==================== d_cache
Fig. 1: d_cache, congestion heat map
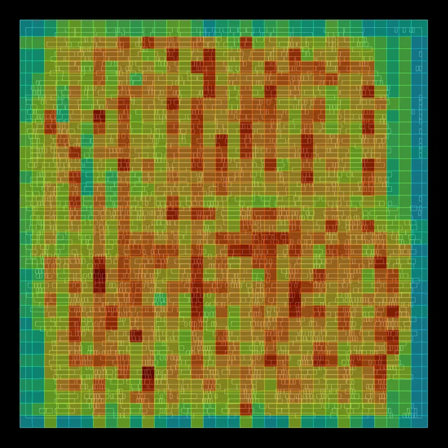
Fig. 2: d_cache, logic cells by family
Scale: 2 px per µm.
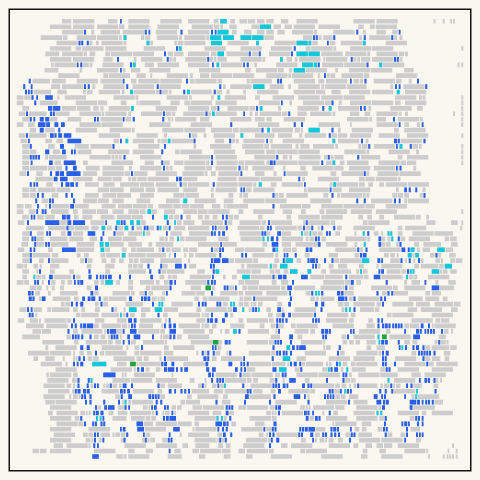
--- src/rtl/d_cache.sv ---
// Direct-mapped, write-through, no-write-allocate data cache with one 16-bit word per line.
// Define DCACHE_STATS_EN to build the saturating hit/miss statistics counters.
module d_cache #(
  parameter int INDEX_W = 4
) (
  input  logic        clock,
  input  logic        reset,
  input  logic [15:0] cpu_addr,
  input  logic [15:0] cpu_wdata,
  input  logic        cpu_we,
  input  logic        cpu_re,
  output logic [15:0] cache_out,
  output logic        hit,
  output logic        mem_req,
  output logic        mem_we,
  output logic [15:0] mem_addr,
  output logic [15:0] mem_wdata,
  input  logic [15:0] mem_rdata,
  input  logic        mem_ack,
  output logic [15:0] hit_cnt,
  output logic [15:0] miss_cnt
);

  localparam int LINES = 1 << INDEX_W;
  localparam int TAG_W = 16 - INDEX_W;

  typedef enum logic [1:0] {IDLE, RD_WAIT, WR_WAIT} state_t;

  state_t             state_q, state_d;
  logic [LINES-1:0]   valid_q;
  logic [TAG_W-1:0]   tag_q  [LINES];
  logic [15:0]        data_q [LINES];
  logic [15:0]        mem_addr_q, mem_addr_d;
  logic [15:0]        mem_wdata_q, mem_wdata_d;
  logic               mem_we_q, mem_we_d;
  logic               start_rd;

  logic [INDEX_W-1:0] cpu_idx, mem_idx;
  logic [TAG_W-1:0]   cpu_tag, mem_tag;
  logic               lookup_hit, fill_en, update_en;

  assign cpu_idx    = cpu_addr[INDEX_W-1:0];
  assign cpu_tag    = cpu_addr[15:INDEX_W];
  assign mem_idx    = mem_addr_q[INDEX_W-1:0];
  assign mem_tag    = mem_addr_q[15:INDEX_W];
  assign lookup_hit = valid_q[cpu_idx] && (tag_q[cpu_idx] == cpu_tag);

  // Line writes are keyed off the latched memory address, never the live CPU inputs.
  assign fill_en   = (state_q == RD_WAIT) && mem_ack;
  assign update_en = (state_q == WR_WAIT) && mem_ack && valid_q[mem_idx] && (tag_q[mem_idx] == mem_tag);

  always_comb begin
    state_d     = state_q;
    hit         = 1'b0;
    cache_out   = 16'h0000;
    start_rd    = 1'b0;
    mem_addr_d  = mem_addr_q;
    mem_wdata_d = mem_wdata_q;
    mem_we_d    = mem_we_q;
    case (state_q)
      IDLE: begin
        if (cpu_we) begin
          state_d     = WR_WAIT;
          mem_addr_d  = cpu_addr;
          mem_wdata_d = cpu_wdata;
          mem_we_d    = 1'b1;
        end else if (cpu_re) begin
          if (lookup_hit) begin
            hit       = 1'b1;
            cache_out = data_q[cpu_idx];
          end else begin
            state_d    = RD_WAIT;
            start_rd   = 1'b1;
            mem_addr_d = cpu_addr;
            mem_we_d   = 1'b0;
          end
        end else begin
          hit = 1'b1;
        end
      end
      RD_WAIT: begin
        if (mem_ack) state_d = IDLE;
      end
      WR_WAIT: begin
        if (mem_ack) begin
          hit     = 1'b1;
          state_d = IDLE;
        end
      end
      default: state_d = IDLE;
    endcase
  end

  always_ff @(posedge clock or negedge reset) begin
    if (!reset) begin
      state_q     <= IDLE;
      valid_q     <= '0;
      mem_addr_q  <= 16'h0000;
      mem_wdata_q <= 16'h0000;
      mem_we_q    <= 1'b0;
    end else begin
      state_q     <= state_d;
      mem_addr_q  <= mem_addr_d;
      mem_wdata_q <= mem_wdata_d;
      mem_we_q    <= mem_we_d;
      if (fill_en) valid_q[mem_idx] <= 1'b1;
    end
  end

  // Tag and data storage carry no reset; the valid bits alone gate their use.
  always_ff @(posedge clock) begin
    if (fill_en) begin
      tag_q[mem_idx]  <= mem_tag;
      data_q[mem_idx] <= mem_rdata;
    end else if (update_en) begin
      data_q[mem_idx] <= mem_wdata_q;
    end
  end

  // Deriving mem_req from the state lets an asynchronous reset drop it at once.
  assign mem_req   = (state_q != IDLE);
  assign mem_we    = mem_we_q;
  assign mem_addr  = mem_addr_q;
  assign mem_wdata = mem_wdata_q;

`ifdef DCACHE_STATS_EN
  logic [15:0] hit_cnt_q, miss_cnt_q;
  logic        was_rd_q;
  logic        read_hit;

  // The hit that completes a refill is not counted, since that access was already a miss.
  assign read_hit = (state_q == IDLE) && !cpu_we && cpu_re && lookup_hit;

  always_ff @(posedge clock or negedge reset) begin
    if (!reset) begin
      hit_cnt_q  <= 16'h0000;
      miss_cnt_q <= 16'h0000;
      was_rd_q   <= 1'b0;
    end else begin
      was_rd_q <= (state_q == RD_WAIT);
      if (start_rd && (miss_cnt_q != 16'hFFFF)) miss_cnt_q <= miss_cnt_q + 16'h0001;
      if (read_hit && !was_rd_q && (hit_cnt_q != 16'hFFFF)) hit_cnt_q <= hit_cnt_q + 16'h0001;
    end
  end

  assign hit_cnt  = hit_cnt_q;
  assign miss_cnt = miss_cnt_q;
`else
  assign hit_cnt  = 16'h0000;
  assign miss_cnt = 16'h0000;
`endif

endmodule
--- config.mk ---
export PLATFORM = sky130hd
export DESIGN_NAME = d_cache
export DESIGN_NICKNAME = d
export VERILOG_FILES = /design/src/rtl/d_cache.sv
export SDC_FILE = /design/constraint.sdc
export NUM_CORES = 1
export LEC_CHECK = 0
export ABC_AREA = 1
export CAP_MARGIN = 20
export CELL_PAD_IN_SITES_DETAIL_PLACEMENT = 0
export CELL_PAD_IN_SITES_GLOBAL_PLACEMENT = 1
export CORE_MARGIN = 3
export CORE_UTILIZATION = 45
export CTS_BUF_LIST = sky130_fd_sc_hd__clkbuf_2 sky130_fd_sc_hd__clkbuf_4 sky130_fd_sc_hd__clkbuf_8
export DETAILED_ROUTE_END_ITERATION = 10
export PLACE_DENSITY_LB_ADDON = 0.12
export SYNTH_ARGS = -nofsm -noshare
export SYNTH_HDL_FRONTEND = slang
export SYNTH_SLANG_ARGS = --single-unit
--- constraint.sdc ---
create_clock -name clock -period 2.8 [get_ports clock]
set_clock_uncertainty 0.1 [all_clocks]
set_input_delay 0.42 -clock clock [delete_from_list [all_inputs] [get_ports clock]]
set_output_delay 0.42 -clock clock [all_outputs]
set_load 0.02 [all_outputs]
==> changes_impl.md <==
### Metrics

- Outcome: complete, but fails checks
- Failing checks: negative setup slack
- DRC: 0
- Layout cell share with drive strength beyond 1: 25.9%
- # Post-CTS Setup Buffers: 29
- Number of distinct library cells after synthesis: 40
- Final setup fails: approximately 530
- Largest register FFs: 256
- R2R Setup Slk: -0.40 ns
- Final Wtd Congestion: 0.863
- Max clock buf depth: 3
- Maximum capacitance violations: 0
- Commonest cells post-synth: 687 x nand2_1, 448 x edfxtp_1, 137 x a21oi_1
- Final-report hold violation count: 0
- Clock sink count: 499
- Worst Reg-to-Reg Cells: 19
- I/O Buffers: 103
- Top-area cell share: 59.6%
- Setup crit start: tag_q[13][0]
- Post-DRT Antenna Nets: 0
- Peak VDD IR: 0.000637 V
- Drt via density: 5.61
- Final WS setup: -0.470 ns
- Logic area: 7530 µm²
- Finished layout cell area: ~30000 µm²
About Fig. 1:
busiest grt layer: met2
GR met3 Demand/Resource: 5.19%
drt wl/cell: 23.1 µm
Total GRT Usage: 28.2%
GRT met2 Usage: 43.8%

About Fig. 2:
legend:
  blue:
    family: nand cells
    cells: 843
    most_used: nand2_1
    where: spread over the die
  green:
    family: non-inverting ao/oa cells
    cells: 4
    most_used: a22o_1
  cyan:
    family: nor cells
    cells: 127
    most_used: nor2_1
most numerous logic cell after layout: nand2_1
Comb/total area: 25.1%


==================== tx_symbol_scheduler_flat
Fig. 3: tx_symbol_scheduler_flat, wire density map
Scale: 8 px per µm. The die is cut into 11 by 11 equal tiles; white is low, dark blue is high, scaled to the fullest tile. Values are wire area over tile area, all layers added.
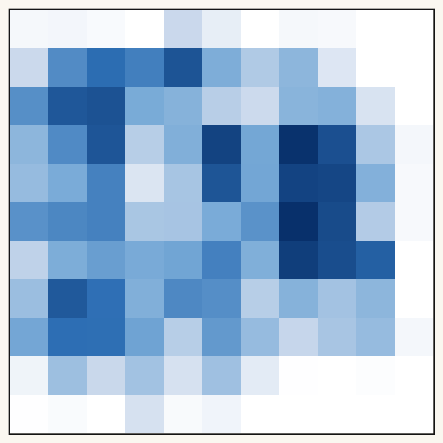
==> config.mk <==
export PLATFORM = sky130hd
export DESIGN_NAME = tx_symbol_scheduler_flat
export DESIGN_NICKNAME = d
export VERILOG_FILES = /design/src/rtl/tx_symbol_scheduler_if.sv /design/src/rtl/tx_symbol_scheduler.sv /design/src/flat_wrapper.sv
export SDC_FILE = /design/constraint.sdc
export NUM_CORES = 1
export LEC_CHECK = 0
export CAP_MARGIN = 20
export CORE_UTILIZATION = 47
export CTS_CLUSTER_SIZE = 16
export DETAILED_ROUTE_END_ITERATION = 10
export GPL_TIMING_DRIVEN = 0
export PLACE_DENSITY = 0.77
export SLEW_MARGIN = 40
export SYNTH_ARGS = -nofsm -noshare
export SYNTH_HDL_FRONTEND = slang
export SYNTH_SLANG_ARGS = --single-unit
==> constraint.sdc <==
create_clock -name clk_i -period 2.2 [get_ports clk_i]
set_input_delay 0.44 -clock clk_i [delete_from_list [all_inputs] [get_ports clk_i]]
set_output_delay 0.44 -clock clk_i [all_outputs]
set_load 0.05 [all_outputs]
==> src/rtl/tx_symbol_scheduler_if.sv <==
// Link-layer and encoder-facing signals of the transmit symbol scheduler.
// master = link layer + encoder side, slave = scheduler.
interface tx_symbol_scheduler_if;
   logic       tx_enable_i;
   logic       tx_valid_i;
   logic       tx_ready_o;
   logic [7:0] tx_data_i;
   logic       tx_k_i;
   logic       tx_start_i;
   logic       tx_end_i;
   logic       sym_valid_o;
   logic [7:0] sym_data_o;
   logic       sym_k_o;
   logic       rd_neg_o;
   logic       enc_rd_neg_post_i;
   logic       skp_active_o;
   logic       skp_overrun_o;

   modport master (
      output tx_enable_i, tx_valid_i, tx_data_i, tx_k_i, tx_start_i, tx_end_i, enc_rd_neg_post_i,
      input  tx_ready_o, sym_valid_o, sym_data_o, sym_k_o, rd_neg_o, skp_active_o, skp_overrun_o
   );

   modport slave (
      input  tx_enable_i, tx_valid_i, tx_data_i, tx_k_i, tx_start_i, tx_end_i, enc_rd_neg_post_i,
      output tx_ready_o, sym_valid_o, sym_data_o, sym_k_o, rd_neg_o, skp_active_o, skp_overrun_o
   );
endinterface

==> src/rtl/tx_symbol_scheduler.sv <==
// Per-symbol sequencer for the 8b/10b encoder: link-layer bytes, idle fill, SKP ordered sets
// inserted between packets, and the running-disparity register.
module tx_symbol_scheduler #(
   parameter int unsigned SKP_INTERVAL = 1180,
   parameter int unsigned NUM_SKP      = 3,
   parameter logic [7:0]  IDLE_BYTE    = 8'h00
) (
   input logic                  clk_i,
   input logic                  reset_i,
   tx_symbol_scheduler_if.slave bus
);
   localparam int unsigned CntW = $clog2(SKP_INTERVAL);
   localparam int unsigned IdxW = $clog2(NUM_SKP + 1);
   localparam logic [CntW-1:0] CntMax  = CntW'(SKP_INTERVAL - 1);
   localparam logic [IdxW-1:0] IdxLast = IdxW'(NUM_SKP - 1);
   localparam logic [7:0] ComByte = 8'hBC;
   localparam logic [7:0] SkpByte = 8'h1C;

   // StNormal also issues the COM of an ordered set; StSkp issues the NUM_SKP SKP symbols.
   typedef enum logic [0:0] {StNormal, StSkp} state_e;

   state_e          state_q;
   logic [CntW-1:0] skp_cnt_q;
   logic [IdxW-1:0] skp_idx_q;
   logic            skp_pending_q;
   logic            in_pkt_q;
   logic            sym_valid_q;
   logic [7:0]      sym_data_q;
   logic            sym_k_q;
   logic            rd_neg_q;
   logic            skp_active_q;
   logic            skp_overrun_q;

   logic skp_due;
   logic tx_ready;
   logic accept;

   always_comb begin
      skp_due  = skp_pending_q && !in_pkt_q;
      tx_ready = !reset_i && bus.tx_enable_i && (state_q == StNormal) && !skp_due;
      accept   = bus.tx_valid_i && tx_ready;
   end

   always_ff @(posedge clk_i) begin
      if (reset_i) begin
         state_q       <= StNormal;
         skp_cnt_q     <= '0;
         skp_idx_q     <= '0;
         skp_pending_q <= 1'b0;
         in_pkt_q      <= 1'b0;
         sym_valid_q   <= 1'b0;
         sym_data_q    <= 8'h00;
         sym_k_q       <= 1'b0;
         rd_neg_q      <= 1'b1;
         skp_active_q  <= 1'b0;
         skp_overrun_q <= 1'b0;
      end else if (!bus.tx_enable_i) begin
         // Electrical idle: everything holds except valid and RD.
         sym_valid_q <= 1'b0;
         rd_neg_q    <= 1'b1;
      end else begin
         sym_valid_q <= 1'b1;
         if (sym_valid_q) begin
            rd_neg_q <= bus.enc_rd_neg_post_i;
         end
         unique case (state_q)
            StNormal: begin
               if (skp_due) begin
                  sym_data_q    <= ComByte;
                  sym_k_q       <= 1'b1;
                  skp_active_q  <= 1'b1;
                  skp_pending_q <= 1'b0;
                  skp_idx_q     <= '0;
                  state_q       <= StSkp;
               end else begin
                  skp_active_q <= 1'b0;
                  if (accept) begin
                     sym_data_q <= bus.tx_data_i;
                     sym_k_q    <= bus.tx_k_i;
                     if (bus.tx_end_i) begin
                        in_pkt_q <= 1'b0;
                     end else if (bus.tx_start_i) begin
                        in_pkt_q <= 1'b1;
                     end
                  end else begin
                     sym_data_q <= IDLE_BYTE;
                     sym_k_q    <= 1'b0;
                  end
                  if (skp_cnt_q == CntMax) begin
                     skp_cnt_q     <= '0;
                     skp_pending_q <= 1'b1;
                     if (skp_pending_q) begin
                        skp_overrun_q <= 1'b1;
                     end
                  end else begin
                     skp_cnt_q <= skp_cnt_q + CntW'(1);
                  end
               end
            end
            StSkp: begin
               sym_data_q   <= SkpByte;
               sym_k_q      <= 1'b1;
               skp_active_q <= 1'b1;
               if (skp_idx_q == IdxLast) begin
                  skp_idx_q <= '0;
                  state_q   <= StNormal;
               end else begin
                  skp_idx_q <= skp_idx_q + IdxW'(1);
               end
            end
            default: state_q <= StNormal;
         endcase
      end
   end

   assign bus.tx_ready_o    = tx_ready;
   assign bus.sym_valid_o   = sym_valid_q;
   assign bus.sym_data_o    = sym_data_q;
   assign bus.sym_k_o       = sym_k_q;
   assign bus.rd_neg_o      = rd_neg_q;
   assign bus.skp_active_o  = skp_active_q;
   assign bus.skp_overrun_o = skp_overrun_q;
endmodule
==> src/flat_wrapper.sv <==
// flat-port wrapper written by rule: the top's interface ports become plain ports
module tx_symbol_scheduler_flat 
#(
   parameter int unsigned SKP_INTERVAL = 1180,
   parameter int unsigned NUM_SKP      = 3,
   parameter logic [7:0]  IDLE_BYTE    = 8'h00
)
  (clk_i, reset_i, bus_tx_enable_i, bus_tx_valid_i, bus_tx_data_i, bus_tx_k_i, bus_tx_start_i, bus_tx_end_i, bus_enc_rd_neg_post_i, bus_tx_ready_o, bus_sym_valid_o, bus_sym_data_o, bus_sym_k_o, bus_rd_neg_o, bus_skp_active_o, bus_skp_overrun_o);
  tx_symbol_scheduler_if bus_i ();
  input logic clk_i;
  input logic reset_i;
  input wire logic [$bits(bus_i.tx_enable_i)-1:0] bus_tx_enable_i;
  input wire logic [$bits(bus_i.tx_valid_i)-1:0] bus_tx_valid_i;
  input wire logic [$bits(bus_i.tx_data_i)-1:0] bus_tx_data_i;
  input wire logic [$bits(bus_i.tx_k_i)-1:0] bus_tx_k_i;
  input wire logic [$bits(bus_i.tx_start_i)-1:0] bus_tx_start_i;
  input wire logic [$bits(bus_i.tx_end_i)-1:0] bus_tx_end_i;
  input wire logic [$bits(bus_i.enc_rd_neg_post_i)-1:0] bus_enc_rd_neg_post_i;
  output wire logic [$bits(bus_i.tx_ready_o)-1:0] bus_tx_ready_o;
  output wire logic [$bits(bus_i.sym_valid_o)-1:0] bus_sym_valid_o;
  output wire logic [$bits(bus_i.sym_data_o)-1:0] bus_sym_data_o;
  output wire logic [$bits(bus_i.sym_k_o)-1:0] bus_sym_k_o;
  output wire logic [$bits(bus_i.rd_neg_o)-1:0] bus_rd_neg_o;
  output wire logic [$bits(bus_i.skp_active_o)-1:0] bus_skp_active_o;
  output wire logic [$bits(bus_i.skp_overrun_o)-1:0] bus_skp_overrun_o;
  assign bus_i.tx_enable_i = bus_tx_enable_i;
  assign bus_i.tx_valid_i = bus_tx_valid_i;
  assign bus_i.tx_data_i = bus_tx_data_i;
  assign bus_i.tx_k_i = bus_tx_k_i;
  assign bus_i.tx_start_i = bus_tx_start_i;
  assign bus_i.tx_end_i = bus_tx_end_i;
  assign bus_i.enc_rd_neg_post_i = bus_enc_rd_neg_post_i;
  assign bus_tx_ready_o = bus_i.tx_ready_o;
  assign bus_sym_valid_o = bus_i.sym_valid_o;
  assign bus_sym_data_o = bus_i.sym_data_o;
  assign bus_sym_k_o = bus_i.sym_k_o;
  assign bus_rd_neg_o = bus_i.rd_neg_o;
  assign bus_skp_active_o = bus_i.skp_active_o;
  assign bus_skp_overrun_o = bus_i.skp_overrun_o;
  tx_symbol_scheduler #(.SKP_INTERVAL(SKP_INTERVAL), .NUM_SKP(NUM_SKP), .IDLE_BYTE(IDLE_BYTE)) u_core (.clk_i(clk_i), .reset_i(reset_i), .bus(bus_i));
endmodule
==> changes_impl.md <==
### Metrics

- Pwr Total: 0.00117 W
- Tmin final: approximately 2.0 ns
- Outcome: finished clean
- Stages on worst setup path: 7
- Yosys simple share: 27.8%
- Top Consumer: sequential cells
- CP endpoint kind: primary output
- Non-clk invs: 3
- # Post-CTS Setup Buffers: 0
- Fin crit share: 92.4%
- Cts repair resizes: 9
- Registers, synthesis: 29
- Hold-fix buffers, CTS: 0
- Most flops, register: u_core.skp_cnt_q
- Row cnt: 18
- Die area: 2800 µm²
- Finished layout cell area: around 1600 µm²
- GR Util met1: 21.2%
- Placed cell count: 198
- Pre-CTS setup slack: -0.728 ns
- FF+latch area: 581 µm²
- Synth Instances: roughly 140
- Post-DRT Antenna Nets: 0
- Post-Synth XOR/XNOR Area: 5.75%
- Area Growth Syn to Fin: 33.7%
- Drt via density: about 5.5
- Antenna diodes: 0
- Die Wd: 52.9 µm
- Syn. warnings: 0
- Mux share: 0.821%
- Reg-to-Reg Start: u_core.skp_cnt_q[0]
- Clk_skew: 0.00782 ns
- Clk latency late pin: 0.34 ns
- Non-clk buf share: 20.0%
- GRT Residual Overflow: 0
- Compound Share, Synth: 12.5%
- Max Slew Vio Count: 0
- GR met3 Demand/Resource: a little under an eighth
- Vias in the first global route: 1055
- Final setup fails: 0
- OpenROAD warning count: 26
- Hold Path Cell Cnt: 2
- Switch Pwr: about 0.0003 W
- Setup CP Type: in -> out
- Biggest Area Class: multi-input combinational cells
- Worst slew pin tran: 0.510 ns
- Flop pwr share: 46.9%
- Crit path max-delay family: buffers and inverters
- Max FO, Critical Path: 10
- CP arrival: 1.59 ns
- Maximum capacitance violations: 0
- CP peak stage delay: 0.27 ns
- DRC: 0
- Clock network contribution to total cell area: 5.45%
- Crit path buf inv count: 4
- Final-report hold violation count: 0
- N_taps: 30
- Number of distinct library cells after synthesis: 38
- Core Area: 2450 µm²
- Most numerous logic cell after layout: dfxtp_1
- FMAX: 492 MHz
- CP Cell Sequence: dlygate4sd2_1 > buf_6 > and2b_1 > nand2b_1 > buf_2 > nor2_1 > buf_6
- Yosys cell count: roughly 140
- Most frequent cells in the layout: 29 x dfxtp_1, 26 x clkdlybuf4s50_1, 22 x nor2_1
- CTS tree: done
- Type of origin of the critical path: input pin
- Post-layout util: 66.4%
About Fig. 3:
fullest tile: 0.41
tiles over half the peak: 32%
nearly empty tiles: 17%
Total GRT Usage: 21.7%
DRT Wirelength: 2670 µm
Via Count: 1127
drt wl/cell: 13.0 µm


==================== spi_tick_master
File: src/rtl/spi_tick_master.sv
// SPI master that advances one step per rising edge of an external divided tick.
// Frames are WORDLEN bits, MSB first, mode 0; cs_n idles GAP_STEPS steps between frames.
module spi_tick_master #(
  parameter int WORDLEN   = 16,
  parameter int GAP_STEPS = 2
) (
  input  logic               clk,
  input  logic               reset,
  input  logic               tick_in,
  input  logic               cmd_valid,
  input  logic [WORDLEN-1:0] cmd_data,
  output logic               cmd_ready,
  output logic               cs_n,
  output logic               sclk,
  output logic               mosi,
  input  logic               miso,
  output logic               rsp_valid,
  output logic [WORDLEN-1:0] rsp_data,
  output logic               busy
);

  localparam int BW = $clog2(WORDLEN);

  typedef enum logic [2:0] {IDLE, SETUP, SHIFT, HOLD, GAP} state_t;

  state_t             state_q, state_d;
  logic               tick_d, step;
  logic               phase_q, phase_d;
  logic               rdy_q;
  logic [WORDLEN-1:0] tx_q, tx_d, rx_q, rx_d, rsp_d;
  logic [BW-1:0]      bit_q, bit_d;
  logic [7:0]         gap_q, gap_d;
  logic               cs_d, sclk_d, mosi_d, rv_d;

  assign step      = tick_in & ~tick_d;
  // rdy_q keeps cmd_ready low until the first edge after reset release
  assign cmd_ready = rdy_q && (state_q == IDLE);
  assign busy      = (state_q != IDLE);

  always_ff @(posedge clk or negedge reset) begin
    if (!reset) begin
      state_q   <= IDLE;
      tick_d    <= 1'b0;
      phase_q   <= 1'b0;
      rdy_q     <= 1'b0;
      tx_q      <= '0;
      rx_q      <= '0;
      bit_q     <= '0;
      gap_q     <= '0;
      cs_n      <= 1'b1;
      sclk      <= 1'b0;
      mosi      <= 1'b0;
      rsp_valid <= 1'b0;
      rsp_data  <= '0;
    end else begin
      state_q   <= state_d;
      tick_d    <= tick_in;
      phase_q   <= phase_d;
      rdy_q     <= 1'b1;
      tx_q      <= tx_d;
      rx_q      <= rx_d;
      bit_q     <= bit_d;
      gap_q     <= gap_d;
      cs_n      <= cs_d;
      sclk      <= sclk_d;
      mosi      <= mosi_d;
      rsp_valid <= rv_d;
      rsp_data  <= rsp_d;
    end
  end

  always_comb begin
    state_d = state_q;
    phase_d = phase_q;
    tx_d    = tx_q;
    rx_d    = rx_q;
    bit_d   = bit_q;
    gap_d   = gap_q;
    cs_d    = cs_n;
    sclk_d  = sclk;
    mosi_d  = mosi;
    rv_d    = 1'b0;
    rsp_d   = rsp_data;
    unique case (state_q)
      IDLE: if (cmd_valid && cmd_ready) begin
        tx_d    = cmd_data;
        rx_d    = '0;
        bit_d   = BW'(WORDLEN-1);
        phase_d = 1'b0;
        cs_d    = 1'b0;
        mosi_d  = cmd_data[WORDLEN-1];
        state_d = SETUP;
      end
      SETUP: if (step) begin
        phase_d = 1'b0;
        state_d = SHIFT;
      end
      SHIFT: if (step) begin
        if (!phase_q) begin
          sclk_d  = 1'b1;
          rx_d    = {rx_q[WORDLEN-2:0], miso};
          phase_d = 1'b1;
        end else begin
          sclk_d  = 1'b0;
          phase_d = 1'b0;
          if (bit_q != '0) begin
            bit_d  = bit_q - BW'(1);
            tx_d   = tx_q << 1;
            mosi_d = tx_q[WORDLEN-2];
          end else begin
            // last fall: park mosi low so it is already quiet through HOLD/GAP
            mosi_d  = 1'b0;
            state_d = HOLD;
          end
        end
      end
      HOLD: if (step) begin
        cs_d    = 1'b1;
        rsp_d   = rx_q;
        rv_d    = 1'b1;
        gap_d   = 8'(GAP_STEPS);
        state_d = GAP;
      end
      GAP: if (step) begin
        gap_d = gap_q - 8'd1;
        if (gap_q == 8'd1) state_d = IDLE;
      end
      default: state_d = IDLE;
    endcase
  end

endmodule

File: config.mk
export PLATFORM = sky130hd
export DESIGN_NAME = spi_tick_master
export DESIGN_NICKNAME = d
export VERILOG_FILES = /design/src/rtl/spi_tick_master.sv
export SDC_FILE = /design/constraint.sdc
export NUM_CORES = 1
export LEC_CHECK = 0
export CAP_MARGIN = 0
export CORE_MARGIN = 2
export CORE_UTILIZATION = 30
export DETAILED_ROUTE_END_ITERATION = 10
export PLACE_DENSITY = 0.52
export REMOVE_ABC_BUFFERS = 1
export SKIP_LAST_GASP = 1
export SLEW_MARGIN = 20
export SYNTH_ARGS = -nofsm -noshare
export SYNTH_HDL_FRONTEND = slang
export SYNTH_SLANG_ARGS = --single-unit
File: constraint.sdc
create_clock -name clk -period 2.05 [get_ports clk]
set_input_delay 0.205 -clock clk [delete_from_list [all_inputs] [get_ports clk]]
set_output_delay 0.205 -clock clk [all_outputs]
set_load 0.01 [all_outputs]
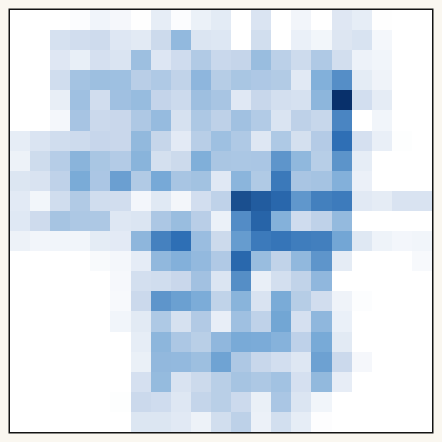
Fig. 4. Wire density map (spi_tick_master).
Scale: 4 px per µm. The die is cut into 21 by 21 equal tiles; white is low, dark blue is high, scaled to the fullest tile. Values are wire area over tile area, all layers added.
densest ninth of the die: center
nearly empty tiles: 30%
mean over tiles: 0.086
fullest tile: 0.43
emptiest ninth of the die: south-west
tiles over half the peak: 7.7%
Via Count: 2193
drt wl/cell: 13.5 µm

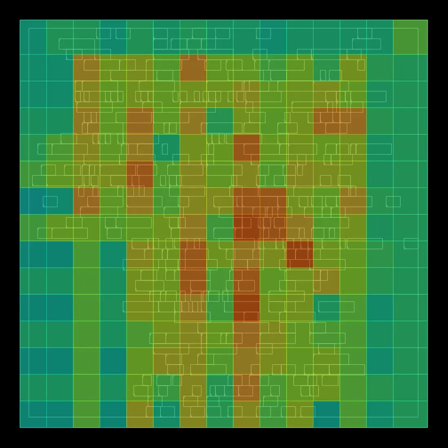
Fig. 5. Congestion heat map (spi_tick_master).
GR Util met1: 15.5%
GRT met2 Usage: 19.5%
busiest grt layer: met2
Total GRT Usage: 11.9%

==> changes_impl.md <==
### Metrics

- Outcome: finished clean
- Hold Crit Class: in -> async
- Yosys simple share: 14.8%
- Flop pwr share: 41.6%
- Compound Share, Synth: 14.6%
- Crit path max-delay cell type: or3b_1
- Logic area: 1250 µm²
- Setup CP Type: reg -> reg
- Crit path max-delay family: simple AND/OR/NAND/NOR gates
- Stages on worst setup path: 6
- Post-DRT Antenna Nets: 0
- Non-clk buf share: between 10 and 15%
- Max Slew Vio Count: 0
- Fin Hold WS: 0.407 ns
- Type of origin of the critical path: flop
- Post-Synth XOR/XNOR Area: 1.98%
- R2R Path End: gap_q[4]
- Logic pwr share: 36.5%
- Comb power: 0.00165 W
- Detail Route met3 WL: 137 µm
- Yosys stat chip area: between 3000 and 4000 µm²
- Yosys cell count: 273
- Tmin final: 1.93 ns
- WL met2: 3020 µm
- Pwr/cell area: roughly 1200 nW/µm²
- Registers, synthesis: 69
- Die height: 105 µm
- OpenROAD warning count: 26
- Fin crit share: 94.0%
- Req. time, crit path: 2.29 ns
- Vias in the first global route: 2230
- Clk root buf: clkbuf_8
- Die area: 11100 µm²
- Row cnt: 37
- CTS clock-pin slew for the worst setup and hold paths: 0.09 ns
- FMAX: roughly 520 MHz
- Post-Route M1 WL: 3030 µm
- Seq/Total Area, Yosys: 55.9%
- Max clock buf depth: 2
- Largest net degree at the start of global routing: around 70
- Post-layout util: 38.8%
- Placed cell count: 449
- Static Leak: 1.64 nW
- Net Sw Frac: 34.7%
- CP Cell Sequence: buf_4 > buf_4 > or3b_1 > a2111oi_2 > xnor2_1 > nor2_1
- DRT Pass-1 Iters: 4
- CLK BUF: 9
- Yosys adder share: roughly 1.2%
- Syn. warnings: 0
- Peak VDD IR: between 0.0004 and 0.0005 V
- Final setup fails: 0
- Seq/total area: 44.0%
- Synthesized area: 3090 µm²
- Cell taking the most area after synthesis: dfrtp_1
- # Post-CTS Setup Buffers: 1
- CP endpoint: gap_q[4]
- Nets: 350
- Clock sink count: between 60 and 70

==================== vga_timing_gen
**config.mk**
```make
export PLATFORM = sky130hd
export DESIGN_NAME = vga_timing_gen
export DESIGN_NICKNAME = d
export VERILOG_FILES = /design/src/rtl/vga_timing_pkg.sv /design/src/rtl/pix_clk_en.sv /design/src/rtl/vga_timing_gen.sv
export SDC_FILE = /design/constraint.sdc
export NUM_CORES = 1
export LEC_CHECK = 0
export ABC_AREA = 1
export ABC_CLOCK_PERIOD_IN_PS = 1900
export CAP_MARGIN = 20
export CORE_MARGIN = 2
export CORE_UTILIZATION = 30
export DETAILED_ROUTE_END_ITERATION = 8
export PLACE_DENSITY_LB_ADDON = 0.1
export REMOVE_ABC_BUFFERS = 1
export SYNTH_ARGS = -nofsm -noshare
export SYNTH_HDL_FRONTEND = slang
export SYNTH_SLANG_ARGS = --single-unit
```
**constraint.sdc**
```tcl
create_clock -name clk -period 1.9 [get_ports clk]
set_clock_uncertainty 0.2 [all_clocks]
set_input_delay 0.38 -clock clk [delete_from_list [all_inputs] [get_ports clk]]
set_output_delay 0.38 -clock clk [all_outputs]
set_load 0.005 [all_outputs]
```
**src/rtl/vga_timing_pkg.sv**
```systemverilog
// 640x480@60 timing constants shared by the VGA timing generator.
package vga_timing_pkg;

  localparam int unsigned CLK_DIV_DEF     = 4;
  localparam int unsigned H_TOTAL_DEF     = 800;
  localparam int unsigned H_SYNC_DEF      = 96;
  localparam int unsigned H_ACT_START_DEF = 144;
  localparam int unsigned H_ACT_END_DEF   = 784;
  localparam int unsigned V_TOTAL_DEF     = 525;
  localparam int unsigned V_SYNC_DEF      = 2;
  localparam int unsigned V_ACT_START_DEF = 35;
  localparam int unsigned V_ACT_END_DEF   = 515;

  localparam int unsigned CntW = 10;

  typedef logic [CntW-1:0] cnt_t;

  // Half-open window test: lo <= c < hi.
  function automatic logic in_win(cnt_t c, cnt_t lo, cnt_t hi);
    return (c >= lo) && (c < hi);
  endfunction

endpackage

```
**src/rtl/pix_clk_en.sv**
```systemverilog
// Pixel strobe divider: one-clk pix_en every CLK_DIV system clocks.
module pix_clk_en
  import vga_timing_pkg::*;
#(
  parameter int unsigned CLK_DIV = CLK_DIV_DEF
) (
  input  logic clk,
  input  logic rst,
  output logic pix_en
);

  localparam int unsigned   DivW    = (CLK_DIV > 1) ? $clog2(CLK_DIV) : 1;
  localparam logic [DivW-1:0] DivLast = DivW'(CLK_DIV - 1);

  logic [DivW-1:0] r_div;

  // Free-running 0..CLK_DIV-1 counter, cleared by synchronous active-low reset.
  always_ff @(posedge clk) begin
    if (!rst) begin
      r_div <= '0;
    end else if (r_div == DivLast) begin
      r_div <= '0;
    end else begin
      r_div <= r_div + DivW'(1);
    end
  end

  // With CLK_DIV==1 DivLast is 0, so the strobe is permanently high.
  assign pix_en = (r_div == DivLast);

endmodule

```
**src/rtl/vga_timing_gen.sv**
```systemverilog
// VGA raster timing: pixel/line counters, syncs, visible window and frame markers.
module vga_timing_gen
  import vga_timing_pkg::*;
#(
  parameter int unsigned CLK_DIV     = CLK_DIV_DEF,
  parameter int unsigned H_TOTAL     = H_TOTAL_DEF,
  parameter int unsigned H_SYNC      = H_SYNC_DEF,
  parameter int unsigned H_ACT_START = H_ACT_START_DEF,
  parameter int unsigned H_ACT_END   = H_ACT_END_DEF,
  parameter int unsigned V_TOTAL     = V_TOTAL_DEF,
  parameter int unsigned V_SYNC      = V_SYNC_DEF,
  parameter int unsigned V_ACT_START = V_ACT_START_DEF,
  parameter int unsigned V_ACT_END   = V_ACT_END_DEF
) (
  input  logic       clk,
  input  logic       rst,
  output logic       pix_en,
  output logic [9:0] hCount,
  output logic [9:0] vCount,
  output logic       hSync,
  output logic       vSync,
  output logic       bright,
  output logic       frame_start,
  output logic [7:0] frame_cnt
);

  localparam cnt_t HLast     = cnt_t'(H_TOTAL - 1);
  localparam cnt_t VLast     = cnt_t'(V_TOTAL - 1);
  localparam cnt_t HSyncEnd  = cnt_t'(H_SYNC);
  localparam cnt_t VSyncEnd  = cnt_t'(V_SYNC);
  localparam cnt_t HActStart = cnt_t'(H_ACT_START);
  localparam cnt_t HActEnd   = cnt_t'(H_ACT_END);
  localparam cnt_t VActStart = cnt_t'(V_ACT_START);
  localparam cnt_t VActEnd   = cnt_t'(V_ACT_END);

  logic w_pix_en;
  logic w_h_last;
  logic w_v_last;
  cnt_t r_h;
  cnt_t r_v;
  logic [7:0] r_frame_cnt;
  // The (0,0) strobe straight after reset and the one after 256 frames look identical
  // in the counters, so this flag marks that at least one frame has wrapped.
  logic r_frame_seen;

  pix_clk_en #(
    .CLK_DIV(CLK_DIV)
  ) u_pix_clk_en (
    .clk   (clk),
    .rst   (rst),
    .pix_en(w_pix_en)
  );

  assign w_h_last = (r_h == HLast);
  assign w_v_last = (r_v == VLast);

  // Raster counters advance on the pixel strobe; reset overrides any increment.
  always_ff @(posedge clk) begin
    if (!rst) begin
      r_h          <= '0;
      r_v          <= '0;
      r_frame_cnt  <= '0;
      r_frame_seen <= 1'b0;
    end else if (w_pix_en) begin
      if (w_h_last) begin
        r_h <= '0;
        if (w_v_last) begin
          r_v          <= '0;
          r_frame_cnt  <= r_frame_cnt + 8'd1;
          r_frame_seen <= 1'b1;
        end else begin
          r_v <= r_v + cnt_t'(1);
        end
      end else begin
        r_h <= r_h + cnt_t'(1);
      end
    end
  end

  // Zero-latency decode of the registered counters.
  always_comb begin
    pix_en      = w_pix_en;
    hCount      = r_h;
    vCount      = r_v;
    frame_cnt   = r_frame_cnt;
    hSync       = (r_h >= HSyncEnd);
    vSync       = (r_v >= VSyncEnd);
    bright      = in_win(r_h, HActStart, HActEnd) && in_win(r_v, VActStart, VActEnd);
    frame_start = w_pix_en && (r_h == '0) && (r_v == '0) && r_frame_seen;
  end

endmodule

```
==> changes_impl.md <==
### Metrics

- Outcome: complete, but fails checks
- Failing checks: negative setup slack
- Registers, synthesis: 31
- Synthesized area: 1850 µm²
- Clk root buf: clkbuf_8
- First-pass GRT wire length: slightly above 9000 µm
- GR Util met1: 23.1%
- Hold Path Cell Cnt: 1
- # IOs: 35
- CP endpoint kind: primary output
- Comb/total area: roughly 40%
- Die height: around 83 µm
- Drt via density: about 4.6
- Antenna diodes: 0
- Post-synth area hogs: dfxtp_1 33%, nand2_1 12%, nor2_1 8.3%
- Pre-CTS setup slack: -0.303 ns
- Comb power: 0.0000818 W
- Maximum capacitance violations: 0
- Switch Pwr: roughly 0.00031 W
- Hold path endpoint: u_pix_clk_en.r_div[0]
- Post-DRT Antenna Nets: 0
- GR met3 Demand/Resource: approximately 4.2%
- Area Growth Syn to Fin: 62.2%
- CP arrival: 1.43 ns
- Yosys simple share: 40.9%
- Final-report hold violation count: 0
- Worst Reg-to-Reg Cells: 12
- Yosys cell count: around 280
- Fin Hold WS: around 0.23 ns
- Static Leak: between 1 and 1.5 nW
- Number of distinct library cells after synthesis: 29
- Final setup fails: 4
- Setup crit start: vCount[2]
- Detail Route met3 WL: 183 µm
- Non-clk invs: 40
- GRT met2 Usage: 29.6%
- CLK BUF: 8
- Hold Startpoint: u_pix_clk_en.r_div[0]
- Layout cell share with drive strength beyond 1: 35.4%
- Die Wd: 82.6 µm
- Iter 0 DRT Violations: 84
- Yosys adder share: 4.72%
- Syn. warnings: 0
- Num CTS Buffers: 5
- HPWL after DPL: 4200 µm
- Flop pwr share: 49.5%
- Non-clock buffers: 96
- GRT Residual Overflow: 0
- FF+latch area: 648 µm²
- Row cnt: 28
- Most frequent cells in the layout: 56 x nand2_1, 55 x buf_4, 39 x nor2_1
- Post-synth EDFFs: 0
- Clock network contribution to total cell area: under 10%
- Pwr Total: approximately 0.0013 W
- Post-Synth XOR/XNOR Area: 1.42%
- N_taps: around 75
- Crit path max-delay family: simple AND/OR/NAND/NOR gates
- Core Area: 5960 µm²
- Clk. pwr: 0.000593 W
- CP Cell Sequence: inv_2 > nand2_4 > nor3_4 > nand2_2 > buf_6 > nor3_4 > buf_2
- Synth Instances: 281
- Final WS setup: -0.109 ns
- Type of origin of the critical path: flop
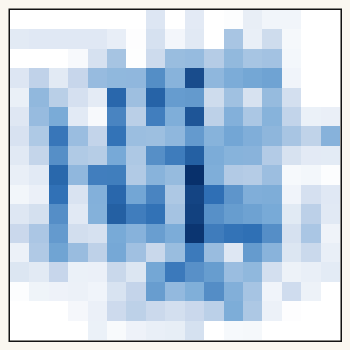
Fig. 6. Wire density map (vga_timing_gen).
Scale: 4 px per µm. The die is cut into 17 by 17 equal tiles; white is low, dark blue is high, scaled to the fullest tile. Values are wire area over tile area, all layers added.
fullest tile: 0.43
nearly empty tiles: 15%
mean over tiles: 0.13
Total GRT Usage: 18.0%
drt wl/cell: 12.3 µm
DRT Wirelength: 5630 µm
Via Count: 2085


==================== ext_alu_sched
Fig. 7: ext_alu_sched, congestion heat map
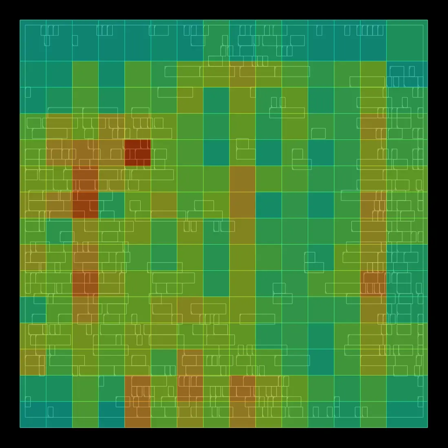
Fig. 8: ext_alu_sched, logic cells by family
Scale: 6 px per µm.
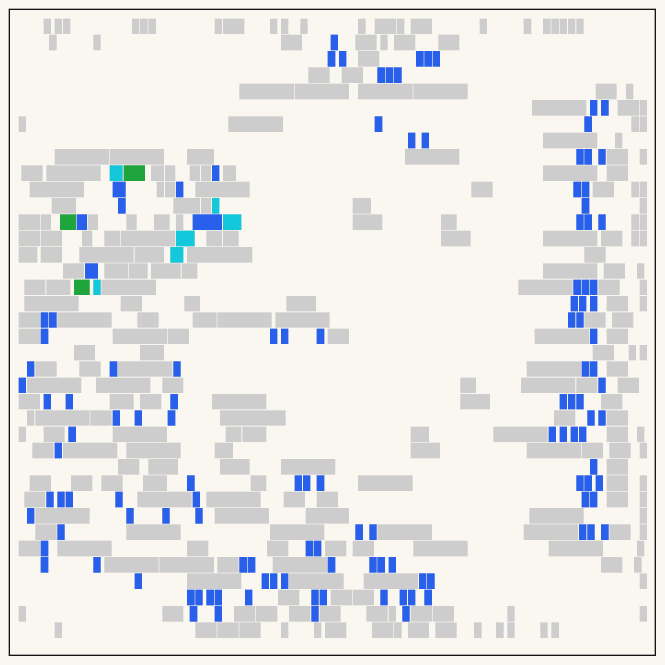
--- config.mk ---
export PLATFORM = sky130hd
export DESIGN_NAME = ext_alu_sched
export DESIGN_NICKNAME = d
export VERILOG_FILES = /design/src/rtl/ext_alu_sched_pkg.sv /design/src/rtl/ext_lat_timer.sv /design/src/rtl/ext_alu_sched.sv
export SDC_FILE = /design/constraint.sdc
export NUM_CORES = 1
export LEC_CHECK = 0
export CAP_MARGIN = 40
export CORE_UTILIZATION = 25
export CTS_CLUSTER_DIAMETER = 120
export DETAILED_ROUTE_END_ITERATION = 16
export PLACE_DENSITY = 0.64
export SLEW_MARGIN = 20
export SYNTH_ARGS = -nofsm -noshare
export SYNTH_HDL_FRONTEND = slang
export SYNTH_SLANG_ARGS = --single-unit
export TNS_END_PERCENT = 30
--- constraint.sdc ---
create_clock -name clk -period 3.3 [get_ports clk]
set_clock_uncertainty 0.1 [all_clocks]
set_input_delay 0.99 -clock clk [delete_from_list [all_inputs] [get_ports clk]]
set_output_delay 0.99 -clock clk [all_outputs]
set_load 0.02 [all_outputs]
--- src/rtl/ext_alu_sched_pkg.sv ---
// Shared definitions for the extended-ALU sequencer: function codes,
// default latencies, FSM state encoding and the captured result payload.
package ext_alu_sched_pkg;

    localparam int unsigned FUNC_W = 3;
    localparam int unsigned DST_W  = 5;
    localparam int unsigned DATA_W = 32;
    localparam int unsigned PERF_W = 32;

    // Extended ALU function codes (value 7 is unassigned)
    localparam logic [FUNC_W-1:0] FN_MUL  = 3'd0;
    localparam logic [FUNC_W-1:0] FN_UMUL = 3'd1;
    localparam logic [FUNC_W-1:0] FN_ADDF = 3'd2;
    localparam logic [FUNC_W-1:0] FN_SUBF = 3'd3;
    localparam logic [FUNC_W-1:0] FN_MULF = 3'd4;
    localparam logic [FUNC_W-1:0] FN_ITF  = 3'd5;
    localparam logic [FUNC_W-1:0] FN_FTI  = 3'd6;

    // Default unit latencies, start pulse to result valid
    localparam int unsigned DEF_MUL_LAT  = 3;
    localparam int unsigned DEF_FADD_LAT = 4;
    localparam int unsigned DEF_FMUL_LAT = 4;
    localparam int unsigned DEF_CVT_LAT  = 2;

    typedef enum logic [1:0] {
        ST_IDLE = 2'd0,
        ST_BUSY = 2'd1,
        ST_DONE = 2'd2
    } ext_state_e;

    // Result payload handed to EX_DM
    typedef struct packed {
        logic [DATA_W-1:0] data;
        logic [DST_W-1:0]  dst;
        logic              z;
        logic              n;
        logic              v;
    } ext_res_t;

    // Arithmetic ops update Z/N/V; conversions and unknown codes do not
    function automatic logic writes_flags(input logic [FUNC_W-1:0] f);
        logic wf;
        case (f)
            FN_MUL, FN_UMUL, FN_ADDF, FN_SUBF, FN_MULF: wf = 1'b1;
            default:                                   wf = 1'b0;
        endcase
        return wf;
    endfunction

endpackage

--- src/rtl/ext_lat_timer.sv ---
// Loadable down-counter timing the remaining cycles of an ext op.
module ext_lat_timer #(
    parameter int unsigned CNT_W = 3
) (
    input  logic             clk,
    input  logic             rst_n,
    input  logic             load,
    input  logic [CNT_W-1:0] load_val,
    input  logic             dec,
    input  logic             clr,
    output logic             zero_c
);

    logic [CNT_W-1:0] cnt;

    // Load has priority; decrement stops at zero
    always_ff @(posedge clk or negedge rst_n) begin
        if (!rst_n) begin
            cnt <= '0;
        end else if (load) begin
            cnt <= load_val;
        end else if (clr) begin
            cnt <= '0;
        end else if (dec && (cnt != '0)) begin
            cnt <= cnt - CNT_W'(1);
        end
    end

    assign zero_c = (cnt == '0);

endmodule

--- src/rtl/ext_alu_sched.sv ---
// Extended-ALU sequencer: starts the multi-cycle unit, times its latency,
// stalls the front of the pipe and emits a one-cycle result pulse.
// Optional counters enabled by defining EXT_SCHED_PERF_EN.
module ext_alu_sched
    import ext_alu_sched_pkg::*;
#(
    parameter int unsigned MUL_LAT  = DEF_MUL_LAT,
    parameter int unsigned FADD_LAT = DEF_FADD_LAT,
    parameter int unsigned FMUL_LAT = DEF_FMUL_LAT,
    parameter int unsigned CVT_LAT  = DEF_CVT_LAT
) (
    input  logic              clk,
    input  logic              rst_n,
    input  logic              ext_req,
    input  logic [FUNC_W-1:0] ext_func,
    input  logic [DST_W-1:0]  ext_dst,
    input  logic              kill,
    output logic              unit_start,
    output logic [FUNC_W-1:0] unit_func,
    output logic              unit_abort,
    input  logic [DATA_W-1:0] unit_result,
    input  logic              unit_z,
    input  logic              unit_n,
    input  logic              unit_v,
    output logic              stall_ext,
    output logic              busy,
    output logic              res_vld,
    output logic [DATA_W-1:0] res_data,
    output logic [DST_W-1:0]  res_dst,
    output logic              res_z,
    output logic              res_n,
    output logic              res_v,
    output logic              flag_we,
    output logic [PERF_W-1:0] perf_ops,
    output logic [PERF_W-1:0] perf_stall
);

    localparam int unsigned MAX_LAT_A = (MUL_LAT > FADD_LAT) ? MUL_LAT : FADD_LAT;
    localparam int unsigned MAX_LAT_B = (FMUL_LAT > CVT_LAT) ? FMUL_LAT : CVT_LAT;
    localparam int unsigned MAX_LAT   = (MAX_LAT_A > MAX_LAT_B) ? MAX_LAT_A : MAX_LAT_B;
    localparam int unsigned CNT_W     = int'($clog2(MAX_LAT)) + 1;

    // Latency minus one for the counter preload; unknown codes take one cycle
    function automatic logic [CNT_W-1:0] lat_m1(input logic [FUNC_W-1:0] f);
        logic [CNT_W-1:0] v;
        case (f)
            FN_MUL, FN_UMUL: v = CNT_W'(MUL_LAT - 1);
            FN_ADDF, FN_SUBF: v = CNT_W'(FADD_LAT - 1);
            FN_MULF:         v = CNT_W'(FMUL_LAT - 1);
            FN_ITF, FN_FTI:  v = CNT_W'(CVT_LAT - 1);
            default:         v = '0;
        endcase
        return v;
    endfunction

    ext_state_e        state_q, state_nxt;
    logic [FUNC_W-1:0] func_q;
    logic [DST_W-1:0]  dst_q;
    ext_res_t          res_q;
    logic              req_ok;
    logic              accept, capture;
    logic              start_nxt, abort_nxt, vld_nxt, fwe_nxt;
    logic              tmr_dec, tmr_clr, tmr_zero;

    assign req_ok = ext_req & ~kill;

    ext_lat_timer #(
        .CNT_W (CNT_W)
    ) u_timer (
        .clk      (clk),
        .rst_n    (rst_n),
        .load     (accept),
        .load_val (lat_m1(ext_func)),
        .dec      (tmr_dec),
        .clr      (tmr_clr),
        .zero_c   (tmr_zero)
    );

    // State register
    always_ff @(posedge clk or negedge rst_n) begin
        if (!rst_n) begin
            state_q <= ST_IDLE;
        end else begin
            state_q <= state_nxt;
        end
    end

    // Next state and next values of the registered pulses; kill beats completion
    always_comb begin
        state_nxt = state_q;
        accept    = 1'b0;
        capture   = 1'b0;
        start_nxt = 1'b0;
        abort_nxt = 1'b0;
        vld_nxt   = 1'b0;
        fwe_nxt   = 1'b0;
        tmr_dec   = 1'b0;
        tmr_clr   = 1'b0;
        case (state_q)
            ST_IDLE: begin
                if (req_ok) begin
                    accept    = 1'b1;
                    start_nxt = 1'b1;
                    state_nxt = ST_BUSY;
                end
            end
            ST_BUSY: begin
                if (kill) begin
                    abort_nxt = 1'b1;
                    tmr_clr   = 1'b1;
                    state_nxt = ST_IDLE;
                end else if (tmr_zero) begin
                    capture   = 1'b1;
                    vld_nxt   = 1'b1;
                    fwe_nxt   = writes_flags(func_q);
                    state_nxt = ST_DONE;
                end else begin
                    tmr_dec = 1'b1;
                end
            end
            ST_DONE: begin
                if (req_ok) begin
                    accept    = 1'b1;
                    start_nxt = 1'b1;
                    state_nxt = ST_BUSY;
                end else begin
                    state_nxt = ST_IDLE;
                end
            end
            default: state_nxt = ST_IDLE;
        endcase
    end

    // Pipe stall: a new accepted request or an op in flight
    assign stall_ext = (state_q == ST_BUSY) |
                       (((state_q == ST_IDLE) | (state_q == ST_DONE)) & req_ok);

    // Registered unit controls, latched op and captured result
    always_ff @(posedge clk or negedge rst_n) begin
        if (!rst_n) begin
            unit_start <= 1'b0;
            unit_abort <= 1'b0;
            res_vld    <= 1'b0;
            flag_we    <= 1'b0;
            busy       <= 1'b0;
            func_q     <= '0;
            dst_q      <= '0;
            res_q      <= '0;
        end else begin
            unit_start <= start_nxt;
            unit_abort <= abort_nxt;
            res_vld    <= vld_nxt;
            flag_we    <= fwe_nxt;
            busy       <= (state_nxt != ST_IDLE);
            if (accept) begin
                func_q <= ext_func;
                dst_q  <= ext_dst;
            end
            if (capture) begin
                res_q <= '{data: unit_result, dst: dst_q, z: unit_z, n: unit_n, v: unit_v};
            end
        end
    end

    assign unit_func = func_q;
    assign res_data  = res_q.data;
    assign res_dst   = res_q.dst;
    assign res_z     = res_q.z;
    assign res_n     = res_q.n;
    assign res_v     = res_q.v;

`ifdef EXT_SCHED_PERF_EN
    logic [PERF_W-1:0] ops_q, stall_q;

    // Saturating completion and stall counters
    always_ff @(posedge clk or negedge rst_n) begin
        if (!rst_n) begin
            ops_q   <= '0;
            stall_q <= '0;
        end else begin
            if (res_vld && (ops_q != '1)) begin
                ops_q <= ops_q + PERF_W'(1);
            end
            if (stall_ext && (stall_q != '1)) begin
                stall_q <= stall_q + PERF_W'(1);
            end
        end
    end

    assign perf_ops   = ops_q;
    assign perf_stall = stall_q;
`else
    assign perf_ops   = '0;
    assign perf_stall = '0;
`endif

endmodule

==> changes_impl.md <==
### Metrics

- Largest net degree at the start of global routing: 42
- Drt via density: 3.73
- Clk latency late pin: 0.33 ns
- Die Wd: around 110 µm
- Peak VDD IR: 0.000394 V
- Hold Path Cell Cnt: 2
- Synthesized area: about 2800 µm²
- Pwr Total: 0.00313 W
- Non-clk invs: 4
- Outcome: finished clean
- CP arrival: 2.06 ns
- GR met3 Demand/Resource: 5.51%
- Logic area: roughly 980 µm²
- Most numerous logic cell after layout: nand2_1
- Net Sw Frac: 36.2%
## Picture notes: Fig. 7
busiest grt layer: met2
drt wl/cell: 11.0 µm
post-layout util: 35.6%

## Picture notes: Fig. 8
legend:
  cyan:
    family: nor cells
    cells: 6
  blue:
    family: nand cells
    cells: 127
    most_used: nand2_1
    where: spread over the die
  green:
    family: non-inverting ao/oa cells
    cells: 3
    most_used: o21a_1
Post-Layout Cell Count: 542
Comb/total area: 25.3%


==================== hcsr04_responder
### src/rtl/hcsr04_pkg.sv
// Shared types and timing constants for the HC-SR04 sensor-side responder.
package hcsr04_pkg;

  typedef enum logic [2:0] {
    S_IDLE    = 3'd0,
    S_TRIG    = 3'd1,
    S_BURST   = 3'd2,
    S_ECHO    = 3'd3,
    S_HOLDOFF = 3'd4
  } hcsr04_state_t;

  // Real-sensor timing for a 12 MHz clock.
  localparam int unsigned CYCLES_PER_CM_DEF   = 696;
  localparam int unsigned MIN_TRIG_CYCLES_DEF = 120;
  localparam int unsigned BURST_CYCLES_DEF    = 2400;
  localparam int unsigned MAX_CM_DEF          = 400;
  localparam int unsigned TIMEOUT_CYCLES_DEF  = 456000;
  localparam int unsigned HOLDOFF_CYCLES_DEF  = 120000;
  localparam int unsigned DIST_W_DEF          = 16;

  // Reduced timing so simulations finish in a few thousand cycles.
  localparam int unsigned SIM_CYCLES_PER_CM   = 4;
  localparam int unsigned SIM_MIN_TRIG_CYCLES = 10;
  localparam int unsigned SIM_BURST_CYCLES    = 20;
  localparam int unsigned SIM_MAX_CM          = 400;
  localparam int unsigned SIM_TIMEOUT_CYCLES  = 2000;
  localparam int unsigned SIM_HOLDOFF_CYCLES  = 50;
  localparam int unsigned SIM_DIST_W          = 16;

  // Larger of two constants, used to size the shared cycle counter.
  function automatic int unsigned max2(input int unsigned a, input int unsigned b);
    return (a > b) ? a : b;
  endfunction

endpackage

### src/rtl/trig_sync.sv
// Two-flop synchronizer for the asynchronous trigger with registered edge strobes.
module trig_sync (
  input  logic clk,
  input  logic rst,
  input  logic trig_in,
  output logic trig_s,
  output logic rise,
  output logic fall
);

  logic s1_q, s1_d;
  logic s2_q, s2_d;
  logic rise_q, rise_d;
  logic fall_q, fall_d;

  // Next values: shift the input through two stages; strobes line up with the new trig_s level.
  always_comb begin
    s1_d   = trig_in;
    s2_d   = s1_q;
    rise_d = s1_q & ~s2_q;
    fall_d = ~s1_q & s2_q;
  end

  // Synchronizer and strobe registers.
  always_ff @(posedge clk) begin
    if (rst) begin
      s1_q   <= 1'b0;
      s2_q   <= 1'b0;
      rise_q <= 1'b0;
      fall_q <= 1'b0;
    end else begin
      s1_q   <= s1_d;
      s2_q   <= s2_d;
      rise_q <= rise_d;
      fall_q <= fall_d;
    end
  end

  assign trig_s = s2_q;
  assign rise   = rise_q;
  assign fall   = fall_q;

endmodule

### src/rtl/hcsr04_responder.sv
// Sensor-side HC-SR04 emulator: validates a trigger, waits out the burst, then
// returns an echo whose width encodes the latched distance.
module hcsr04_responder
  import hcsr04_pkg::*;
#(
  parameter int unsigned CYCLES_PER_CM   = CYCLES_PER_CM_DEF,
  parameter int unsigned MIN_TRIG_CYCLES = MIN_TRIG_CYCLES_DEF,
  parameter int unsigned BURST_CYCLES    = BURST_CYCLES_DEF,
  parameter int unsigned MAX_CM          = MAX_CM_DEF,
  parameter int unsigned TIMEOUT_CYCLES  = TIMEOUT_CYCLES_DEF,
  parameter int unsigned HOLDOFF_CYCLES  = HOLDOFF_CYCLES_DEF,
  parameter int unsigned DIST_W          = DIST_W_DEF
) (
  input  logic              clk,
  input  logic              rst,
  input  logic              trig_in,
  input  logic [DIST_W-1:0] distance_cm,
  output logic              echo,
  output logic              busy,
  output logic              trig_err,
  output logic              trig_ignored
);

  // One counter serves trigger width, burst, timeout echo and holdoff.
  localparam int unsigned CNT_MAX = max2(max2(TIMEOUT_CYCLES, HOLDOFF_CYCLES),
                                         max2(BURST_CYCLES, MIN_TRIG_CYCLES));
  localparam int unsigned CNT_W   = $clog2(CNT_MAX + 1);
  localparam int unsigned PRE_W   = $clog2(CYCLES_PER_CM + 1);

  hcsr04_state_t state_q, state_d;

  logic [CNT_W-1:0]  cnt_q, cnt_d;
  logic [PRE_W-1:0]  presc_q, presc_d;
  logic [DIST_W-1:0] cm_q, cm_d;
  logic              range_ok_q, range_ok_d;
  logic              echo_q, echo_d;
  logic              busy_q, busy_d;
  logic              trig_err_q, trig_err_d;
  logic              trig_ignored_q, trig_ignored_d;

  logic trig_s, trig_rise, trig_fall;

  logic trig_ok_c, burst_done_c, cm_tick_c, echo_done_c, hold_done_c, dist_in_range_c;

  trig_sync u_trig_sync (
    .clk     (clk),
    .rst     (rst),
    .trig_in (trig_in),
    .trig_s  (trig_s),
    .rise    (trig_rise),
    .fall    (trig_fall)
  );

  assign trig_ok_c       = (cnt_q >= CNT_W'(MIN_TRIG_CYCLES));
  assign burst_done_c    = (cnt_q == CNT_W'(BURST_CYCLES - 1));
  assign cm_tick_c       = (presc_q == PRE_W'(CYCLES_PER_CM - 1));
  assign echo_done_c     = range_ok_q ? (cm_tick_c && (cm_q == DIST_W'(1)))
                                      : (cnt_q == CNT_W'(TIMEOUT_CYCLES - 1));
  assign hold_done_c     = (cnt_q == CNT_W'(HOLDOFF_CYCLES - 1));
  assign dist_in_range_c = (distance_cm != '0) && (distance_cm <= DIST_W'(MAX_CM));

  // State register.
  always_ff @(posedge clk) begin
    if (rst) begin
      state_q <= S_IDLE;
    end else begin
      state_q <= state_d;
    end
  end

  // Next-state logic.
  always_comb begin
    state_d = state_q;
    unique case (state_q)
      S_IDLE:    if (trig_rise)    state_d = S_TRIG;
      S_TRIG:    if (trig_fall)    state_d = trig_ok_c ? S_BURST : S_IDLE;
      S_BURST:   if (burst_done_c) state_d = S_ECHO;
      S_ECHO:    if (echo_done_c)  state_d = S_HOLDOFF;
      S_HOLDOFF: if (hold_done_c)  state_d = S_IDLE;
      default:                     state_d = S_IDLE;
    endcase
  end

  // Output next values; echo/busy follow the state being entered.
  always_comb begin
    echo_d         = (state_d == S_ECHO);
    busy_d         = (state_d != S_IDLE);
    trig_err_d     = (state_q == S_TRIG) && trig_fall && !trig_ok_c;
    trig_ignored_d = trig_rise && ((state_q == S_BURST) || (state_q == S_ECHO) ||
                                   (state_q == S_HOLDOFF));
  end

  // Counter, prescaler and distance latch updates.
  always_comb begin
    cnt_d      = cnt_q;
    presc_d    = presc_q;
    cm_d       = cm_q;
    range_ok_d = range_ok_q;
    unique case (state_q)
      S_IDLE: begin
        if (trig_rise) cnt_d = '0;
      end
      S_TRIG: begin
        if (trig_fall) begin
          cnt_d = '0;
          if (trig_ok_c) begin
            cm_d       = distance_cm;
            range_ok_d = dist_in_range_c;
          end
        end else if (trig_s && !trig_ok_c) begin
          cnt_d = cnt_q + CNT_W'(1);
        end
      end
      S_BURST: begin
        if (burst_done_c) begin
          cnt_d   = '0;
          presc_d = '0;
        end else begin
          cnt_d = cnt_q + CNT_W'(1);
        end
      end
      S_ECHO: begin
        if (range_ok_q) begin
          if (cm_tick_c) begin
            presc_d = '0;
            cm_d    = cm_q - DIST_W'(1);
          end else begin
            presc_d = presc_q + PRE_W'(1);
          end
        end else begin
          cnt_d = cnt_q + CNT_W'(1);
        end
        if (echo_done_c) begin
          cnt_d   = '0;
          presc_d = '0;
        end
      end
      S_HOLDOFF: begin
        cnt_d = hold_done_c ? '0 : cnt_q + CNT_W'(1);
      end
      default: begin
        cnt_d   = '0;
        presc_d = '0;
      end
    endcase
  end

  // Datapath and output registers.
  always_ff @(posedge clk) begin
    if (rst) begin
      cnt_q          <= '0;
      presc_q        <= '0;
      cm_q           <= '0;
      range_ok_q     <= 1'b0;
      echo_q         <= 1'b0;
      busy_q         <= 1'b0;
      trig_err_q     <= 1'b0;
      trig_ignored_q <= 1'b0;
    end else begin
      cnt_q          <= cnt_d;
      presc_q        <= presc_d;
      cm_q           <= cm_d;
      range_ok_q     <= range_ok_d;
      echo_q         <= echo_d;
      busy_q         <= busy_d;
      trig_err_q     <= trig_err_d;
      trig_ignored_q <= trig_ignored_d;
    end
  end

  assign echo         = echo_q;
  assign busy         = busy_q;
  assign trig_err     = trig_err_q;
  assign trig_ignored = trig_ignored_q;

endmodule
### config.mk
export PLATFORM = sky130hd
export DESIGN_NAME = hcsr04_responder
export DESIGN_NICKNAME = d
export VERILOG_FILES = /design/src/rtl/hcsr04_pkg.sv /design/src/rtl/trig_sync.sv /design/src/rtl/hcsr04_responder.sv
export SDC_FILE = /design/constraint.sdc
export NUM_CORES = 1
export LEC_CHECK = 0
export ABC_CLOCK_PERIOD_IN_PS = 7120
export CAP_MARGIN = 20
export CORE_MARGIN = 3
export CORE_UTILIZATION = 40
export DETAILED_ROUTE_END_ITERATION = 8
export GPL_TIMING_DRIVEN = 0
export SYNTH_ARGS = -nofsm -noshare
export SYNTH_HDL_FRONTEND = slang
export SYNTH_HIERARCHICAL = 1
export SYNTH_SLANG_ARGS = --single-unit
export TNS_END_PERCENT = 20
### constraint.sdc
create_clock -name clk -period 7.12 [get_ports clk]
set_input_delay 1.068 -clock clk [delete_from_list [all_inputs] [get_ports clk]]
set_output_delay 1.068 -clock clk [all_outputs]
set_load 0.02 [all_outputs]
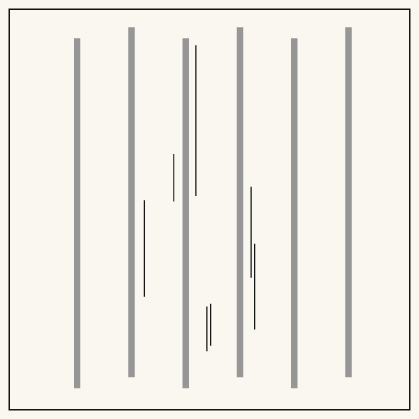
Fig. 9. Metal 4 (hcsr04_responder).
Scale: 4 px per µm. Supply wires on this layer in gray.
nets with wire on the layer: 6
main direction: vertical
Via Count: 3619
DRT Wirelength: 9860 µm

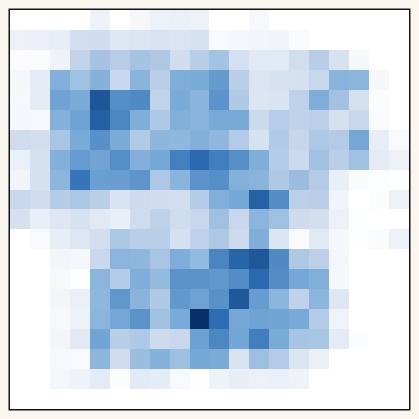
Fig. 10. Wire density map (hcsr04_responder).
Scale: 4 px per µm. The die is cut into 20 by 20 equal tiles; white is low, dark blue is high, scaled to the fullest tile. Values are wire area over tile area, all layers added.
densest ninth of the die: center
tiles over half the peak: 15%
mean over tiles: 0.16
nearly empty tiles: 24%
Total GRT Usage: 20.5%
drt wl/cell: 16.3 µm

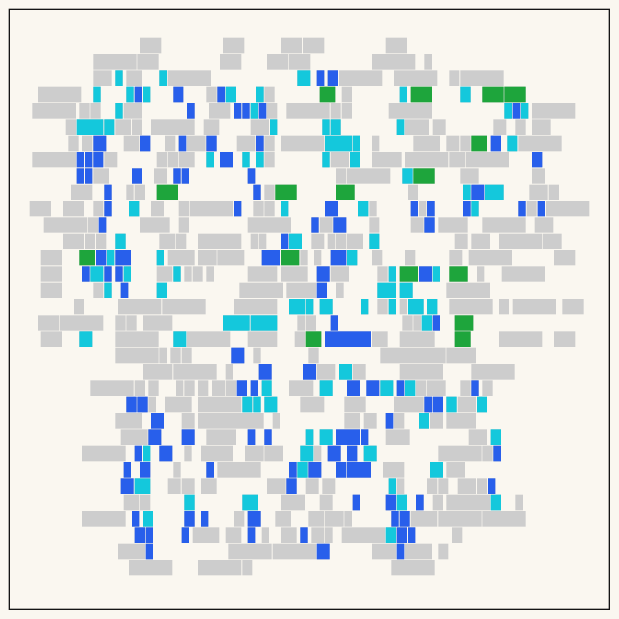
Fig. 11. Logic cells by family (hcsr04_responder).
Scale: 6 px per µm.
legend:
  green:
    family: non-inverting ao/oa cells
    cells: 16
  cyan:
    family: nor cells
    cells: 89
    most_used: nor2_1
  blue:
    family: nand cells
    cells: 112
    most_used: nand2_1
Post-Layout Cell Count: 604
Comb/total area: 52.9%
most numerous logic cell after layout: nand2_1

==> changes_impl.md <==
### Metrics

- Outcome: finished clean
- Syn Nets: approximately 500
- Mi-comb count: 361
- Final setup fails: 0
- Cell taking the most area after synthesis: dfxtp_1
- Seq/total area: between 20% and 30%
- Fill cell count: 857
- Yosys simple share: 34.1%
- Yosys stat chip area: 3520 µm²
- HPWL after DPL: ~7000 µm
- Cts repair resizes: 0
- Clk latency late pin: 0.35 ns
- Non-clk invs: 14
- DRC: 0
- N_taps: 105
- Die Wd: about 100 µm
- DRT Pass-1 Iters: 5
- Detail Route met3 WL: a little under 700 µm
- Peak VDD IR: 0.0000889 V
- R2R Setup Slk: 4.26 ns
- Area Growth Syn to Fin: 16.5%
- Worst Reg-to-Reg Cells: 7
- Ys flop type: dfxtp_1
- CP arrival: 3.26 ns
- FMAX: 329 MHz
- Row cnt: 33
- Core Area: 8380 µm²
- Fin Hold WS: 0.458 ns
- Non-clock buffers: 52
- Stages on worst setup path: 5
- Vias in the first global route: 3277
- GRT met2 Usage: 30.0%
- Placement Cell Area: 3870 µm²
- Post-DRT Antenna Nets: 0
- Post-Synth XOR/XNOR Area: 0%
- Clock network contribution to total cell area: 5.59%
- Req. time, crit path: 7.34 ns
- Logic pwr share: 6.0%
- Compound Share, Synth: 25.4%
- Worst slew pin tran: 0.811 ns
- Slew HR: between 40 and 50%
- Biggest Area Class: multi-input combinational cells
- CP endpoint kind: flop
- Die area: 9950 µm²
- CTS tree: done
- Crit path top cell by count: clkbuf_1
- Top Consumer: the clock network
- Commonest cells post-synth: 61 x nand2_1, 57 x dfxtp_1, 36 x nor2_1
- Clk root buf: clkbuf_8
- Top Registers: cnt_q: 19 flops, cm_q: 16 flops, presc_q: 10 flops
- H-tree Lvls: 3
- Largest net degree at the start of global routing: 11
- Clk_skew: 0.0138 ns
- Seq/Total Area, Yosys: 32.5%
- Pwr Total: 0.000718 W
- Pwr/cell area: about 180 nW/µm²
- Clk. pwr: around 0.00035 W
- Synthesized area: 3520 µm²
- Uppermost layer routed: met4
- Final WS setup: 4.08 ns
- Synth top cell by count: nand2_1
- Part of the power in the clock network: 49.2%
- Maximum capacitance violations: 0
- Synth logic family: simple AND/OR/NAND/NOR gates
- WL met2: between 4000 and 5000 µm
- Registers, synthesis: 57

==================== aes_rx_block_assembler
Fig. 12: aes_rx_block_assembler, clock distribution
Scale: 2 px per µm.
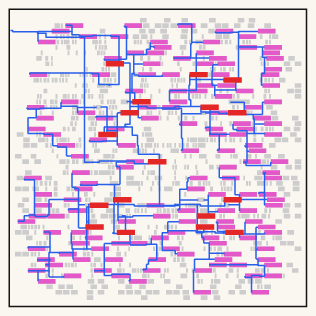
===== config.mk =====
export PLATFORM = sky130hd
export DESIGN_NAME = aes_rx_block_assembler
export DESIGN_NICKNAME = d
export VERILOG_FILES = /design/src/rtl/aes_rx_block_assembler.sv
export SDC_FILE = /design/constraint.sdc
export NUM_CORES = 1
export LEC_CHECK = 0
export ABC_AREA = 1
export CAP_MARGIN = 30
export CELL_PAD_IN_SITES_DETAIL_PLACEMENT = 0
export CELL_PAD_IN_SITES_GLOBAL_PLACEMENT = 2
export CORE_MARGIN = 2
export CORE_UTILIZATION = 33
export CTS_CLUSTER_SIZE = 24
export DETAILED_ROUTE_END_ITERATION = 10
export HOLD_SLACK_MARGIN = 0.1
export PLACE_DENSITY_LB_ADDON = 0.1
export SYNTH_ARGS = -nofsm -noshare
export SYNTH_HDL_FRONTEND = slang
export SYNTH_SLANG_ARGS = --single-unit

===== constraint.sdc =====
create_clock -name clk -period 14.62 [get_ports clk]
set_clock_uncertainty 0.15 [all_clocks]
set_input_delay 4.386 -clock clk [delete_from_list [all_inputs] [get_ports clk]]
set_output_delay 4.386 -clock clk [all_outputs]
set_load 0.01 [all_outputs]

===== src/rtl/aes_rx_block_assembler.sv =====
// aes_rx_block_assembler: packs uart_rx bytes into one AES plaintext block and offers it over valid/ready.
// Define AES_RX_SKID_EN to hold one byte that arrives while a full block waits, instead of dropping it.
module aes_rx_block_assembler #(
    parameter int NUM_BYTES    = 16,
    parameter int TIMEOUT_CLKS = 8700
) (
    input  logic                   clk,
    input  logic                   rst,
    input  logic                   rx_dv,
    input  logic [7:0]             rx_byte,
    output logic [0:8*NUM_BYTES-1] block_out,
    output logic                   block_valid,
    input  logic                   block_ready,
    output logic [4:0]             byte_count,
    output logic                   overrun,
    output logic                   timeout
);

    // state   | meaning
    // IDLE    | no bytes held, idle timer off
    // COLLECT | partial block held, idle timer running
    // FULL    | complete block offered, waiting for block_ready
    typedef enum logic [1:0] {IDLE, COLLECT, FULL} state_t;

    localparam int            TW         = $clog2(TIMEOUT_CLKS + 1);
    localparam logic [TW-1:0] TIMER_LOAD = TW'(TIMEOUT_CLKS - 1);

    state_t        state, state_nxt;
    logic [TW-1:0] timer;
    logic          accept, expire, xfer;

`ifdef AES_RX_SKID_EN
    logic          skid_valid;
    logic [7:0]    skid_byte;
`endif

    assign block_valid = (state == FULL);

    always_ff @(posedge clk or posedge rst) begin
        if (rst) state <= IDLE;
        else     state <= state_nxt;
    end

    always_comb begin
        state_nxt = state;
        accept    = 1'b0;
        expire    = 1'b0;
        xfer      = 1'b0;
        case (state)
            IDLE, COLLECT: begin
                if (rx_dv) begin
                    accept    = 1'b1;
                    state_nxt = (byte_count == 5'(NUM_BYTES - 1)) ? FULL : COLLECT;
                end else if (state == COLLECT && timer == '0) begin
                    expire    = 1'b1;
                    state_nxt = IDLE;
                end
            end
            FULL: begin
                if (block_ready) begin
                    xfer      = 1'b1;
                    state_nxt = IDLE;
`ifdef AES_RX_SKID_EN
                    if (skid_valid || rx_dv) state_nxt = COLLECT;
`endif
                end
            end
            default: state_nxt = IDLE;
        endcase
    end

    always_ff @(posedge clk or posedge rst) begin
        if (rst) begin
            block_out  <= '0;
            byte_count <= '0;
            overrun    <= 1'b0;
            timeout    <= 1'b0;
            timer      <= '0;
`ifdef AES_RX_SKID_EN
            skid_valid <= 1'b0;
            skid_byte  <= '0;
`endif
        end else begin
            overrun <= 1'b0;
            timeout <= expire;
            if (accept) begin
                block_out[8*byte_count +: 8] <= rx_byte;
                byte_count                   <= byte_count + 5'd1;
                timer                        <= TIMER_LOAD;
            end else if (expire) begin
                byte_count <= '0;
            end else if (state == COLLECT) begin
                timer <= timer - TW'(1);
            end else if (state == FULL) begin
`ifdef AES_RX_SKID_EN
                if (xfer) begin
                    // Parked byte (if any) always goes first so arrival order is kept.
                    skid_valid <= 1'b0;
                    timer      <= TIMER_LOAD;
                    if (skid_valid) begin
                        block_out[0:7] <= skid_byte;
                        if (rx_dv) begin
                            block_out[8:15] <= rx_byte;
                            byte_count      <= 5'd2;
                        end else begin
                            byte_count <= 5'd1;
                        end
                    end else if (rx_dv) begin
                        block_out[0:7] <= rx_byte;
                        byte_count     <= 5'd1;
                    end else begin
                        byte_count <= '0;
                    end
                end else if (rx_dv) begin
                    if (skid_valid) begin
                        overrun <= 1'b1;
                    end else begin
                        skid_valid <= 1'b1;
                        skid_byte  <= rx_byte;
                    end
                end
`else
                if (xfer)  byte_count <= '0;
                if (rx_dv) overrun    <= 1'b1;
`endif
            end
        end
    end

endmodule


==> changes_impl.md <==
### Metrics

- CLK BUF: 19
- Iter 0 DRT Violations: between 300 and 400
- Area Growth Syn to Fin: 31.9%
- FF+latch area: approximately 3800 µm²
- Biggest Area Class: registers
- Int Power: 0.00104 W
- Final Wtd Congestion: about 0.77
- Net Sw Frac: between 30% and 40%
- Registers, synthesis: between 150 and 200
- GR Util met1: roughly a quarter
- Most frequent cells in the layout: 230 x nand2_1, 151 x dfrtp_1, 147 x clkdlybuf4s50_1
- Core Area: between 20000 and 25000 µm²
- Pwr Total: 0.00164 W
- CTS tree: done
- Max Slew Vio Count: 0
- Logic area: 2560 µm²
- Pre-CTS setup slack: about 8.0 ns
- Synth Instances: approximately 750
- Outcome: finished clean
- Syn. warnings: 0
- Setup CP Type: reg -> out
- Post-DRT Antenna Nets: 0
- Commonest cells post-synth: 230 x nand2_1, 151 x dfrtp_1, 78 x o21ai_0
- DRT Wirelength: 19100 µm
- Post-Layout Cell Count: between 1000 and 1500
- GRT Residual Overflow: 0
- Cts repair resizes: 0
- Synth logic family: simple AND/OR/NAND/NOR gates
- Peak VDD IR: 0.0000931 V
- Synthesized area: 6840 µm²
- Fin Hold WS: around 0.33 ns
- Final setup fails: 0
- Total GRT Usage: 18.0%
- Seq group: 0.000633 W
- Max FO, Critical Path: 23
- Largest net degree at the start of global routing: approximately 89
- Yosys stat chip area: ~7000 µm²
- DRC: 0
- HPWL after DPL: between 10000 and 15000 µm
- Setup crit start: byte_count[0]
- Logic pwr share: 34.9%
- Post-Route M1 WL: around 9200 µm
- CP endpoint: byte_count[0]
- Mux share: 0%
- CP arrival: 1.99 ns
- Drt via density: roughly 4.7
- Hold Startpoint: block_out[77]
- Worst slew pin tran: 0.843 ns
- Non-clk invs: between 60 and 70
- Post-synth area hogs: dfrtp_1 55%, nand2_1 13%, o21ai_0 5.7%
- Initial antenna violation count: 0
- Hold Crit Class: reg -> reg
- Top Registers: block_out: 128 flops, timer: 14 flops, byte_count: 5 flops
- Tmin final: roughly 6.5 ns
- Slew HR: 43.8%
- Yosys simple share: about a quarter
- Antenna diodes: 0
- Placed cell count: about 1100
- Static Leak: 4.10 nW
- Yosys adder share: 1.65%
- Die height: 148 µm
About Fig. 12:
legend:
  red:
    item: clock drivers
    count: 17
  magenta:
    item: flip-flops
    count: 151
  blue:
    item: clock wires
    length: 2100 µm
flops lie: spread over the die
clk latency late pin: 0.42 ns
part of the power in the clock network: 26.5%
Clk. pwr: 0.000435 W


==================== id_ex_hazard_reg
<file path="config.mk">
export PLATFORM = sky130hd
export DESIGN_NAME = id_ex_hazard_reg
export DESIGN_NICKNAME = d
export VERILOG_FILES = /design/src/rtl/id_ex_hazard_reg.sv
export SDC_FILE = /design/constraint.sdc
export NUM_CORES = 1
export LEC_CHECK = 0
export ABC_AREA = 1
export CORE_MARGIN = 5
export CORE_UTILIZATION = 45
export DETAILED_ROUTE_END_ITERATION = 16
export PLACE_DENSITY = 0.86
export SYNTH_ARGS = -nofsm -noshare
export SYNTH_HDL_FRONTEND = slang
export SYNTH_SLANG_ARGS = --single-unit
</file>
<file path="constraint.sdc">
create_clock -name clk -period 3.4 [get_ports clk]
set_clock_uncertainty 0.05 [all_clocks]
set_input_delay 0.34 -clock clk [delete_from_list [all_inputs] [get_ports clk]]
set_output_delay 0.34 -clock clk [all_outputs]
set_load 0.03 [all_outputs]
</file>
<file path="src/rtl/id_ex_hazard_reg.sv">
// ID/EX pipeline register with load-use hazard detection, branch squash and
// saturating stall/flush performance counters.
module id_ex_hazard_reg #(
  parameter int DATA_W = 32,
  parameter int CNT_W  = 16
) (
  input  logic              clk,
  input  logic              rst_n,
  input  logic              id_valid,
  input  logic [4:0]        id_rs,
  input  logic [4:0]        id_rt,
  input  logic [4:0]        id_rd,
  input  logic              id_uses_rs,
  input  logic              id_uses_rt,
  input  logic [DATA_W-1:0] id_rs_data,
  input  logic [DATA_W-1:0] id_rt_data,
  input  logic [DATA_W-1:0] id_imm,
  input  logic [8:0]        id_ctrl,
  input  logic              flush,
  output logic              ex_valid,
  output logic [4:0]        ex_rs,
  output logic [4:0]        ex_rt,
  output logic [4:0]        ex_rd,
  output logic [DATA_W-1:0] ex_rs_data,
  output logic [DATA_W-1:0] ex_rt_data,
  output logic [DATA_W-1:0] ex_imm,
  output logic [8:0]        ex_ctrl,
  output logic              stall,
  output logic              pc_write,
  output logic              ifid_write,
  output logic [CNT_W-1:0]  stall_cnt,
  output logic [CNT_W-1:0]  flush_cnt
);

  localparam int MEMREAD_BIT = 7;

  logic              ex_valid_q, ex_valid_d;
  logic [4:0]        ex_rs_q, ex_rs_d;
  logic [4:0]        ex_rt_q, ex_rt_d;
  logic [4:0]        ex_rd_q, ex_rd_d;
  logic [DATA_W-1:0] ex_rs_data_q, ex_rs_data_d;
  logic [DATA_W-1:0] ex_rt_data_q, ex_rt_data_d;
  logic [DATA_W-1:0] ex_imm_q, ex_imm_d;
  logic [8:0]        ex_ctrl_q, ex_ctrl_d;
  logic [CNT_W-1:0]  stall_cnt_q, stall_cnt_d;
  logic [CNT_W-1:0]  flush_cnt_q, flush_cnt_d;
  logic              hz;
  logic              src_match;

  always_comb begin
    src_match = (id_uses_rs & (id_rs == ex_rt_q)) | (id_uses_rt & (id_rt == ex_rt_q));
    hz        = ex_valid_q & ex_ctrl_q[MEMREAD_BIT] & (ex_rt_q != 5'd0) & id_valid & src_match;
  end

  // Flush wins so the PC is free to take the branch target.
  assign stall      = hz & ~flush;
  assign pc_write   = ~stall;
  assign ifid_write = ~stall;

  always_comb begin
    // Bubble by default; counters hold.
    ex_valid_d   = 1'b0;
    ex_rs_d      = '0;
    ex_rt_d      = '0;
    ex_rd_d      = '0;
    ex_rs_data_d = '0;
    ex_rt_data_d = '0;
    ex_imm_d     = '0;
    ex_ctrl_d    = '0;
    stall_cnt_d  = stall_cnt_q;
    flush_cnt_d  = flush_cnt_q;
    if (flush) begin
      if (id_valid && (flush_cnt_q != {CNT_W{1'b1}}))
        flush_cnt_d = flush_cnt_q + CNT_W'(1);
    end else if (stall) begin
      if (stall_cnt_q != {CNT_W{1'b1}})
        stall_cnt_d = stall_cnt_q + CNT_W'(1);
    end else begin
      ex_valid_d   = id_valid;
      ex_rs_d      = id_rs;
      ex_rt_d      = id_rt;
      ex_rd_d      = id_rd;
      ex_rs_data_d = id_rs_data;
      ex_rt_data_d = id_rt_data;
      ex_imm_d     = id_imm;
      ex_ctrl_d    = id_ctrl;
    end
  end

  always_ff @(posedge clk or negedge rst_n) begin
    if (!rst_n) begin
      ex_valid_q   <= 1'b0;
      ex_rs_q      <= '0;
      ex_rt_q      <= '0;
      ex_rd_q      <= '0;
      ex_rs_data_q <= '0;
      ex_rt_data_q <= '0;
      ex_imm_q     <= '0;
      ex_ctrl_q    <= '0;
      stall_cnt_q  <= '0;
      flush_cnt_q  <= '0;
    end else begin
      ex_valid_q   <= ex_valid_d;
      ex_rs_q      <= ex_rs_d;
      ex_rt_q      <= ex_rt_d;
      ex_rd_q      <= ex_rd_d;
      ex_rs_data_q <= ex_rs_data_d;
      ex_rt_data_q <= ex_rt_data_d;
      ex_imm_q     <= ex_imm_d;
      ex_ctrl_q    <= ex_ctrl_d;
      stall_cnt_q  <= stall_cnt_d;
      flush_cnt_q  <= flush_cnt_d;
    end
  end

  assign ex_valid   = ex_valid_q;
  assign ex_rs      = ex_rs_q;
  assign ex_rt      = ex_rt_q;
  assign ex_rd      = ex_rd_q;
  assign ex_rs_data = ex_rs_data_q;
  assign ex_rt_data = ex_rt_data_q;
  assign ex_imm     = ex_imm_q;
  assign ex_ctrl    = ex_ctrl_q;
  assign stall_cnt  = stall_cnt_q;
  assign flush_cnt  = flush_cnt_q;

endmodule

</file>
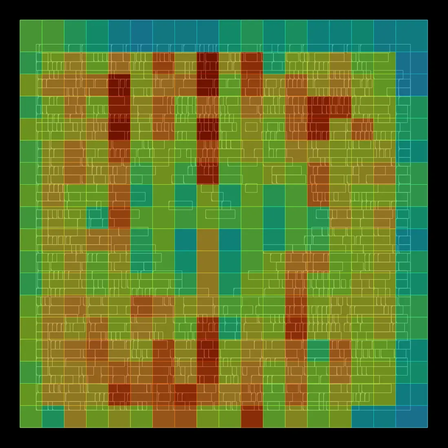
Fig. 13. Congestion heat map (id_ex_hazard_reg).
drt wl/cell: 15.5 µm
GR Util met1: 23.4%
busiest grt layer: met2
GR met3 Demand/Resource: 10.0%

==> changes_impl.md <==
### Metrics

- Maximum capacitance violations: 0
- Crit path max-delay cell type: clkdlybuf4s50_1
- Part of the power in the clock network: 45.1%
- Int Power: just under 0.004 W
- Clk latency late pin: around 0.42 ns
- R2R Path End: ex_imm[13]
- TNS Setup: 0 ns
- Setup CP Type: reg -> out
- Tmin final: 2.95 ns
- Commonest cells post-synth: 154 x inv_1, 154 x nor2_1, 153 x dfrtp_1
- Pwr/cell area: around 530 nW/µm²
- Placement Cell Area: 9110 µm²
- Total GRT Usage: 22.3%
- GRT met2 Usage: 39.9%
- Iter 0 DRT Violations: 323
- Reg-to-Reg Start: ex_rt[3]
- Hold Crit Class: in -> reg
- Via Count: slightly above 5000
- Comb/total area: ~16%
- Worst slew pin tran: 0.786 ns
- Most numerous logic cell after layout: clkdlybuf4s50_1
- Hold-fix buffers, CTS: 1
- Syn avg cell area: ~9.1 µm²
- R2R Setup Slk: about 1.2 ns
- Max FO, Critical Path: 5
- Worst Reg-to-Reg Cells: 10
- Outcome: finished clean
- DRC: 0
- CP endpoint: stall
- Req. time, crit path: 3.01 ns
- HPWL after DPL: 13100 µm
- Die height: between 100 and 150 µm
- Antenna diodes: 0
- Drt via density: 4.49
- Switch Pwr: approximately 0.0013 W
- Type of origin of the critical path: flop
- Crit path buf inv count: 3
- Mux share: 0%
- Registers, synthesis: 153
- Fin Hold WS: 0.381 ns
- Ys flop type: dfrtp_1
- Peak VDD IR: 0.000360 V
- # IOs: roughly 280
- Final-report hold violation count: 0
- Top-area cell share: about three fifths
- Post-Synth XOR/XNOR Area: 3.26%
- Fin crit share: 86.8%
- Number of distinct library cells after synthesis: 27
- Clk. pwr: between 0.002 and 0.0025 W
- CTS tree: done
- I/O Buffers: around 280
- Core Area: 13300 µm²
- CLK BUF: 18
- N_taps: 176
- Non-clk buf share: 29.2%
- WL met2: 9380 µm
- Compound Share, Synth: just over 1%

==================== sram_page_ecc_decoder
## src/rtl/sram_page_ecc_decoder.sv

```systemverilog
// SECDED page decoder on the SRAM read path. Two ping-pong page buffers let
// ingest of one page overlap the registered drain of the previous one.
module sram_page_ecc_decoder #(
  parameter int DATA_W     = 16,
  parameter int PAGE_WORDS = 8,
  parameter int CNT_W      = 16,
  localparam int N         = DATA_W * PAGE_WORDS,
  localparam int CHK_C0    = $clog2(N + 1),
  localparam int CHK_W     = ((1 << CHK_C0) >= N + CHK_C0 + 1) ? CHK_C0 : CHK_C0 + 1,
  localparam int CODE_W    = CHK_W + 1,
  localparam int WORD_W    = $clog2(PAGE_WORDS),
  localparam int BIT_W     = $clog2(DATA_W)
) (
  input  logic              clk,
  input  logic              rst_n,
  input  logic              cfg_ecc_en,
  input  logic              in_valid,
  output logic              in_ready,
  input  logic [DATA_W-1:0] in_data,
  input  logic [CODE_W-1:0] in_code,
  output logic              out_valid,
  input  logic              out_ready,
  output logic [DATA_W-1:0] out_data,
  output logic              out_last,
  output logic              out_err_corr,
  output logic              out_err_uncorr,
  output logic [WORD_W-1:0] out_err_word,
  output logic [BIT_W-1:0]  out_err_bit,
  output logic [CNT_W-1:0]  corr_cnt,
  output logic [CNT_W-1:0]  uncorr_cnt,
  output logic [3:0]        dbg_buf_state
);

  localparam int IDX_W = $clog2(N);

  // Handshakes: a beat transfers on the rising edge where valid && ready are both
  // high; valid never depends on ready, and out_* hold while out_valid && !out_ready.

  typedef enum logic [1:0] {BUF_EMPTY, BUF_FILLING, BUF_FULL, BUF_DRAINING} buf_state_t;

  typedef struct packed {
    logic              corr;
    logic              uncorr;
    logic              flip;
    logic [WORD_W-1:0] word;
    logic [BIT_W-1:0]  bit_i;
  } meta_t;

  // Hamming position of data bit i: the (i+1)-th integer >= 3 that is not a power of two.
  function automatic int pos_of(input int i);
    int cnt;
    int res;
    cnt = 0;
    res = 0;
    for (int p = 3; p < i + 64; p++) begin
      if ((p & (p - 1)) != 0) begin
        if (cnt == i && res == 0) res = p;
        cnt++;
      end
    end
    return res;
  endfunction

  logic [CHK_W-1:0] pos_tab [N];
  for (genvar g = 0; g < N; g++) begin : g_pos
    localparam int P = pos_of(g);
    assign pos_tab[g] = CHK_W'(P);
  end

  buf_state_t        state_q [2];
  buf_state_t        state_nxt [2];
  meta_t             meta_q [2];
  meta_t             meta_fin;
  logic [DATA_W-1:0] mem_q [2][PAGE_WORDS];
  logic              fill_sel_q, drain_sel_q;
  logic [WORD_W-1:0] beat_q, rd_ptr_q;
  logic [CHK_W-1:0]  syn_q, word_syn, syn_fin;
  logic              par_q, par_fin, page_en_q;
  logic              in_fire, beat_last, out_fire, drain_done;
  logic              load_en, load_first, load_sel;
  logic [WORD_W-1:0] load_idx;
  logic [DATA_W-1:0] load_mask, load_data;
  logic [IDX_W-1:0]  base_idx;
  logic              is_pow2;
  int                msb, flip_idx;

  assign in_ready   = (state_q[fill_sel_q] == BUF_EMPTY) || (state_q[fill_sel_q] == BUF_FILLING);
  assign in_fire    = in_valid && in_ready;
  assign beat_last  = (beat_q == WORD_W'(PAGE_WORDS - 1));
  assign out_fire   = out_valid && out_ready;
  assign drain_done = out_fire && out_last;
  assign dbg_buf_state = {state_q[1], state_q[0]};

  always_comb begin
    word_syn = '0;
    base_idx = IDX_W'(beat_q) * IDX_W'(DATA_W);
    for (int b = 0; b < DATA_W; b++) begin
      if (in_data[b]) word_syn = word_syn ^ pos_tab[base_idx + IDX_W'(b)];
    end
  end

  // Each set check bit k contributes position 2^k, so the code bits XOR in directly.
  assign syn_fin = syn_q ^ word_syn ^ in_code[CHK_W-1:0];
  assign par_fin = par_q ^ (^in_data) ^ (^in_code);

  always_comb begin
    meta_fin = '0;
    msb      = 0;
    for (int k = 0; k < CHK_W; k++) begin
      if (syn_fin[k]) msb = k;
    end
    is_pow2  = ((syn_fin & (syn_fin - CHK_W'(1))) == '0);
    flip_idx = int'(syn_fin) - 2 - msb;
    if (page_en_q && (syn_fin != '0 || par_fin)) begin
      if (!par_fin) begin
        meta_fin.uncorr = 1'b1;
      end else if (is_pow2) begin
        meta_fin.corr = 1'b1;
      end else if (flip_idx < N) begin
        meta_fin.corr  = 1'b1;
        meta_fin.flip  = 1'b1;
        meta_fin.word  = WORD_W'(flip_idx / DATA_W);
        meta_fin.bit_i = BIT_W'(flip_idx % DATA_W);
      end else begin
        meta_fin.uncorr = 1'b1;
      end
    end
  end

  // Drain side: pick the next word to present in the output register.
  always_comb begin
    load_en    = 1'b0;
    load_first = 1'b0;
    load_sel   = drain_sel_q;
    load_idx   = '0;
    if (!out_valid) begin
      if (state_q[drain_sel_q] == BUF_FULL) begin
        load_en    = 1'b1;
        load_first = 1'b1;
      end
    end else if (out_fire) begin
      if (!out_last) begin
        load_en  = 1'b1;
        load_idx = rd_ptr_q + WORD_W'(1);
      end else if (state_q[~drain_sel_q] == BUF_FULL) begin
        load_en    = 1'b1;
        load_first = 1'b1;
        load_sel   = ~drain_sel_q;
      end
    end
  end

  always_comb begin
    load_mask = '0;
    if (meta_q[load_sel].flip && meta_q[load_sel].word == load_idx)
      load_mask[meta_q[load_sel].bit_i] = 1'b1;
    load_data = mem_q[load_sel][load_idx] ^ load_mask;
  end

  always_comb begin
    state_nxt = state_q;
    if (in_fire) begin
      if (beat_q == '0) state_nxt[fill_sel_q] = BUF_FILLING;
      if (beat_last)    state_nxt[fill_sel_q] = BUF_FULL;
    end
    if (drain_done) state_nxt[drain_sel_q] = BUF_EMPTY;
    if (load_first) state_nxt[load_sel] = BUF_DRAINING;
  end

  always_ff @(posedge clk) begin
    if (in_fire) mem_q[fill_sel_q][beat_q] <= in_data;
  end

  always_ff @(posedge clk or negedge rst_n) begin
    if (!rst_n) begin
      state_q[0]     <= BUF_EMPTY;
      state_q[1]     <= BUF_EMPTY;
      meta_q[0]      <= '0;
      meta_q[1]      <= '0;
      fill_sel_q     <= 1'b0;
      drain_sel_q    <= 1'b0;
      beat_q         <= '0;
      rd_ptr_q       <= '0;
      syn_q          <= '0;
      par_q          <= 1'b0;
      page_en_q      <= 1'b0;
      out_valid      <= 1'b0;
      out_data       <= '0;
      out_last       <= 1'b0;
      out_err_corr   <= 1'b0;
      out_err_uncorr <= 1'b0;
      out_err_word   <= '0;
      out_err_bit    <= '0;
      corr_cnt       <= '0;
      uncorr_cnt     <= '0;
    end else begin
      state_q <= state_nxt;
      if (in_fire) begin
        if (beat_q == '0) page_en_q <= cfg_ecc_en;
        if (beat_last) begin
          meta_q[fill_sel_q] <= meta_fin;
          fill_sel_q         <= ~fill_sel_q;
          beat_q             <= '0;
          syn_q              <= '0;
          par_q              <= 1'b0;
        end else begin
          beat_q <= beat_q + WORD_W'(1);
          syn_q  <= syn_q ^ word_syn;
          par_q  <= par_q ^ (^in_data);
        end
      end
      if (drain_done) begin
        drain_sel_q <= ~drain_sel_q;
        if (out_err_corr && corr_cnt != '1)     corr_cnt   <= corr_cnt + CNT_W'(1);
        if (out_err_uncorr && uncorr_cnt != '1) uncorr_cnt <= uncorr_cnt + CNT_W'(1);
      end
      if (load_en) begin
        out_valid      <= 1'b1;
        out_data       <= load_data;
        out_last       <= (load_idx == WORD_W'(PAGE_WORDS - 1));
        out_err_corr   <= meta_q[load_sel].corr;
        out_err_uncorr <= meta_q[load_sel].uncorr;
        out_err_word   <= meta_q[load_sel].word;
        out_err_bit    <= meta_q[load_sel].bit_i;
        rd_ptr_q       <= load_idx;
      end else if (drain_done) begin
        out_valid <= 1'b0;
        out_last  <= 1'b0;
      end
    end
  end

endmodule

```

## config.mk

```make
export PLATFORM = sky130hd
export DESIGN_NAME = sram_page_ecc_decoder
export DESIGN_NICKNAME = d
export VERILOG_FILES = /design/src/rtl/sram_page_ecc_decoder.sv
export SDC_FILE = /design/constraint.sdc
export NUM_CORES = 1
export LEC_CHECK = 0
export CAP_MARGIN = 20
export CELL_PAD_IN_SITES_DETAIL_PLACEMENT = 1
export CELL_PAD_IN_SITES_GLOBAL_PLACEMENT = 2
export CORE_UTILIZATION = 39
export CTS_CLUSTER_DIAMETER = 40
export DETAILED_ROUTE_END_ITERATION = 8
export PLACE_DENSITY_LB_ADDON = 0.1
export SYNTH_ARGS = -nofsm -noshare
export SYNTH_HDL_FRONTEND = slang
export SYNTH_SLANG_ARGS = --single-unit
```

## constraint.sdc

```tcl
create_clock -name clk -period 4.9 [get_ports clk]
set_input_delay 1.225 -clock clk [delete_from_list [all_inputs] [get_ports clk]]
set_output_delay 1.225 -clock clk [all_outputs]
set_load 0.01 [all_outputs]
```

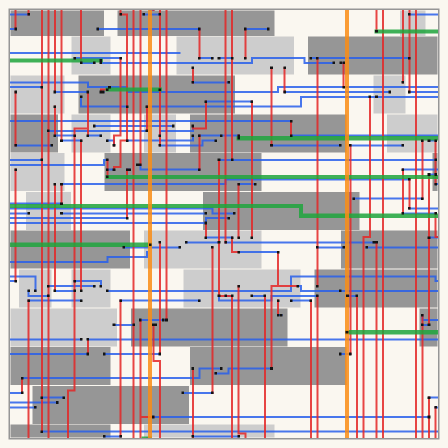
Fig. 14. A small window of the routed layout (sram_page_ecc_decoder).
Window x 90 to 120, y 48 to 78 µm. Cells in gray, sequential cells in the stronger gray; small squares are vias.
legend:
  green:
    layer: metal 3
  red:
    layer: metal 2
  orange:
    layer: metal 4
  blue:
    layer: metal 1
cells with their middle in the window: 26
most frequent: edfxtp_1 (14), mux4_2 (3), and2_1 (3)
sequential cells in the window: 14
netlist names of flops here include: mem_q (14)

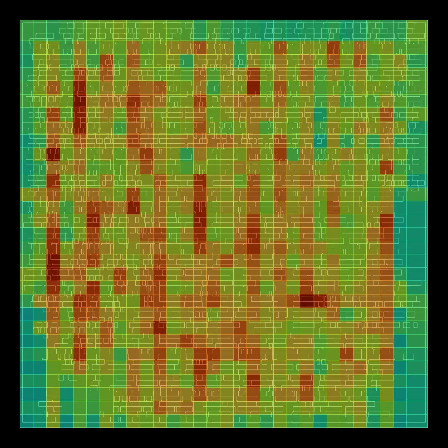
Fig. 15. Congestion heat map (sram_page_ecc_decoder).
GR met3 Demand/Resource: 4.10%
GRT met2 Usage: 38.0%
post-layout util: 53.1%
GR Util met1: 29.6%

==> changes_impl.md <==
### Metrics

- Outcome: complete, but fails checks
- Failing checks: negative setup slack
- Yosys stat chip area: 17000 µm²
- Non-clk invs: 20
- Maximum capacitance violations: 0
- CP endpoint: meta_q[16]
- Yosys cell count: 1214
- CTS tree: done
- Busiest grt layer: met2
- CLK BUF: 62
- Synthesized area: 17000 µm²
- CP arrival: 5.62 ns
- FMAX: 195 MHz
- Largest net degree at the start of global routing: 76
- Iter 0 DRT Violations: ~660
- Clock network contribution to total cell area: 8.67%
- Clk latency late pin: 0.62 ns
- Compound Share, Synth: 7.81%
- Final setup fails: 20
- RSZ-0062 raised after global routing: true
- Detail Route met3 WL: roughly 2000 µm
- Yosys simple share: 9.33%
- Post-synth EDFFs: 256
- Req. time, crit path: 5.39 ns
- Synth Instances: 1214
- Crit path max-delay family: XOR/XNOR gates
- Mi-comb count: between 700 and 800
- CP peak stage delay: 0.55 ns
- # IOs: 94
- Non-clk buf share: between 10% and 20%
- Setup crit start: in_data[6]
- Worst slew pin tran: 0.822 ns
- Final WS setup: -0.225 ns
- Syn Nets: about 1300
- Max Slew Vio Count: 0
- Via Count: ~11000
- H-tree Lvls: 2
- OpenROAD warning count: 39
- Post-Synth XOR/XNOR Area: 8.78%
- Cts repair resizes: about 120
- Fin crit share: 105%
- Top Registers: mem_q: 256 flops, meta_q: 20 flops
- Type of origin of the critical path: input pin
- CTS clock-pin slew for the worst setup and hold paths: 0.05 ns
- HPWL after DPL: around 32000 µm

==================== mant_normalize_flat
Fig. 16: mant_normalize_flat, clock distribution
Scale: 3 px per µm.
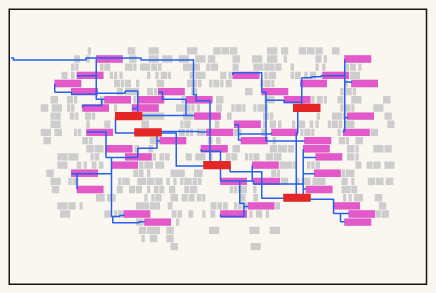
Fig. 17: mant_normalize_flat, congestion heat map
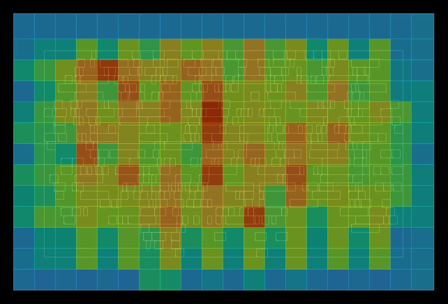
--- src/rtl/mant_normalize_pkg.sv ---
`default_nettype none
// ============================================================================
// Module   : mant_normalize_pkg
// Purpose  : Shared constants for the mantissa normalizer: the mantissa and
//            shift-count widths, the FSM state encoding, and the stop test.
// Revision : 1.0 - initial release
// ============================================================================
package mant_normalize_pkg;

    localparam int MANT_W  = 27;    // hidden bit at [26], G/R/S at [2:0]
    localparam int SHIFT_W = 5;     // holds 0..26

    // FSM state encoding
    localparam logic [1:0] ST_IDLE  = 2'd0;
    localparam logic [1:0] ST_SHIFT = 2'd1;
    localparam logic [1:0] ST_DONE  = 2'd2;

    // Normalization stops when the hidden bit is set, when there is nothing
    // to normalize, or when the exponent has reached its floor (denormal).
    function automatic logic stop_cond(input logic [MANT_W-1:0] mant,
                                       input logic              exp_is_zero);
        return mant[MANT_W-1] | ~(|mant) | exp_is_zero;
    endfunction

endpackage
`default_nettype wire

--- src/rtl/mant_normalize_if.sv ---
`default_nettype none
// ============================================================================
// Module   : mant_normalize_if
// Purpose  : Valid/ready bundle between an upstream producer, the mantissa
//            normalizer and the downstream packer.
//   in_valid/in_ready/in_mant/in_exp           : input word handshake
//   out_valid/out_ready/out_mant/out_exp/
//   out_shift/out_zero                         : result handshake
//   modport master : upstream/downstream side (drives inputs, out_ready)
//   modport slave  : normalizer side
// Revision : 1.0 - initial release
// ============================================================================
interface mant_normalize_if #(
    parameter int W = 8
);
    import mant_normalize_pkg::*;

    logic                in_valid;
    logic                in_ready;
    logic [MANT_W-1:0]   in_mant;
    logic [W+1:0]        in_exp;
    logic                out_valid;
    logic                out_ready;
    logic [MANT_W-1:0]   out_mant;
    logic [W+1:0]        out_exp;
    logic [SHIFT_W-1:0]  out_shift;
    logic                out_zero;

    modport master (
        output in_valid, in_mant, in_exp, out_ready,
        input  in_ready, out_valid, out_mant, out_exp, out_shift, out_zero
    );

    modport slave (
        input  in_valid, in_mant, in_exp, out_ready,
        output in_ready, out_valid, out_mant, out_exp, out_shift, out_zero
    );

endinterface
`default_nettype wire

--- src/rtl/mant_normalize.sv ---
`default_nettype none
// ============================================================================
// Module   : mant_normalize
// Purpose  : Iterative left-normalizer for a 27-bit mantissa. One word at a
//            time: accept in IDLE, shift one bit per cycle in SHIFT until the
//            hidden bit is set / mantissa is zero / exponent hits 0, then hold
//            the result in DONE until the downstream takes it.
// Ports    : clk   - clock, rising edge
//            reset - asynchronous, active-low
//            bus   - mant_normalize_if.slave (input word + result handshake)
// Revision : 1.0 - initial release
// ============================================================================
module mant_normalize
    import mant_normalize_pkg::*;
#(
    parameter int W = 8
) (
    input  wire logic        clk,
    input  wire logic        reset,
    mant_normalize_if.slave  bus
);

    localparam logic [W+1:0]       c_exp_one   = {{(W+1){1'b0}}, 1'b1};
    localparam logic [SHIFT_W-1:0] c_shift_one = {{(SHIFT_W-1){1'b0}}, 1'b1};

    logic [1:0]         r_state;
    logic [MANT_W-1:0]  r_mant;
    logic [W+1:0]       r_exp;
    logic [SHIFT_W-1:0] r_shift;
    logic               r_zero;
    // Registered stop test. It is computed one step ahead so the 27-bit zero
    // detect never sits in series with the shifter; r_stop_vld marks that the
    // first evaluation (on the freshly captured word) has been done.
    logic               r_stop;
    logic               r_stop_vld;

    logic [MANT_W-1:0]  w_mant_shl;
    logic [W+1:0]       w_exp_dec;
    logic               w_stop_now;
    logic               w_stop_nxt;

    assign w_mant_shl = {r_mant[MANT_W-2:0], 1'b0};
    // Only used when r_exp != 0 (exp == 0 is a stop condition), so no wrap.
    assign w_exp_dec  = r_exp - c_exp_one;
    assign w_stop_now = stop_cond(r_mant, r_exp == '0);
    assign w_stop_nxt = stop_cond(w_mant_shl, w_exp_dec == '0);

    always_ff @(posedge clk or negedge reset) begin
        if (!reset) begin
            r_state    <= ST_IDLE;
            r_mant     <= '0;
            r_exp      <= '0;
            r_shift    <= '0;
            r_zero     <= 1'b0;
            r_stop     <= 1'b0;
            r_stop_vld <= 1'b0;
        end else begin
            case (r_state)
                ST_IDLE: begin
                    if (bus.in_valid) begin
                        r_mant     <= bus.in_mant;
                        r_exp      <= bus.in_exp;
                        r_shift    <= '0;
                        r_zero     <= (bus.in_mant == '0);
                        r_stop     <= 1'b0;
                        r_stop_vld <= 1'b0;
                        r_state    <= ST_SHIFT;
                    end
                end
                ST_SHIFT: begin
                    if (!r_stop_vld) begin
                        r_stop     <= w_stop_now;
                        r_stop_vld <= 1'b1;
                    end else if (r_stop) begin
                        r_state <= ST_DONE;
                    end else begin
                        r_mant  <= w_mant_shl;
                        r_exp   <= w_exp_dec;
                        r_shift <= r_shift + c_shift_one;
                        r_stop  <= w_stop_nxt;
                    end
                end
                ST_DONE: begin
                    if (bus.out_ready) begin
                        r_state <= ST_IDLE;
                    end
                end
                default: begin
                    r_state <= ST_IDLE;
                end
            endcase
        end
    end

    assign bus.in_ready  = (r_state == ST_IDLE);
    assign bus.out_valid = (r_state == ST_DONE);
    assign bus.out_mant  = r_mant;
    assign bus.out_exp   = r_exp;
    assign bus.out_shift = r_shift;
    assign bus.out_zero  = r_zero;

endmodule
`default_nettype wire

--- src/flat_wrapper.sv ---
// flat-port wrapper written by rule: the top's interface ports become plain ports
module mant_normalize_flat import mant_normalize_pkg::*;
#(
    parameter int W = 8
)
  (clk, reset, bus_in_valid, bus_in_mant, bus_in_exp, bus_out_ready, bus_in_ready, bus_out_valid, bus_out_mant, bus_out_exp, bus_out_shift, bus_out_zero);
  mant_normalize_if #(.W(W)) bus_i ();
  input  wire logic clk;
  input  wire logic reset;
  input wire logic [$bits(bus_i.in_valid)-1:0] bus_in_valid;
  input wire logic [$bits(bus_i.in_mant)-1:0] bus_in_mant;
  input wire logic [$bits(bus_i.in_exp)-1:0] bus_in_exp;
  input wire logic [$bits(bus_i.out_ready)-1:0] bus_out_ready;
  output wire logic [$bits(bus_i.in_ready)-1:0] bus_in_ready;
  output wire logic [$bits(bus_i.out_valid)-1:0] bus_out_valid;
  output wire logic [$bits(bus_i.out_mant)-1:0] bus_out_mant;
  output wire logic [$bits(bus_i.out_exp)-1:0] bus_out_exp;
  output wire logic [$bits(bus_i.out_shift)-1:0] bus_out_shift;
  output wire logic [$bits(bus_i.out_zero)-1:0] bus_out_zero;
  assign bus_i.in_valid = bus_in_valid;
  assign bus_i.in_mant = bus_in_mant;
  assign bus_i.in_exp = bus_in_exp;
  assign bus_i.out_ready = bus_out_ready;
  assign bus_in_ready = bus_i.in_ready;
  assign bus_out_valid = bus_i.out_valid;
  assign bus_out_mant = bus_i.out_mant;
  assign bus_out_exp = bus_i.out_exp;
  assign bus_out_shift = bus_i.out_shift;
  assign bus_out_zero = bus_i.out_zero;
  mant_normalize #(.W(W)) u_core (.clk(clk), .reset(reset), .bus(bus_i));
endmodule
--- config.mk ---
export PLATFORM = sky130hd
export DESIGN_NAME = mant_normalize_flat
export DESIGN_NICKNAME = d
export VERILOG_FILES = /design/src/rtl/mant_normalize_pkg.sv /design/src/rtl/mant_normalize_if.sv /design/src/rtl/mant_normalize.sv /design/src/flat_wrapper.sv
export SDC_FILE = /design/constraint.sdc
export NUM_CORES = 1
export LEC_CHECK = 0
export CAP_MARGIN = 20
export CORE_ASPECT_RATIO = 0.6
export CORE_MARGIN = 10
export CORE_UTILIZATION = 30
export DETAILED_ROUTE_END_ITERATION = 16
export PLACE_DENSITY_LB_ADDON = 0.2
export REMOVE_ABC_BUFFERS = 1
export SETUP_SLACK_MARGIN = 0.4
export SLEW_MARGIN = 20
export SYNTH_ARGS = -nofsm -noshare
export SYNTH_HDL_FRONTEND = slang
export SYNTH_SLANG_ARGS = --single-unit
--- constraint.sdc ---
create_clock -name clk -period 3.02 [get_ports clk]
set_input_delay 0.302 -clock clk [delete_from_list [all_inputs] [get_ports clk]]
set_output_delay 0.302 -clock clk [all_outputs]
set_load 0.1 [all_outputs]
==> changes_impl.md <==
### Metrics

- Outcome: finished clean
- GRT Residual Overflow: 0
- Hold Crit Class: in -> async
- CP endpoint: u_core.r_stop
- R2R Setup Slk: 0.72 ns
- Drt via density: 5.16
- Core Area: 8040 µm²
- Fin crit share: 76.3%
- Largest register FFs: 27
- Yosys adder share: 1.48%
- Starting Density: between 30% and 40%
- CP endpoint kind: flop
- # Post-CTS Setup Buffers: 0
- Die Wd: 139 µm
- Reg-to-Reg Start: u_core.bus.out_exp[1]
- Row cnt: 25
- CTS tree: done
- Mi-comb count: 244
- Uppermost layer routed: met4
- R2R Path End: u_core.r_stop
- Finished layout cell area: 3540 µm²
- Clk root buf: clkbuf_16
- Largest net degree at the start of global routing: between 40 and 50
Notes on Fig. 16 above:
legend:
  magenta:
    item: flip-flops
    count: 47
  blue:
    item: clock wires
    length: 702 µm
  red:
    item: clock drivers
    count: 5
routed clock nets: 6
clk_skew: 0.00553 ns

Notes on Fig. 17 above:
GR Util met1: 20.0%
busiest grt layer: met1


==================== fetch_unit
Fig. 18: fetch_unit, logic cells by family
Scale: 6 px per µm.
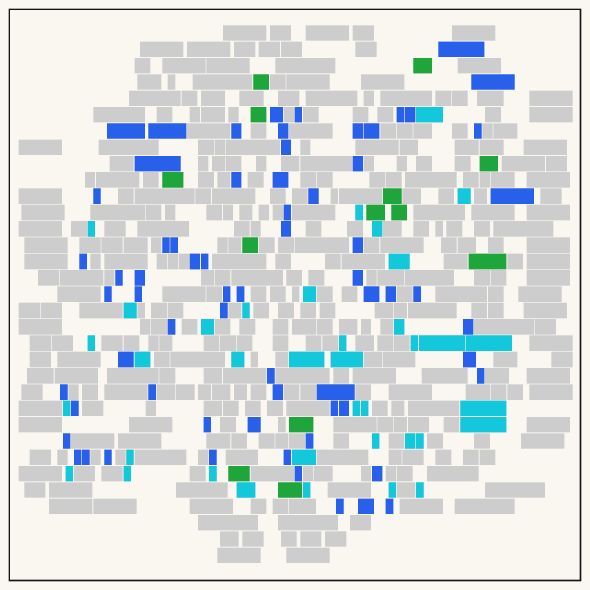
Fig. 19: fetch_unit, a small window of the routed layout
Window x 32 to 62, y 13 to 43 µm. Cells in gray, sequential cells in the stronger gray; small squares are vias.
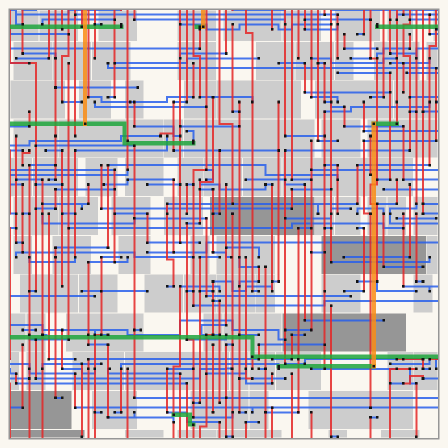
**config.mk**
```make
export PLATFORM = sky130hd
export DESIGN_NAME = fetch_unit
export DESIGN_NICKNAME = d
export VERILOG_FILES = /design/src/rtl/fetch_unit.sv
export SDC_FILE = /design/constraint.sdc
export NUM_CORES = 1
export LEC_CHECK = 0
export CORE_UTILIZATION = 30
export CTS_BUF_LIST = sky130_fd_sc_hd__clkbuf_16
export DETAILED_ROUTE_END_ITERATION = 10
export SLEW_MARGIN = 20
export SYNTH_ARGS = -nofsm -noshare
export SYNTH_HDL_FRONTEND = slang
export SYNTH_SLANG_ARGS = --single-unit
```
**constraint.sdc**
```tcl
create_clock -name clk -period 1.9 [get_ports clk]
set_input_delay 0.475 -clock clk [delete_from_list [all_inputs] [get_ports clk]]
set_output_delay 0.475 -clock clk [all_outputs]
set_load 0.1 [all_outputs]
```
**src/rtl/fetch_unit.sv**
```systemverilog
// fetch_unit: program counter and instruction-fetch stage of the single-cycle
// RISC core. Sequences the PC from the decoder controls (jmp, halt, rti) and
// owns the single-level interrupt context (saved return PC and saved flags).
//
// Optional build macro: FETCH_IRQ_WAKE_EN
//   When defined, an irq outside interrupt context wakes the core from HALTED
//   and returns to the instruction after the HALT.
//
// Ports:
//   clk            system clock, rising edge
//   reset          synchronous, active-high reset
//   jmp            taken jump/branch this cycle
//   jmp_target     jump destination
//   halt           current instruction is HALT
//   rti            current instruction is return-from-interrupt
//   irq            level interrupt request
//   flags_in       CPU flags, captured on interrupt entry
//   IM_address     current PC, drives instruction memory
//   pc_plus1       IM_address + 1 (combinational, wraps)
//   irq_ack        one-cycle pulse in the cycle after interrupt entry
//   flags_restore  saved flags, valid while restore_flags=1
//   restore_flags  one-cycle pulse in the cycle after a valid rti
//   in_isr         interrupt context active
//   halted         core is in HALTED
//
// state  | meaning
// RUN    | fetching; PC advances every cycle
// HALTED | PC frozen until reset (or irq wake when enabled)

module fetch_unit #(
  parameter int                 ADDR_W    = 16,
  parameter logic [ADDR_W-1:0]  RESET_VEC = 16'h0000,
  parameter logic [ADDR_W-1:0]  IRQ_VEC   = 16'h0010
) (
  input  logic              clk,
  input  logic              reset,
  input  logic              jmp,
  input  logic [ADDR_W-1:0] jmp_target,
  input  logic              halt,
  input  logic              rti,
  input  logic              irq,
  input  logic [3:0]        flags_in,
  output logic [ADDR_W-1:0] IM_address,
  output logic [ADDR_W-1:0] pc_plus1,
  output logic              irq_ack,
  output logic [3:0]        flags_restore,
  output logic              restore_flags,
  output logic              in_isr,
  output logic              halted
);

  typedef enum logic {
    RUN    = 1'b0,
    HALTED = 1'b1
  } state_t;

  localparam logic [ADDR_W-1:0] PC_ONE = {{(ADDR_W-1){1'b0}}, 1'b1};

  state_t            state_q, state_d;
  logic [ADDR_W-1:0] pc_q, pc_d;
  logic [ADDR_W-1:0] epc_q, epc_d;
  logic [3:0]        saved_flags_q, saved_flags_d;
  logic              in_isr_q, in_isr_d;
  logic              irq_ack_q, irq_ack_d;
  logic              restore_flags_q, restore_flags_d;
  logic [3:0]        flags_restore_q, flags_restore_d;
  logic [ADDR_W-1:0] npc;
  logic              valid_rti;

  assign pc_plus1 = pc_q + PC_ONE;

  always_comb begin
    state_d         = state_q;
    pc_d            = pc_q;
    epc_d           = epc_q;
    saved_flags_d   = saved_flags_q;
    in_isr_d        = in_isr_q;
    irq_ack_d       = 1'b0;
    restore_flags_d = 1'b0;
    flags_restore_d = flags_restore_q;
    npc             = pc_plus1;
    valid_rti       = 1'b0;

    case (state_q)
      RUN: begin
        if (halt) begin
          npc     = pc_q;
          state_d = HALTED;
        end else if (rti && in_isr_q) begin
          valid_rti       = 1'b1;
          npc             = epc_q;
          in_isr_d        = 1'b0;
          restore_flags_d = 1'b1;
          flags_restore_d = saved_flags_q;
        end else if (rti) begin
          // rti outside an ISR behaves as a NOP, even over a jmp
          npc = pc_plus1;
        end else if (jmp) begin
          npc = jmp_target;
        end
        pc_d = npc;

        // Entry saves the already-resolved next PC so a jump target survives
        if (irq && !in_isr_q && !halt && !valid_rti) begin
          epc_d         = npc;
          saved_flags_d = flags_in;
          pc_d          = IRQ_VEC;
          in_isr_d      = 1'b1;
          irq_ack_d     = 1'b1;
        end
      end

      HALTED: begin
`ifdef FETCH_IRQ_WAKE_EN
        if (irq && !in_isr_q) begin
          epc_d         = pc_plus1;
          saved_flags_d = flags_in;
          pc_d          = IRQ_VEC;
          in_isr_d      = 1'b1;
          irq_ack_d     = 1'b1;
          state_d       = RUN;
        end
`else
        state_d = HALTED;
`endif
      end

      default: state_d = RUN;
    endcase
  end

  always_ff @(posedge clk) begin
    if (reset) begin
      state_q         <= RUN;
      pc_q            <= RESET_VEC;
      epc_q           <= '0;
      saved_flags_q   <= 4'b0;
      in_isr_q        <= 1'b0;
      irq_ack_q       <= 1'b0;
      restore_flags_q <= 1'b0;
      flags_restore_q <= 4'b0;
    end else begin
      state_q         <= state_d;
      pc_q            <= pc_d;
      epc_q           <= epc_d;
      saved_flags_q   <= saved_flags_d;
      in_isr_q        <= in_isr_d;
      irq_ack_q       <= irq_ack_d;
      restore_flags_q <= restore_flags_d;
      flags_restore_q <= flags_restore_d;
    end
  end

  assign IM_address    = pc_q;
  assign irq_ack       = irq_ack_q;
  assign flags_restore = flags_restore_q;
  assign restore_flags = restore_flags_q;
  assign in_isr        = in_isr_q;
  assign halted        = (state_q == HALTED);

endmodule

```
==> changes_impl.md <==
### Metrics

- Yosys adder share: 0.483%
- Outcome: complete, but fails checks
- H-tree Lvls: 2
- Slew HR: 65.7%
- CTS tree: done
- Final WS setup: -0.440 ns
- Switch Pwr: 0.000968 W
- Row cnt: 33
- Via Count: 3137
- Max FO, Critical Path: 6
- Num CTS Buffers: 5
- Fin Hold WS: 0.453 ns
- Nets: 499
- Hold Startpoint: epc_q[0]
- Synth Instances: 312
- Max Slew Vio Count: 0
- Net Sw Frac: approximately 35%
- Clock sink count: 44
- Hold-fix buffers, CTS: 0
- Final setup fails: 14
- CP Cell Sequence: buf_6 > nand4_4 > buf_6 > nor4_4 > xor2_4 > buf_12
- Seq/Total Area, Yosys: about 34%
- Failing checks: negative setup slack
- Worst Reg-to-Reg Cells: 7
- Top-area cell share: 34.0%
- Core Area: around 8300 µm²
Notes on Fig. 18 above:
legend:
  blue:
    family: nand cells
    cells: 67
    most_used: nand2_1
  green:
    family: non-inverting ao/oa cells
    cells: 13
    most_used: o21a_1
  cyan:
    family: nor cells
    cells: 37
    most_used: nor2_1
most numerous logic cell after layout: buf_4
Post-Layout Cell Count: 578
Comb/total area: 37.4%

Notes on Fig. 19 above:
legend:
  orange:
    layer: metal 4
  green:
    layer: metal 3
  blue:
    layer: metal 1
  red:
    layer: metal 2
cells with their middle in the window: 79
netlist names of flops here include: epc_q (2), IM_address (1)
sequential cells in the window: 3
most frequent: buf_4 (21), nand2_1 (7), nor2_1 (6)


==================== seg_display_ctrl
Fig. 20: seg_display_ctrl, metal 4
Scale: 3 px per µm. Supply wires on this layer in gray.
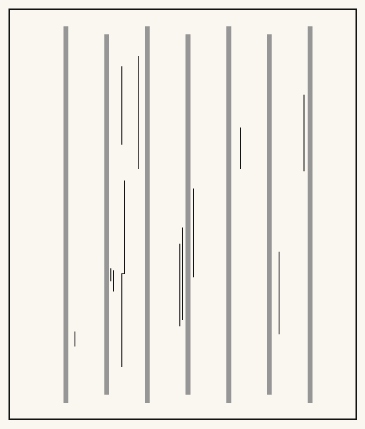
--- src/rtl/seg_pkg.sv ---
// Shared types and constants for the seven-segment front-end controller.
package seg_pkg;

  typedef enum logic [1:0] {StIdle, StConv, StUpd} state_e;

  localparam int unsigned NUM_DIGITS = 8;
  localparam logic [3:0]  ERR_DIGIT  = 4'hE;
  localparam int unsigned MAX_DEC    = 99_999_999;

  // Digit i lights if any digit at or above it is nonzero; digit 0 always lights.
  function automatic logic [NUM_DIGITS-1:0] digit_mask(input logic [4*NUM_DIGITS-1:0] bcd,
                                                      input logic blank);
    logic [NUM_DIGITS-1:0] m;
    logic                  seen;
    seen = 1'b0;
    for (int i = NUM_DIGITS - 1; i >= 0; i--) begin
      seen = seen | (bcd[4*i +: 4] != 4'd0);
      m[i] = seen | ~blank;
    end
    m[0] = 1'b1;
    return m;
  endfunction

endpackage

--- src/rtl/bin2bcd_seq.sv ---
// Iterative double-dabble: one input bit per cycle while run is high, MSB first.
module bin2bcd_seq
  import seg_pkg::*;
#(
  parameter int unsigned BIN_W = 27
) (
  input  logic                    clk,
  input  logic                    rst_n,
  input  logic                    start,
  input  logic [BIN_W-1:0]        bin,
  input  logic                    run,
  output logic                    done,
  output logic [4*NUM_DIGITS-1:0] bcd
);

  localparam int unsigned CntW = (BIN_W > 1) ? $clog2(BIN_W) : 1;

  logic [BIN_W-1:0]        sh_q, sh_d;
  logic [4*NUM_DIGITS-1:0] acc_q, acc_d, adj;
  logic [CntW-1:0]         cnt_q, cnt_d;
  logic                    last;

  assign last = (cnt_q == CntW'(BIN_W - 1));

  // Per-nibble add-3 correction, no carry between nibbles.
  always_comb begin
    adj = '0;
    for (int i = 0; i < int'(NUM_DIGITS); i++) begin
      adj[4*i +: 4] = (acc_q[4*i +: 4] >= 4'd5) ? acc_q[4*i +: 4] + 4'd3 : acc_q[4*i +: 4];
    end
  end

  always_comb begin
    sh_d  = sh_q;
    acc_d = acc_q;
    cnt_d = cnt_q;
    if (start) begin
      sh_d  = bin;
      acc_d = '0;
      cnt_d = '0;
    end else if (run) begin
      sh_d  = sh_q << 1;
      acc_d = {adj[4*NUM_DIGITS-2:0], sh_q[BIN_W-1]};
      cnt_d = last ? '0 : cnt_q + 1'b1;
    end
  end

  always_ff @(posedge clk or negedge rst_n) begin
    if (!rst_n) begin
      sh_q  <= '0;
      acc_q <= '0;
      cnt_q <= '0;
    end else begin
      sh_q  <= sh_d;
      acc_q <= acc_d;
      cnt_q <= cnt_d;
    end
  end

  assign done = run & last;
  assign bcd  = acc_q;

endmodule

--- src/rtl/seg_display_ctrl.sv ---
// Binary-to-display front end: handshake, BCD conversion, blanking/overflow and scan enable.
module seg_display_ctrl
  import seg_pkg::*;
#(
  parameter int unsigned BIN_W       = 27,
  parameter int unsigned REFRESH_DIV = 100000
) (
  input  logic                    clk,
  input  logic                    rst_n,
  input  logic [BIN_W-1:0]        value,
  input  logic                    value_valid,
  output logic                    value_ready,
  input  logic                    blank_zeros,
  input  logic                    display_en,
  output logic [4*NUM_DIGITS-1:0] digits,
  output logic [NUM_DIGITS-1:0]   anodes_mask,
  output logic                    ce,
  output logic                    busy,
  output logic                    overflow
);

  localparam int unsigned PreW = $clog2(REFRESH_DIV);

  state_e                  state_q, state_d;
  logic                    start, run, upd, conv_done;
  logic [4*NUM_DIGITS-1:0] bcd;
  logic                    blank_q, ovf_pend_q;
  logic [4*NUM_DIGITS-1:0] digits_q, digits_d;
  logic [NUM_DIGITS-1:0]   mask_q, mask_d, an_q, an_d;
  logic                    ovf_q, ovf_d;
  logic [PreW-1:0]         pre_q, pre_d;
  logic                    pre_wrap;

  bin2bcd_seq #(
    .BIN_W(BIN_W)
  ) u_bin2bcd (
    .clk  (clk),
    .rst_n(rst_n),
    .start(start),
    .bin  (value),
    .run  (run),
    .done (conv_done),
    .bcd  (bcd)
  );

  always_ff @(posedge clk or negedge rst_n) begin
    if (!rst_n) state_q <= StIdle;
    else        state_q <= state_d;
  end

  always_comb begin
    state_d = state_q;
    unique case (state_q)
      StIdle:  if (value_valid) state_d = StConv;
      StConv:  if (conv_done)   state_d = StUpd;
      StUpd:   state_d = StIdle;
      default: state_d = StIdle;
    endcase
  end

  always_comb begin
    value_ready = (state_q == StIdle);
    busy        = ~value_ready;
    start       = value_valid & value_ready;
    run         = (state_q == StConv);
    upd         = (state_q == StUpd);
  end

  // Digits, mask and overflow commit together; the anode register follows mask_d so
  // the visible mask changes on the same edge as the digits.
  always_comb begin
    digits_d = digits_q;
    mask_d   = mask_q;
    ovf_d    = ovf_q;
    if (upd) begin
      if (ovf_pend_q) begin
        digits_d = {NUM_DIGITS{ERR_DIGIT}};
        mask_d   = '1;
        ovf_d    = 1'b1;
      end else begin
        digits_d = bcd;
        mask_d   = digit_mask(bcd, blank_q);
        ovf_d    = 1'b0;
      end
    end
    an_d = display_en ? mask_d : '0;
  end

  always_ff @(posedge clk or negedge rst_n) begin
    if (!rst_n) begin
      blank_q    <= 1'b0;
      ovf_pend_q <= 1'b0;
      digits_q   <= '0;
      mask_q     <= NUM_DIGITS'(1);
      an_q       <= NUM_DIGITS'(1);
      ovf_q      <= 1'b0;
    end else begin
      if (start) begin
        blank_q    <= blank_zeros;
        ovf_pend_q <= (64'(value) > 64'(MAX_DEC));
      end
      digits_q <= digits_d;
      mask_q   <= mask_d;
      an_q     <= an_d;
      ovf_q    <= ovf_d;
    end
  end

  assign pre_wrap = (pre_q == PreW'(REFRESH_DIV - 1));
  assign pre_d    = pre_wrap ? '0 : pre_q + 1'b1;

  always_ff @(posedge clk or negedge rst_n) begin
    if (!rst_n) pre_q <= '0;
    else        pre_q <= pre_d;
  end

  assign ce          = pre_wrap;
  assign digits      = digits_q;
  assign anodes_mask = an_q;
  assign overflow    = ovf_q;

endmodule

--- config.mk ---
export PLATFORM = sky130hd
export DESIGN_NAME = seg_display_ctrl
export DESIGN_NICKNAME = d
export VERILOG_FILES = /design/src/rtl/seg_pkg.sv /design/src/rtl/bin2bcd_seq.sv /design/src/rtl/seg_display_ctrl.sv
export SDC_FILE = /design/constraint.sdc
export NUM_CORES = 1
export LEC_CHECK = 0
export ABC_AREA = 1
export CAP_MARGIN = 25
export CORE_ASPECT_RATIO = 1.2
export CORE_MARGIN = 5
export CORE_UTILIZATION = 50
export DETAILED_ROUTE_END_ITERATION = 12
export GPL_TIMING_DRIVEN = 0
export HOLD_SLACK_MARGIN = 0.02
export PLACE_DENSITY_LB_ADDON = 0.08
export SETUP_SLACK_MARGIN = 0.1
export SYNTH_ARGS = -nofsm -noshare
export SYNTH_HDL_FRONTEND = slang
export SYNTH_HIERARCHICAL = 1
export SYNTH_SLANG_ARGS = --single-unit
--- constraint.sdc ---
create_clock -name clk -period 2.7 [get_ports clk]
set_input_delay 0.27 -clock clk [delete_from_list [all_inputs] [get_ports clk]]
set_output_delay 0.27 -clock clk [all_outputs]
set_load 0.01 [all_outputs]
==> changes_impl.md <==
### Metrics

- Stages on worst setup path: 6
- GR met3 Demand/Resource: between 4 and 5%
- Max Slew Vio Count: 0
- Int Power: 0.00506 W
- Post-layout util: 62.1%
- Crit path buf inv count: 3
- FMAX: 438 MHz
- Pre-CTS setup slack: 0.739 ns
- Setup crit start: pre_q[0]
- Clk root buf: clkbuf_16
- Slew HR: 61.5%
- TNS Setup: 0 ns
- GR Util met1: between 20 and 30%
- Iter 0 DRT Violations: 464
- Post-Route M1 WL: 6980 µm
- H-tree Lvls: 4
- CP arrival: 2.01 ns
- Core Area: approximately 13000 µm²
- Final setup fails: 0
- Row cnt: around 46
- CP endpoint: ce
- Final WS setup: ~0.42 ns
- Outcome: finished clean
Notes on Fig. 20 above:
main direction: vertical
wire length on this layer: 295 µm
nets with wire on the layer: 9
share of all routed wire: 1.8%
Via Count: 5756
DRT Wirelength: 16100 µm



==> screenshots <==
Congestion heat map.
shot_01.png
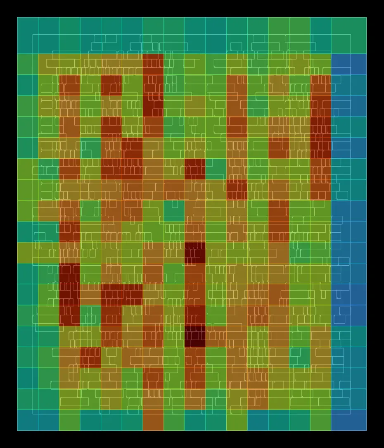
shot_02.png
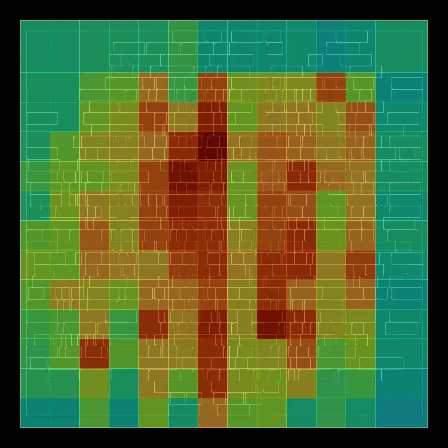
shot_03.png
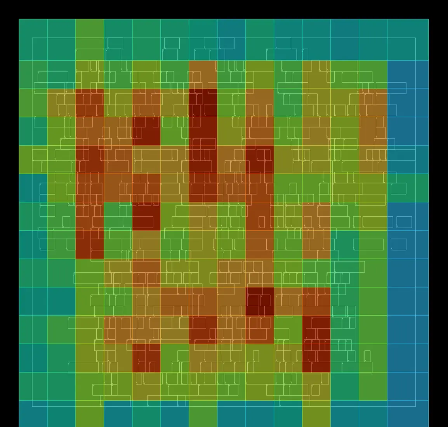
shot_04.png
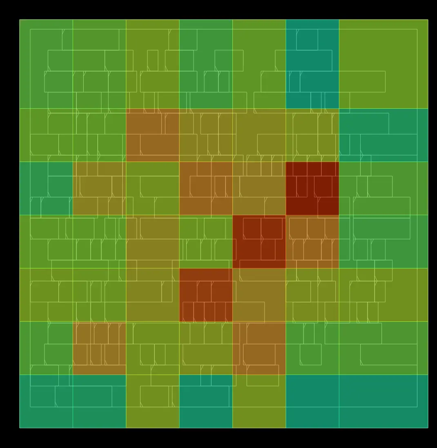
shot_05.png
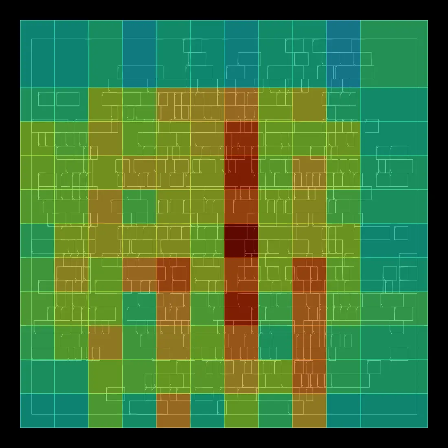
shot_06.png
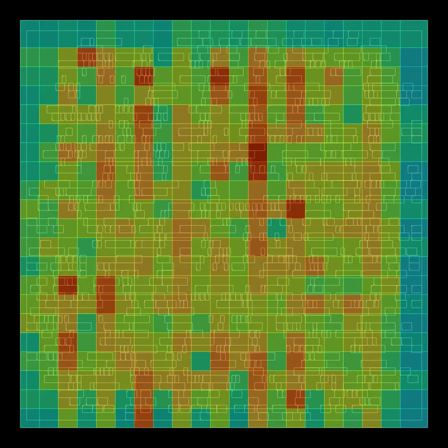
- tx_symbol_scheduler_flat = shot_04.png
- fetch_unit = shot_02.png
- aes_rx_block_assembler = shot_06.png
- hcsr04_responder = shot_03.png
- vga_timing_gen = shot_05.png
- seg_display_ctrl = shot_01.png


==> gallery <==
Metal 4.
picture 1
Scale: 2 px per µm. Supply wires on this layer in gray.
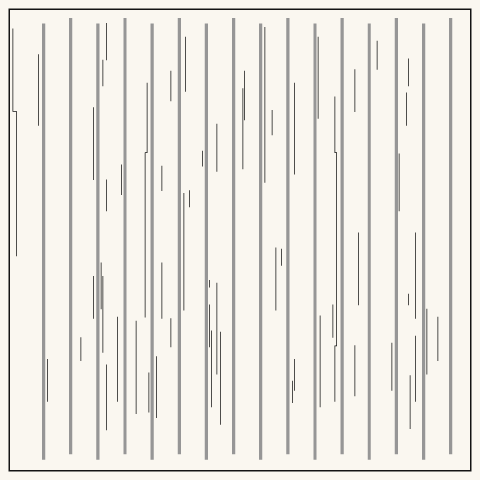
picture 2
Scale: 4 px per µm. Supply wires on this layer in gray.
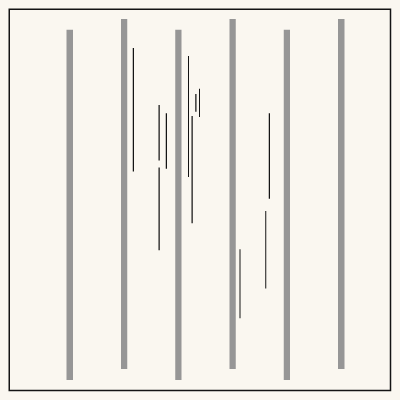
picture 3
Scale: 4 px per µm. Supply wires on this layer in gray.
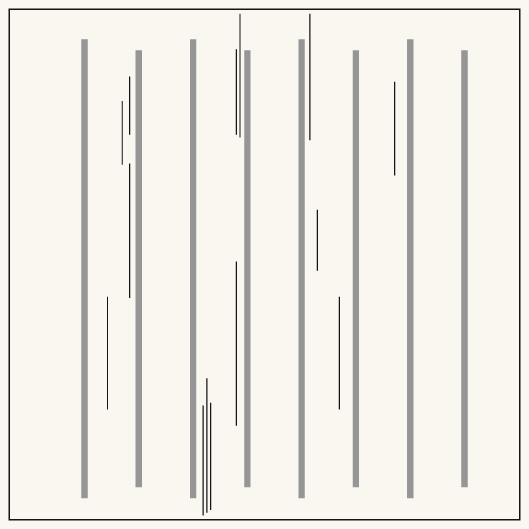
picture 4
Scale: 2 px per µm. Supply wires on this layer in gray.
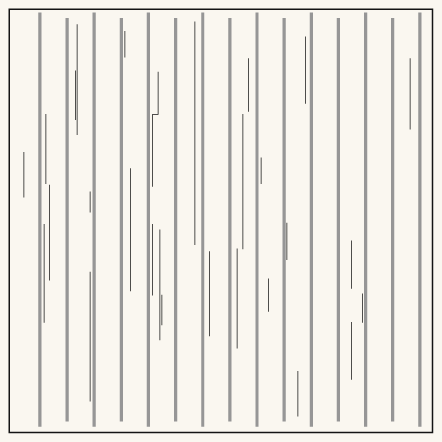
The one with the largest die is picture 1.
The one with the smallest die is picture 2.
picture 2: fetch_unit
picture 1: d_cache
picture 4: sram_page_ecc_decoder
picture 3: id_ex_hazard_reg

Power and IR drop assume default switching activity.
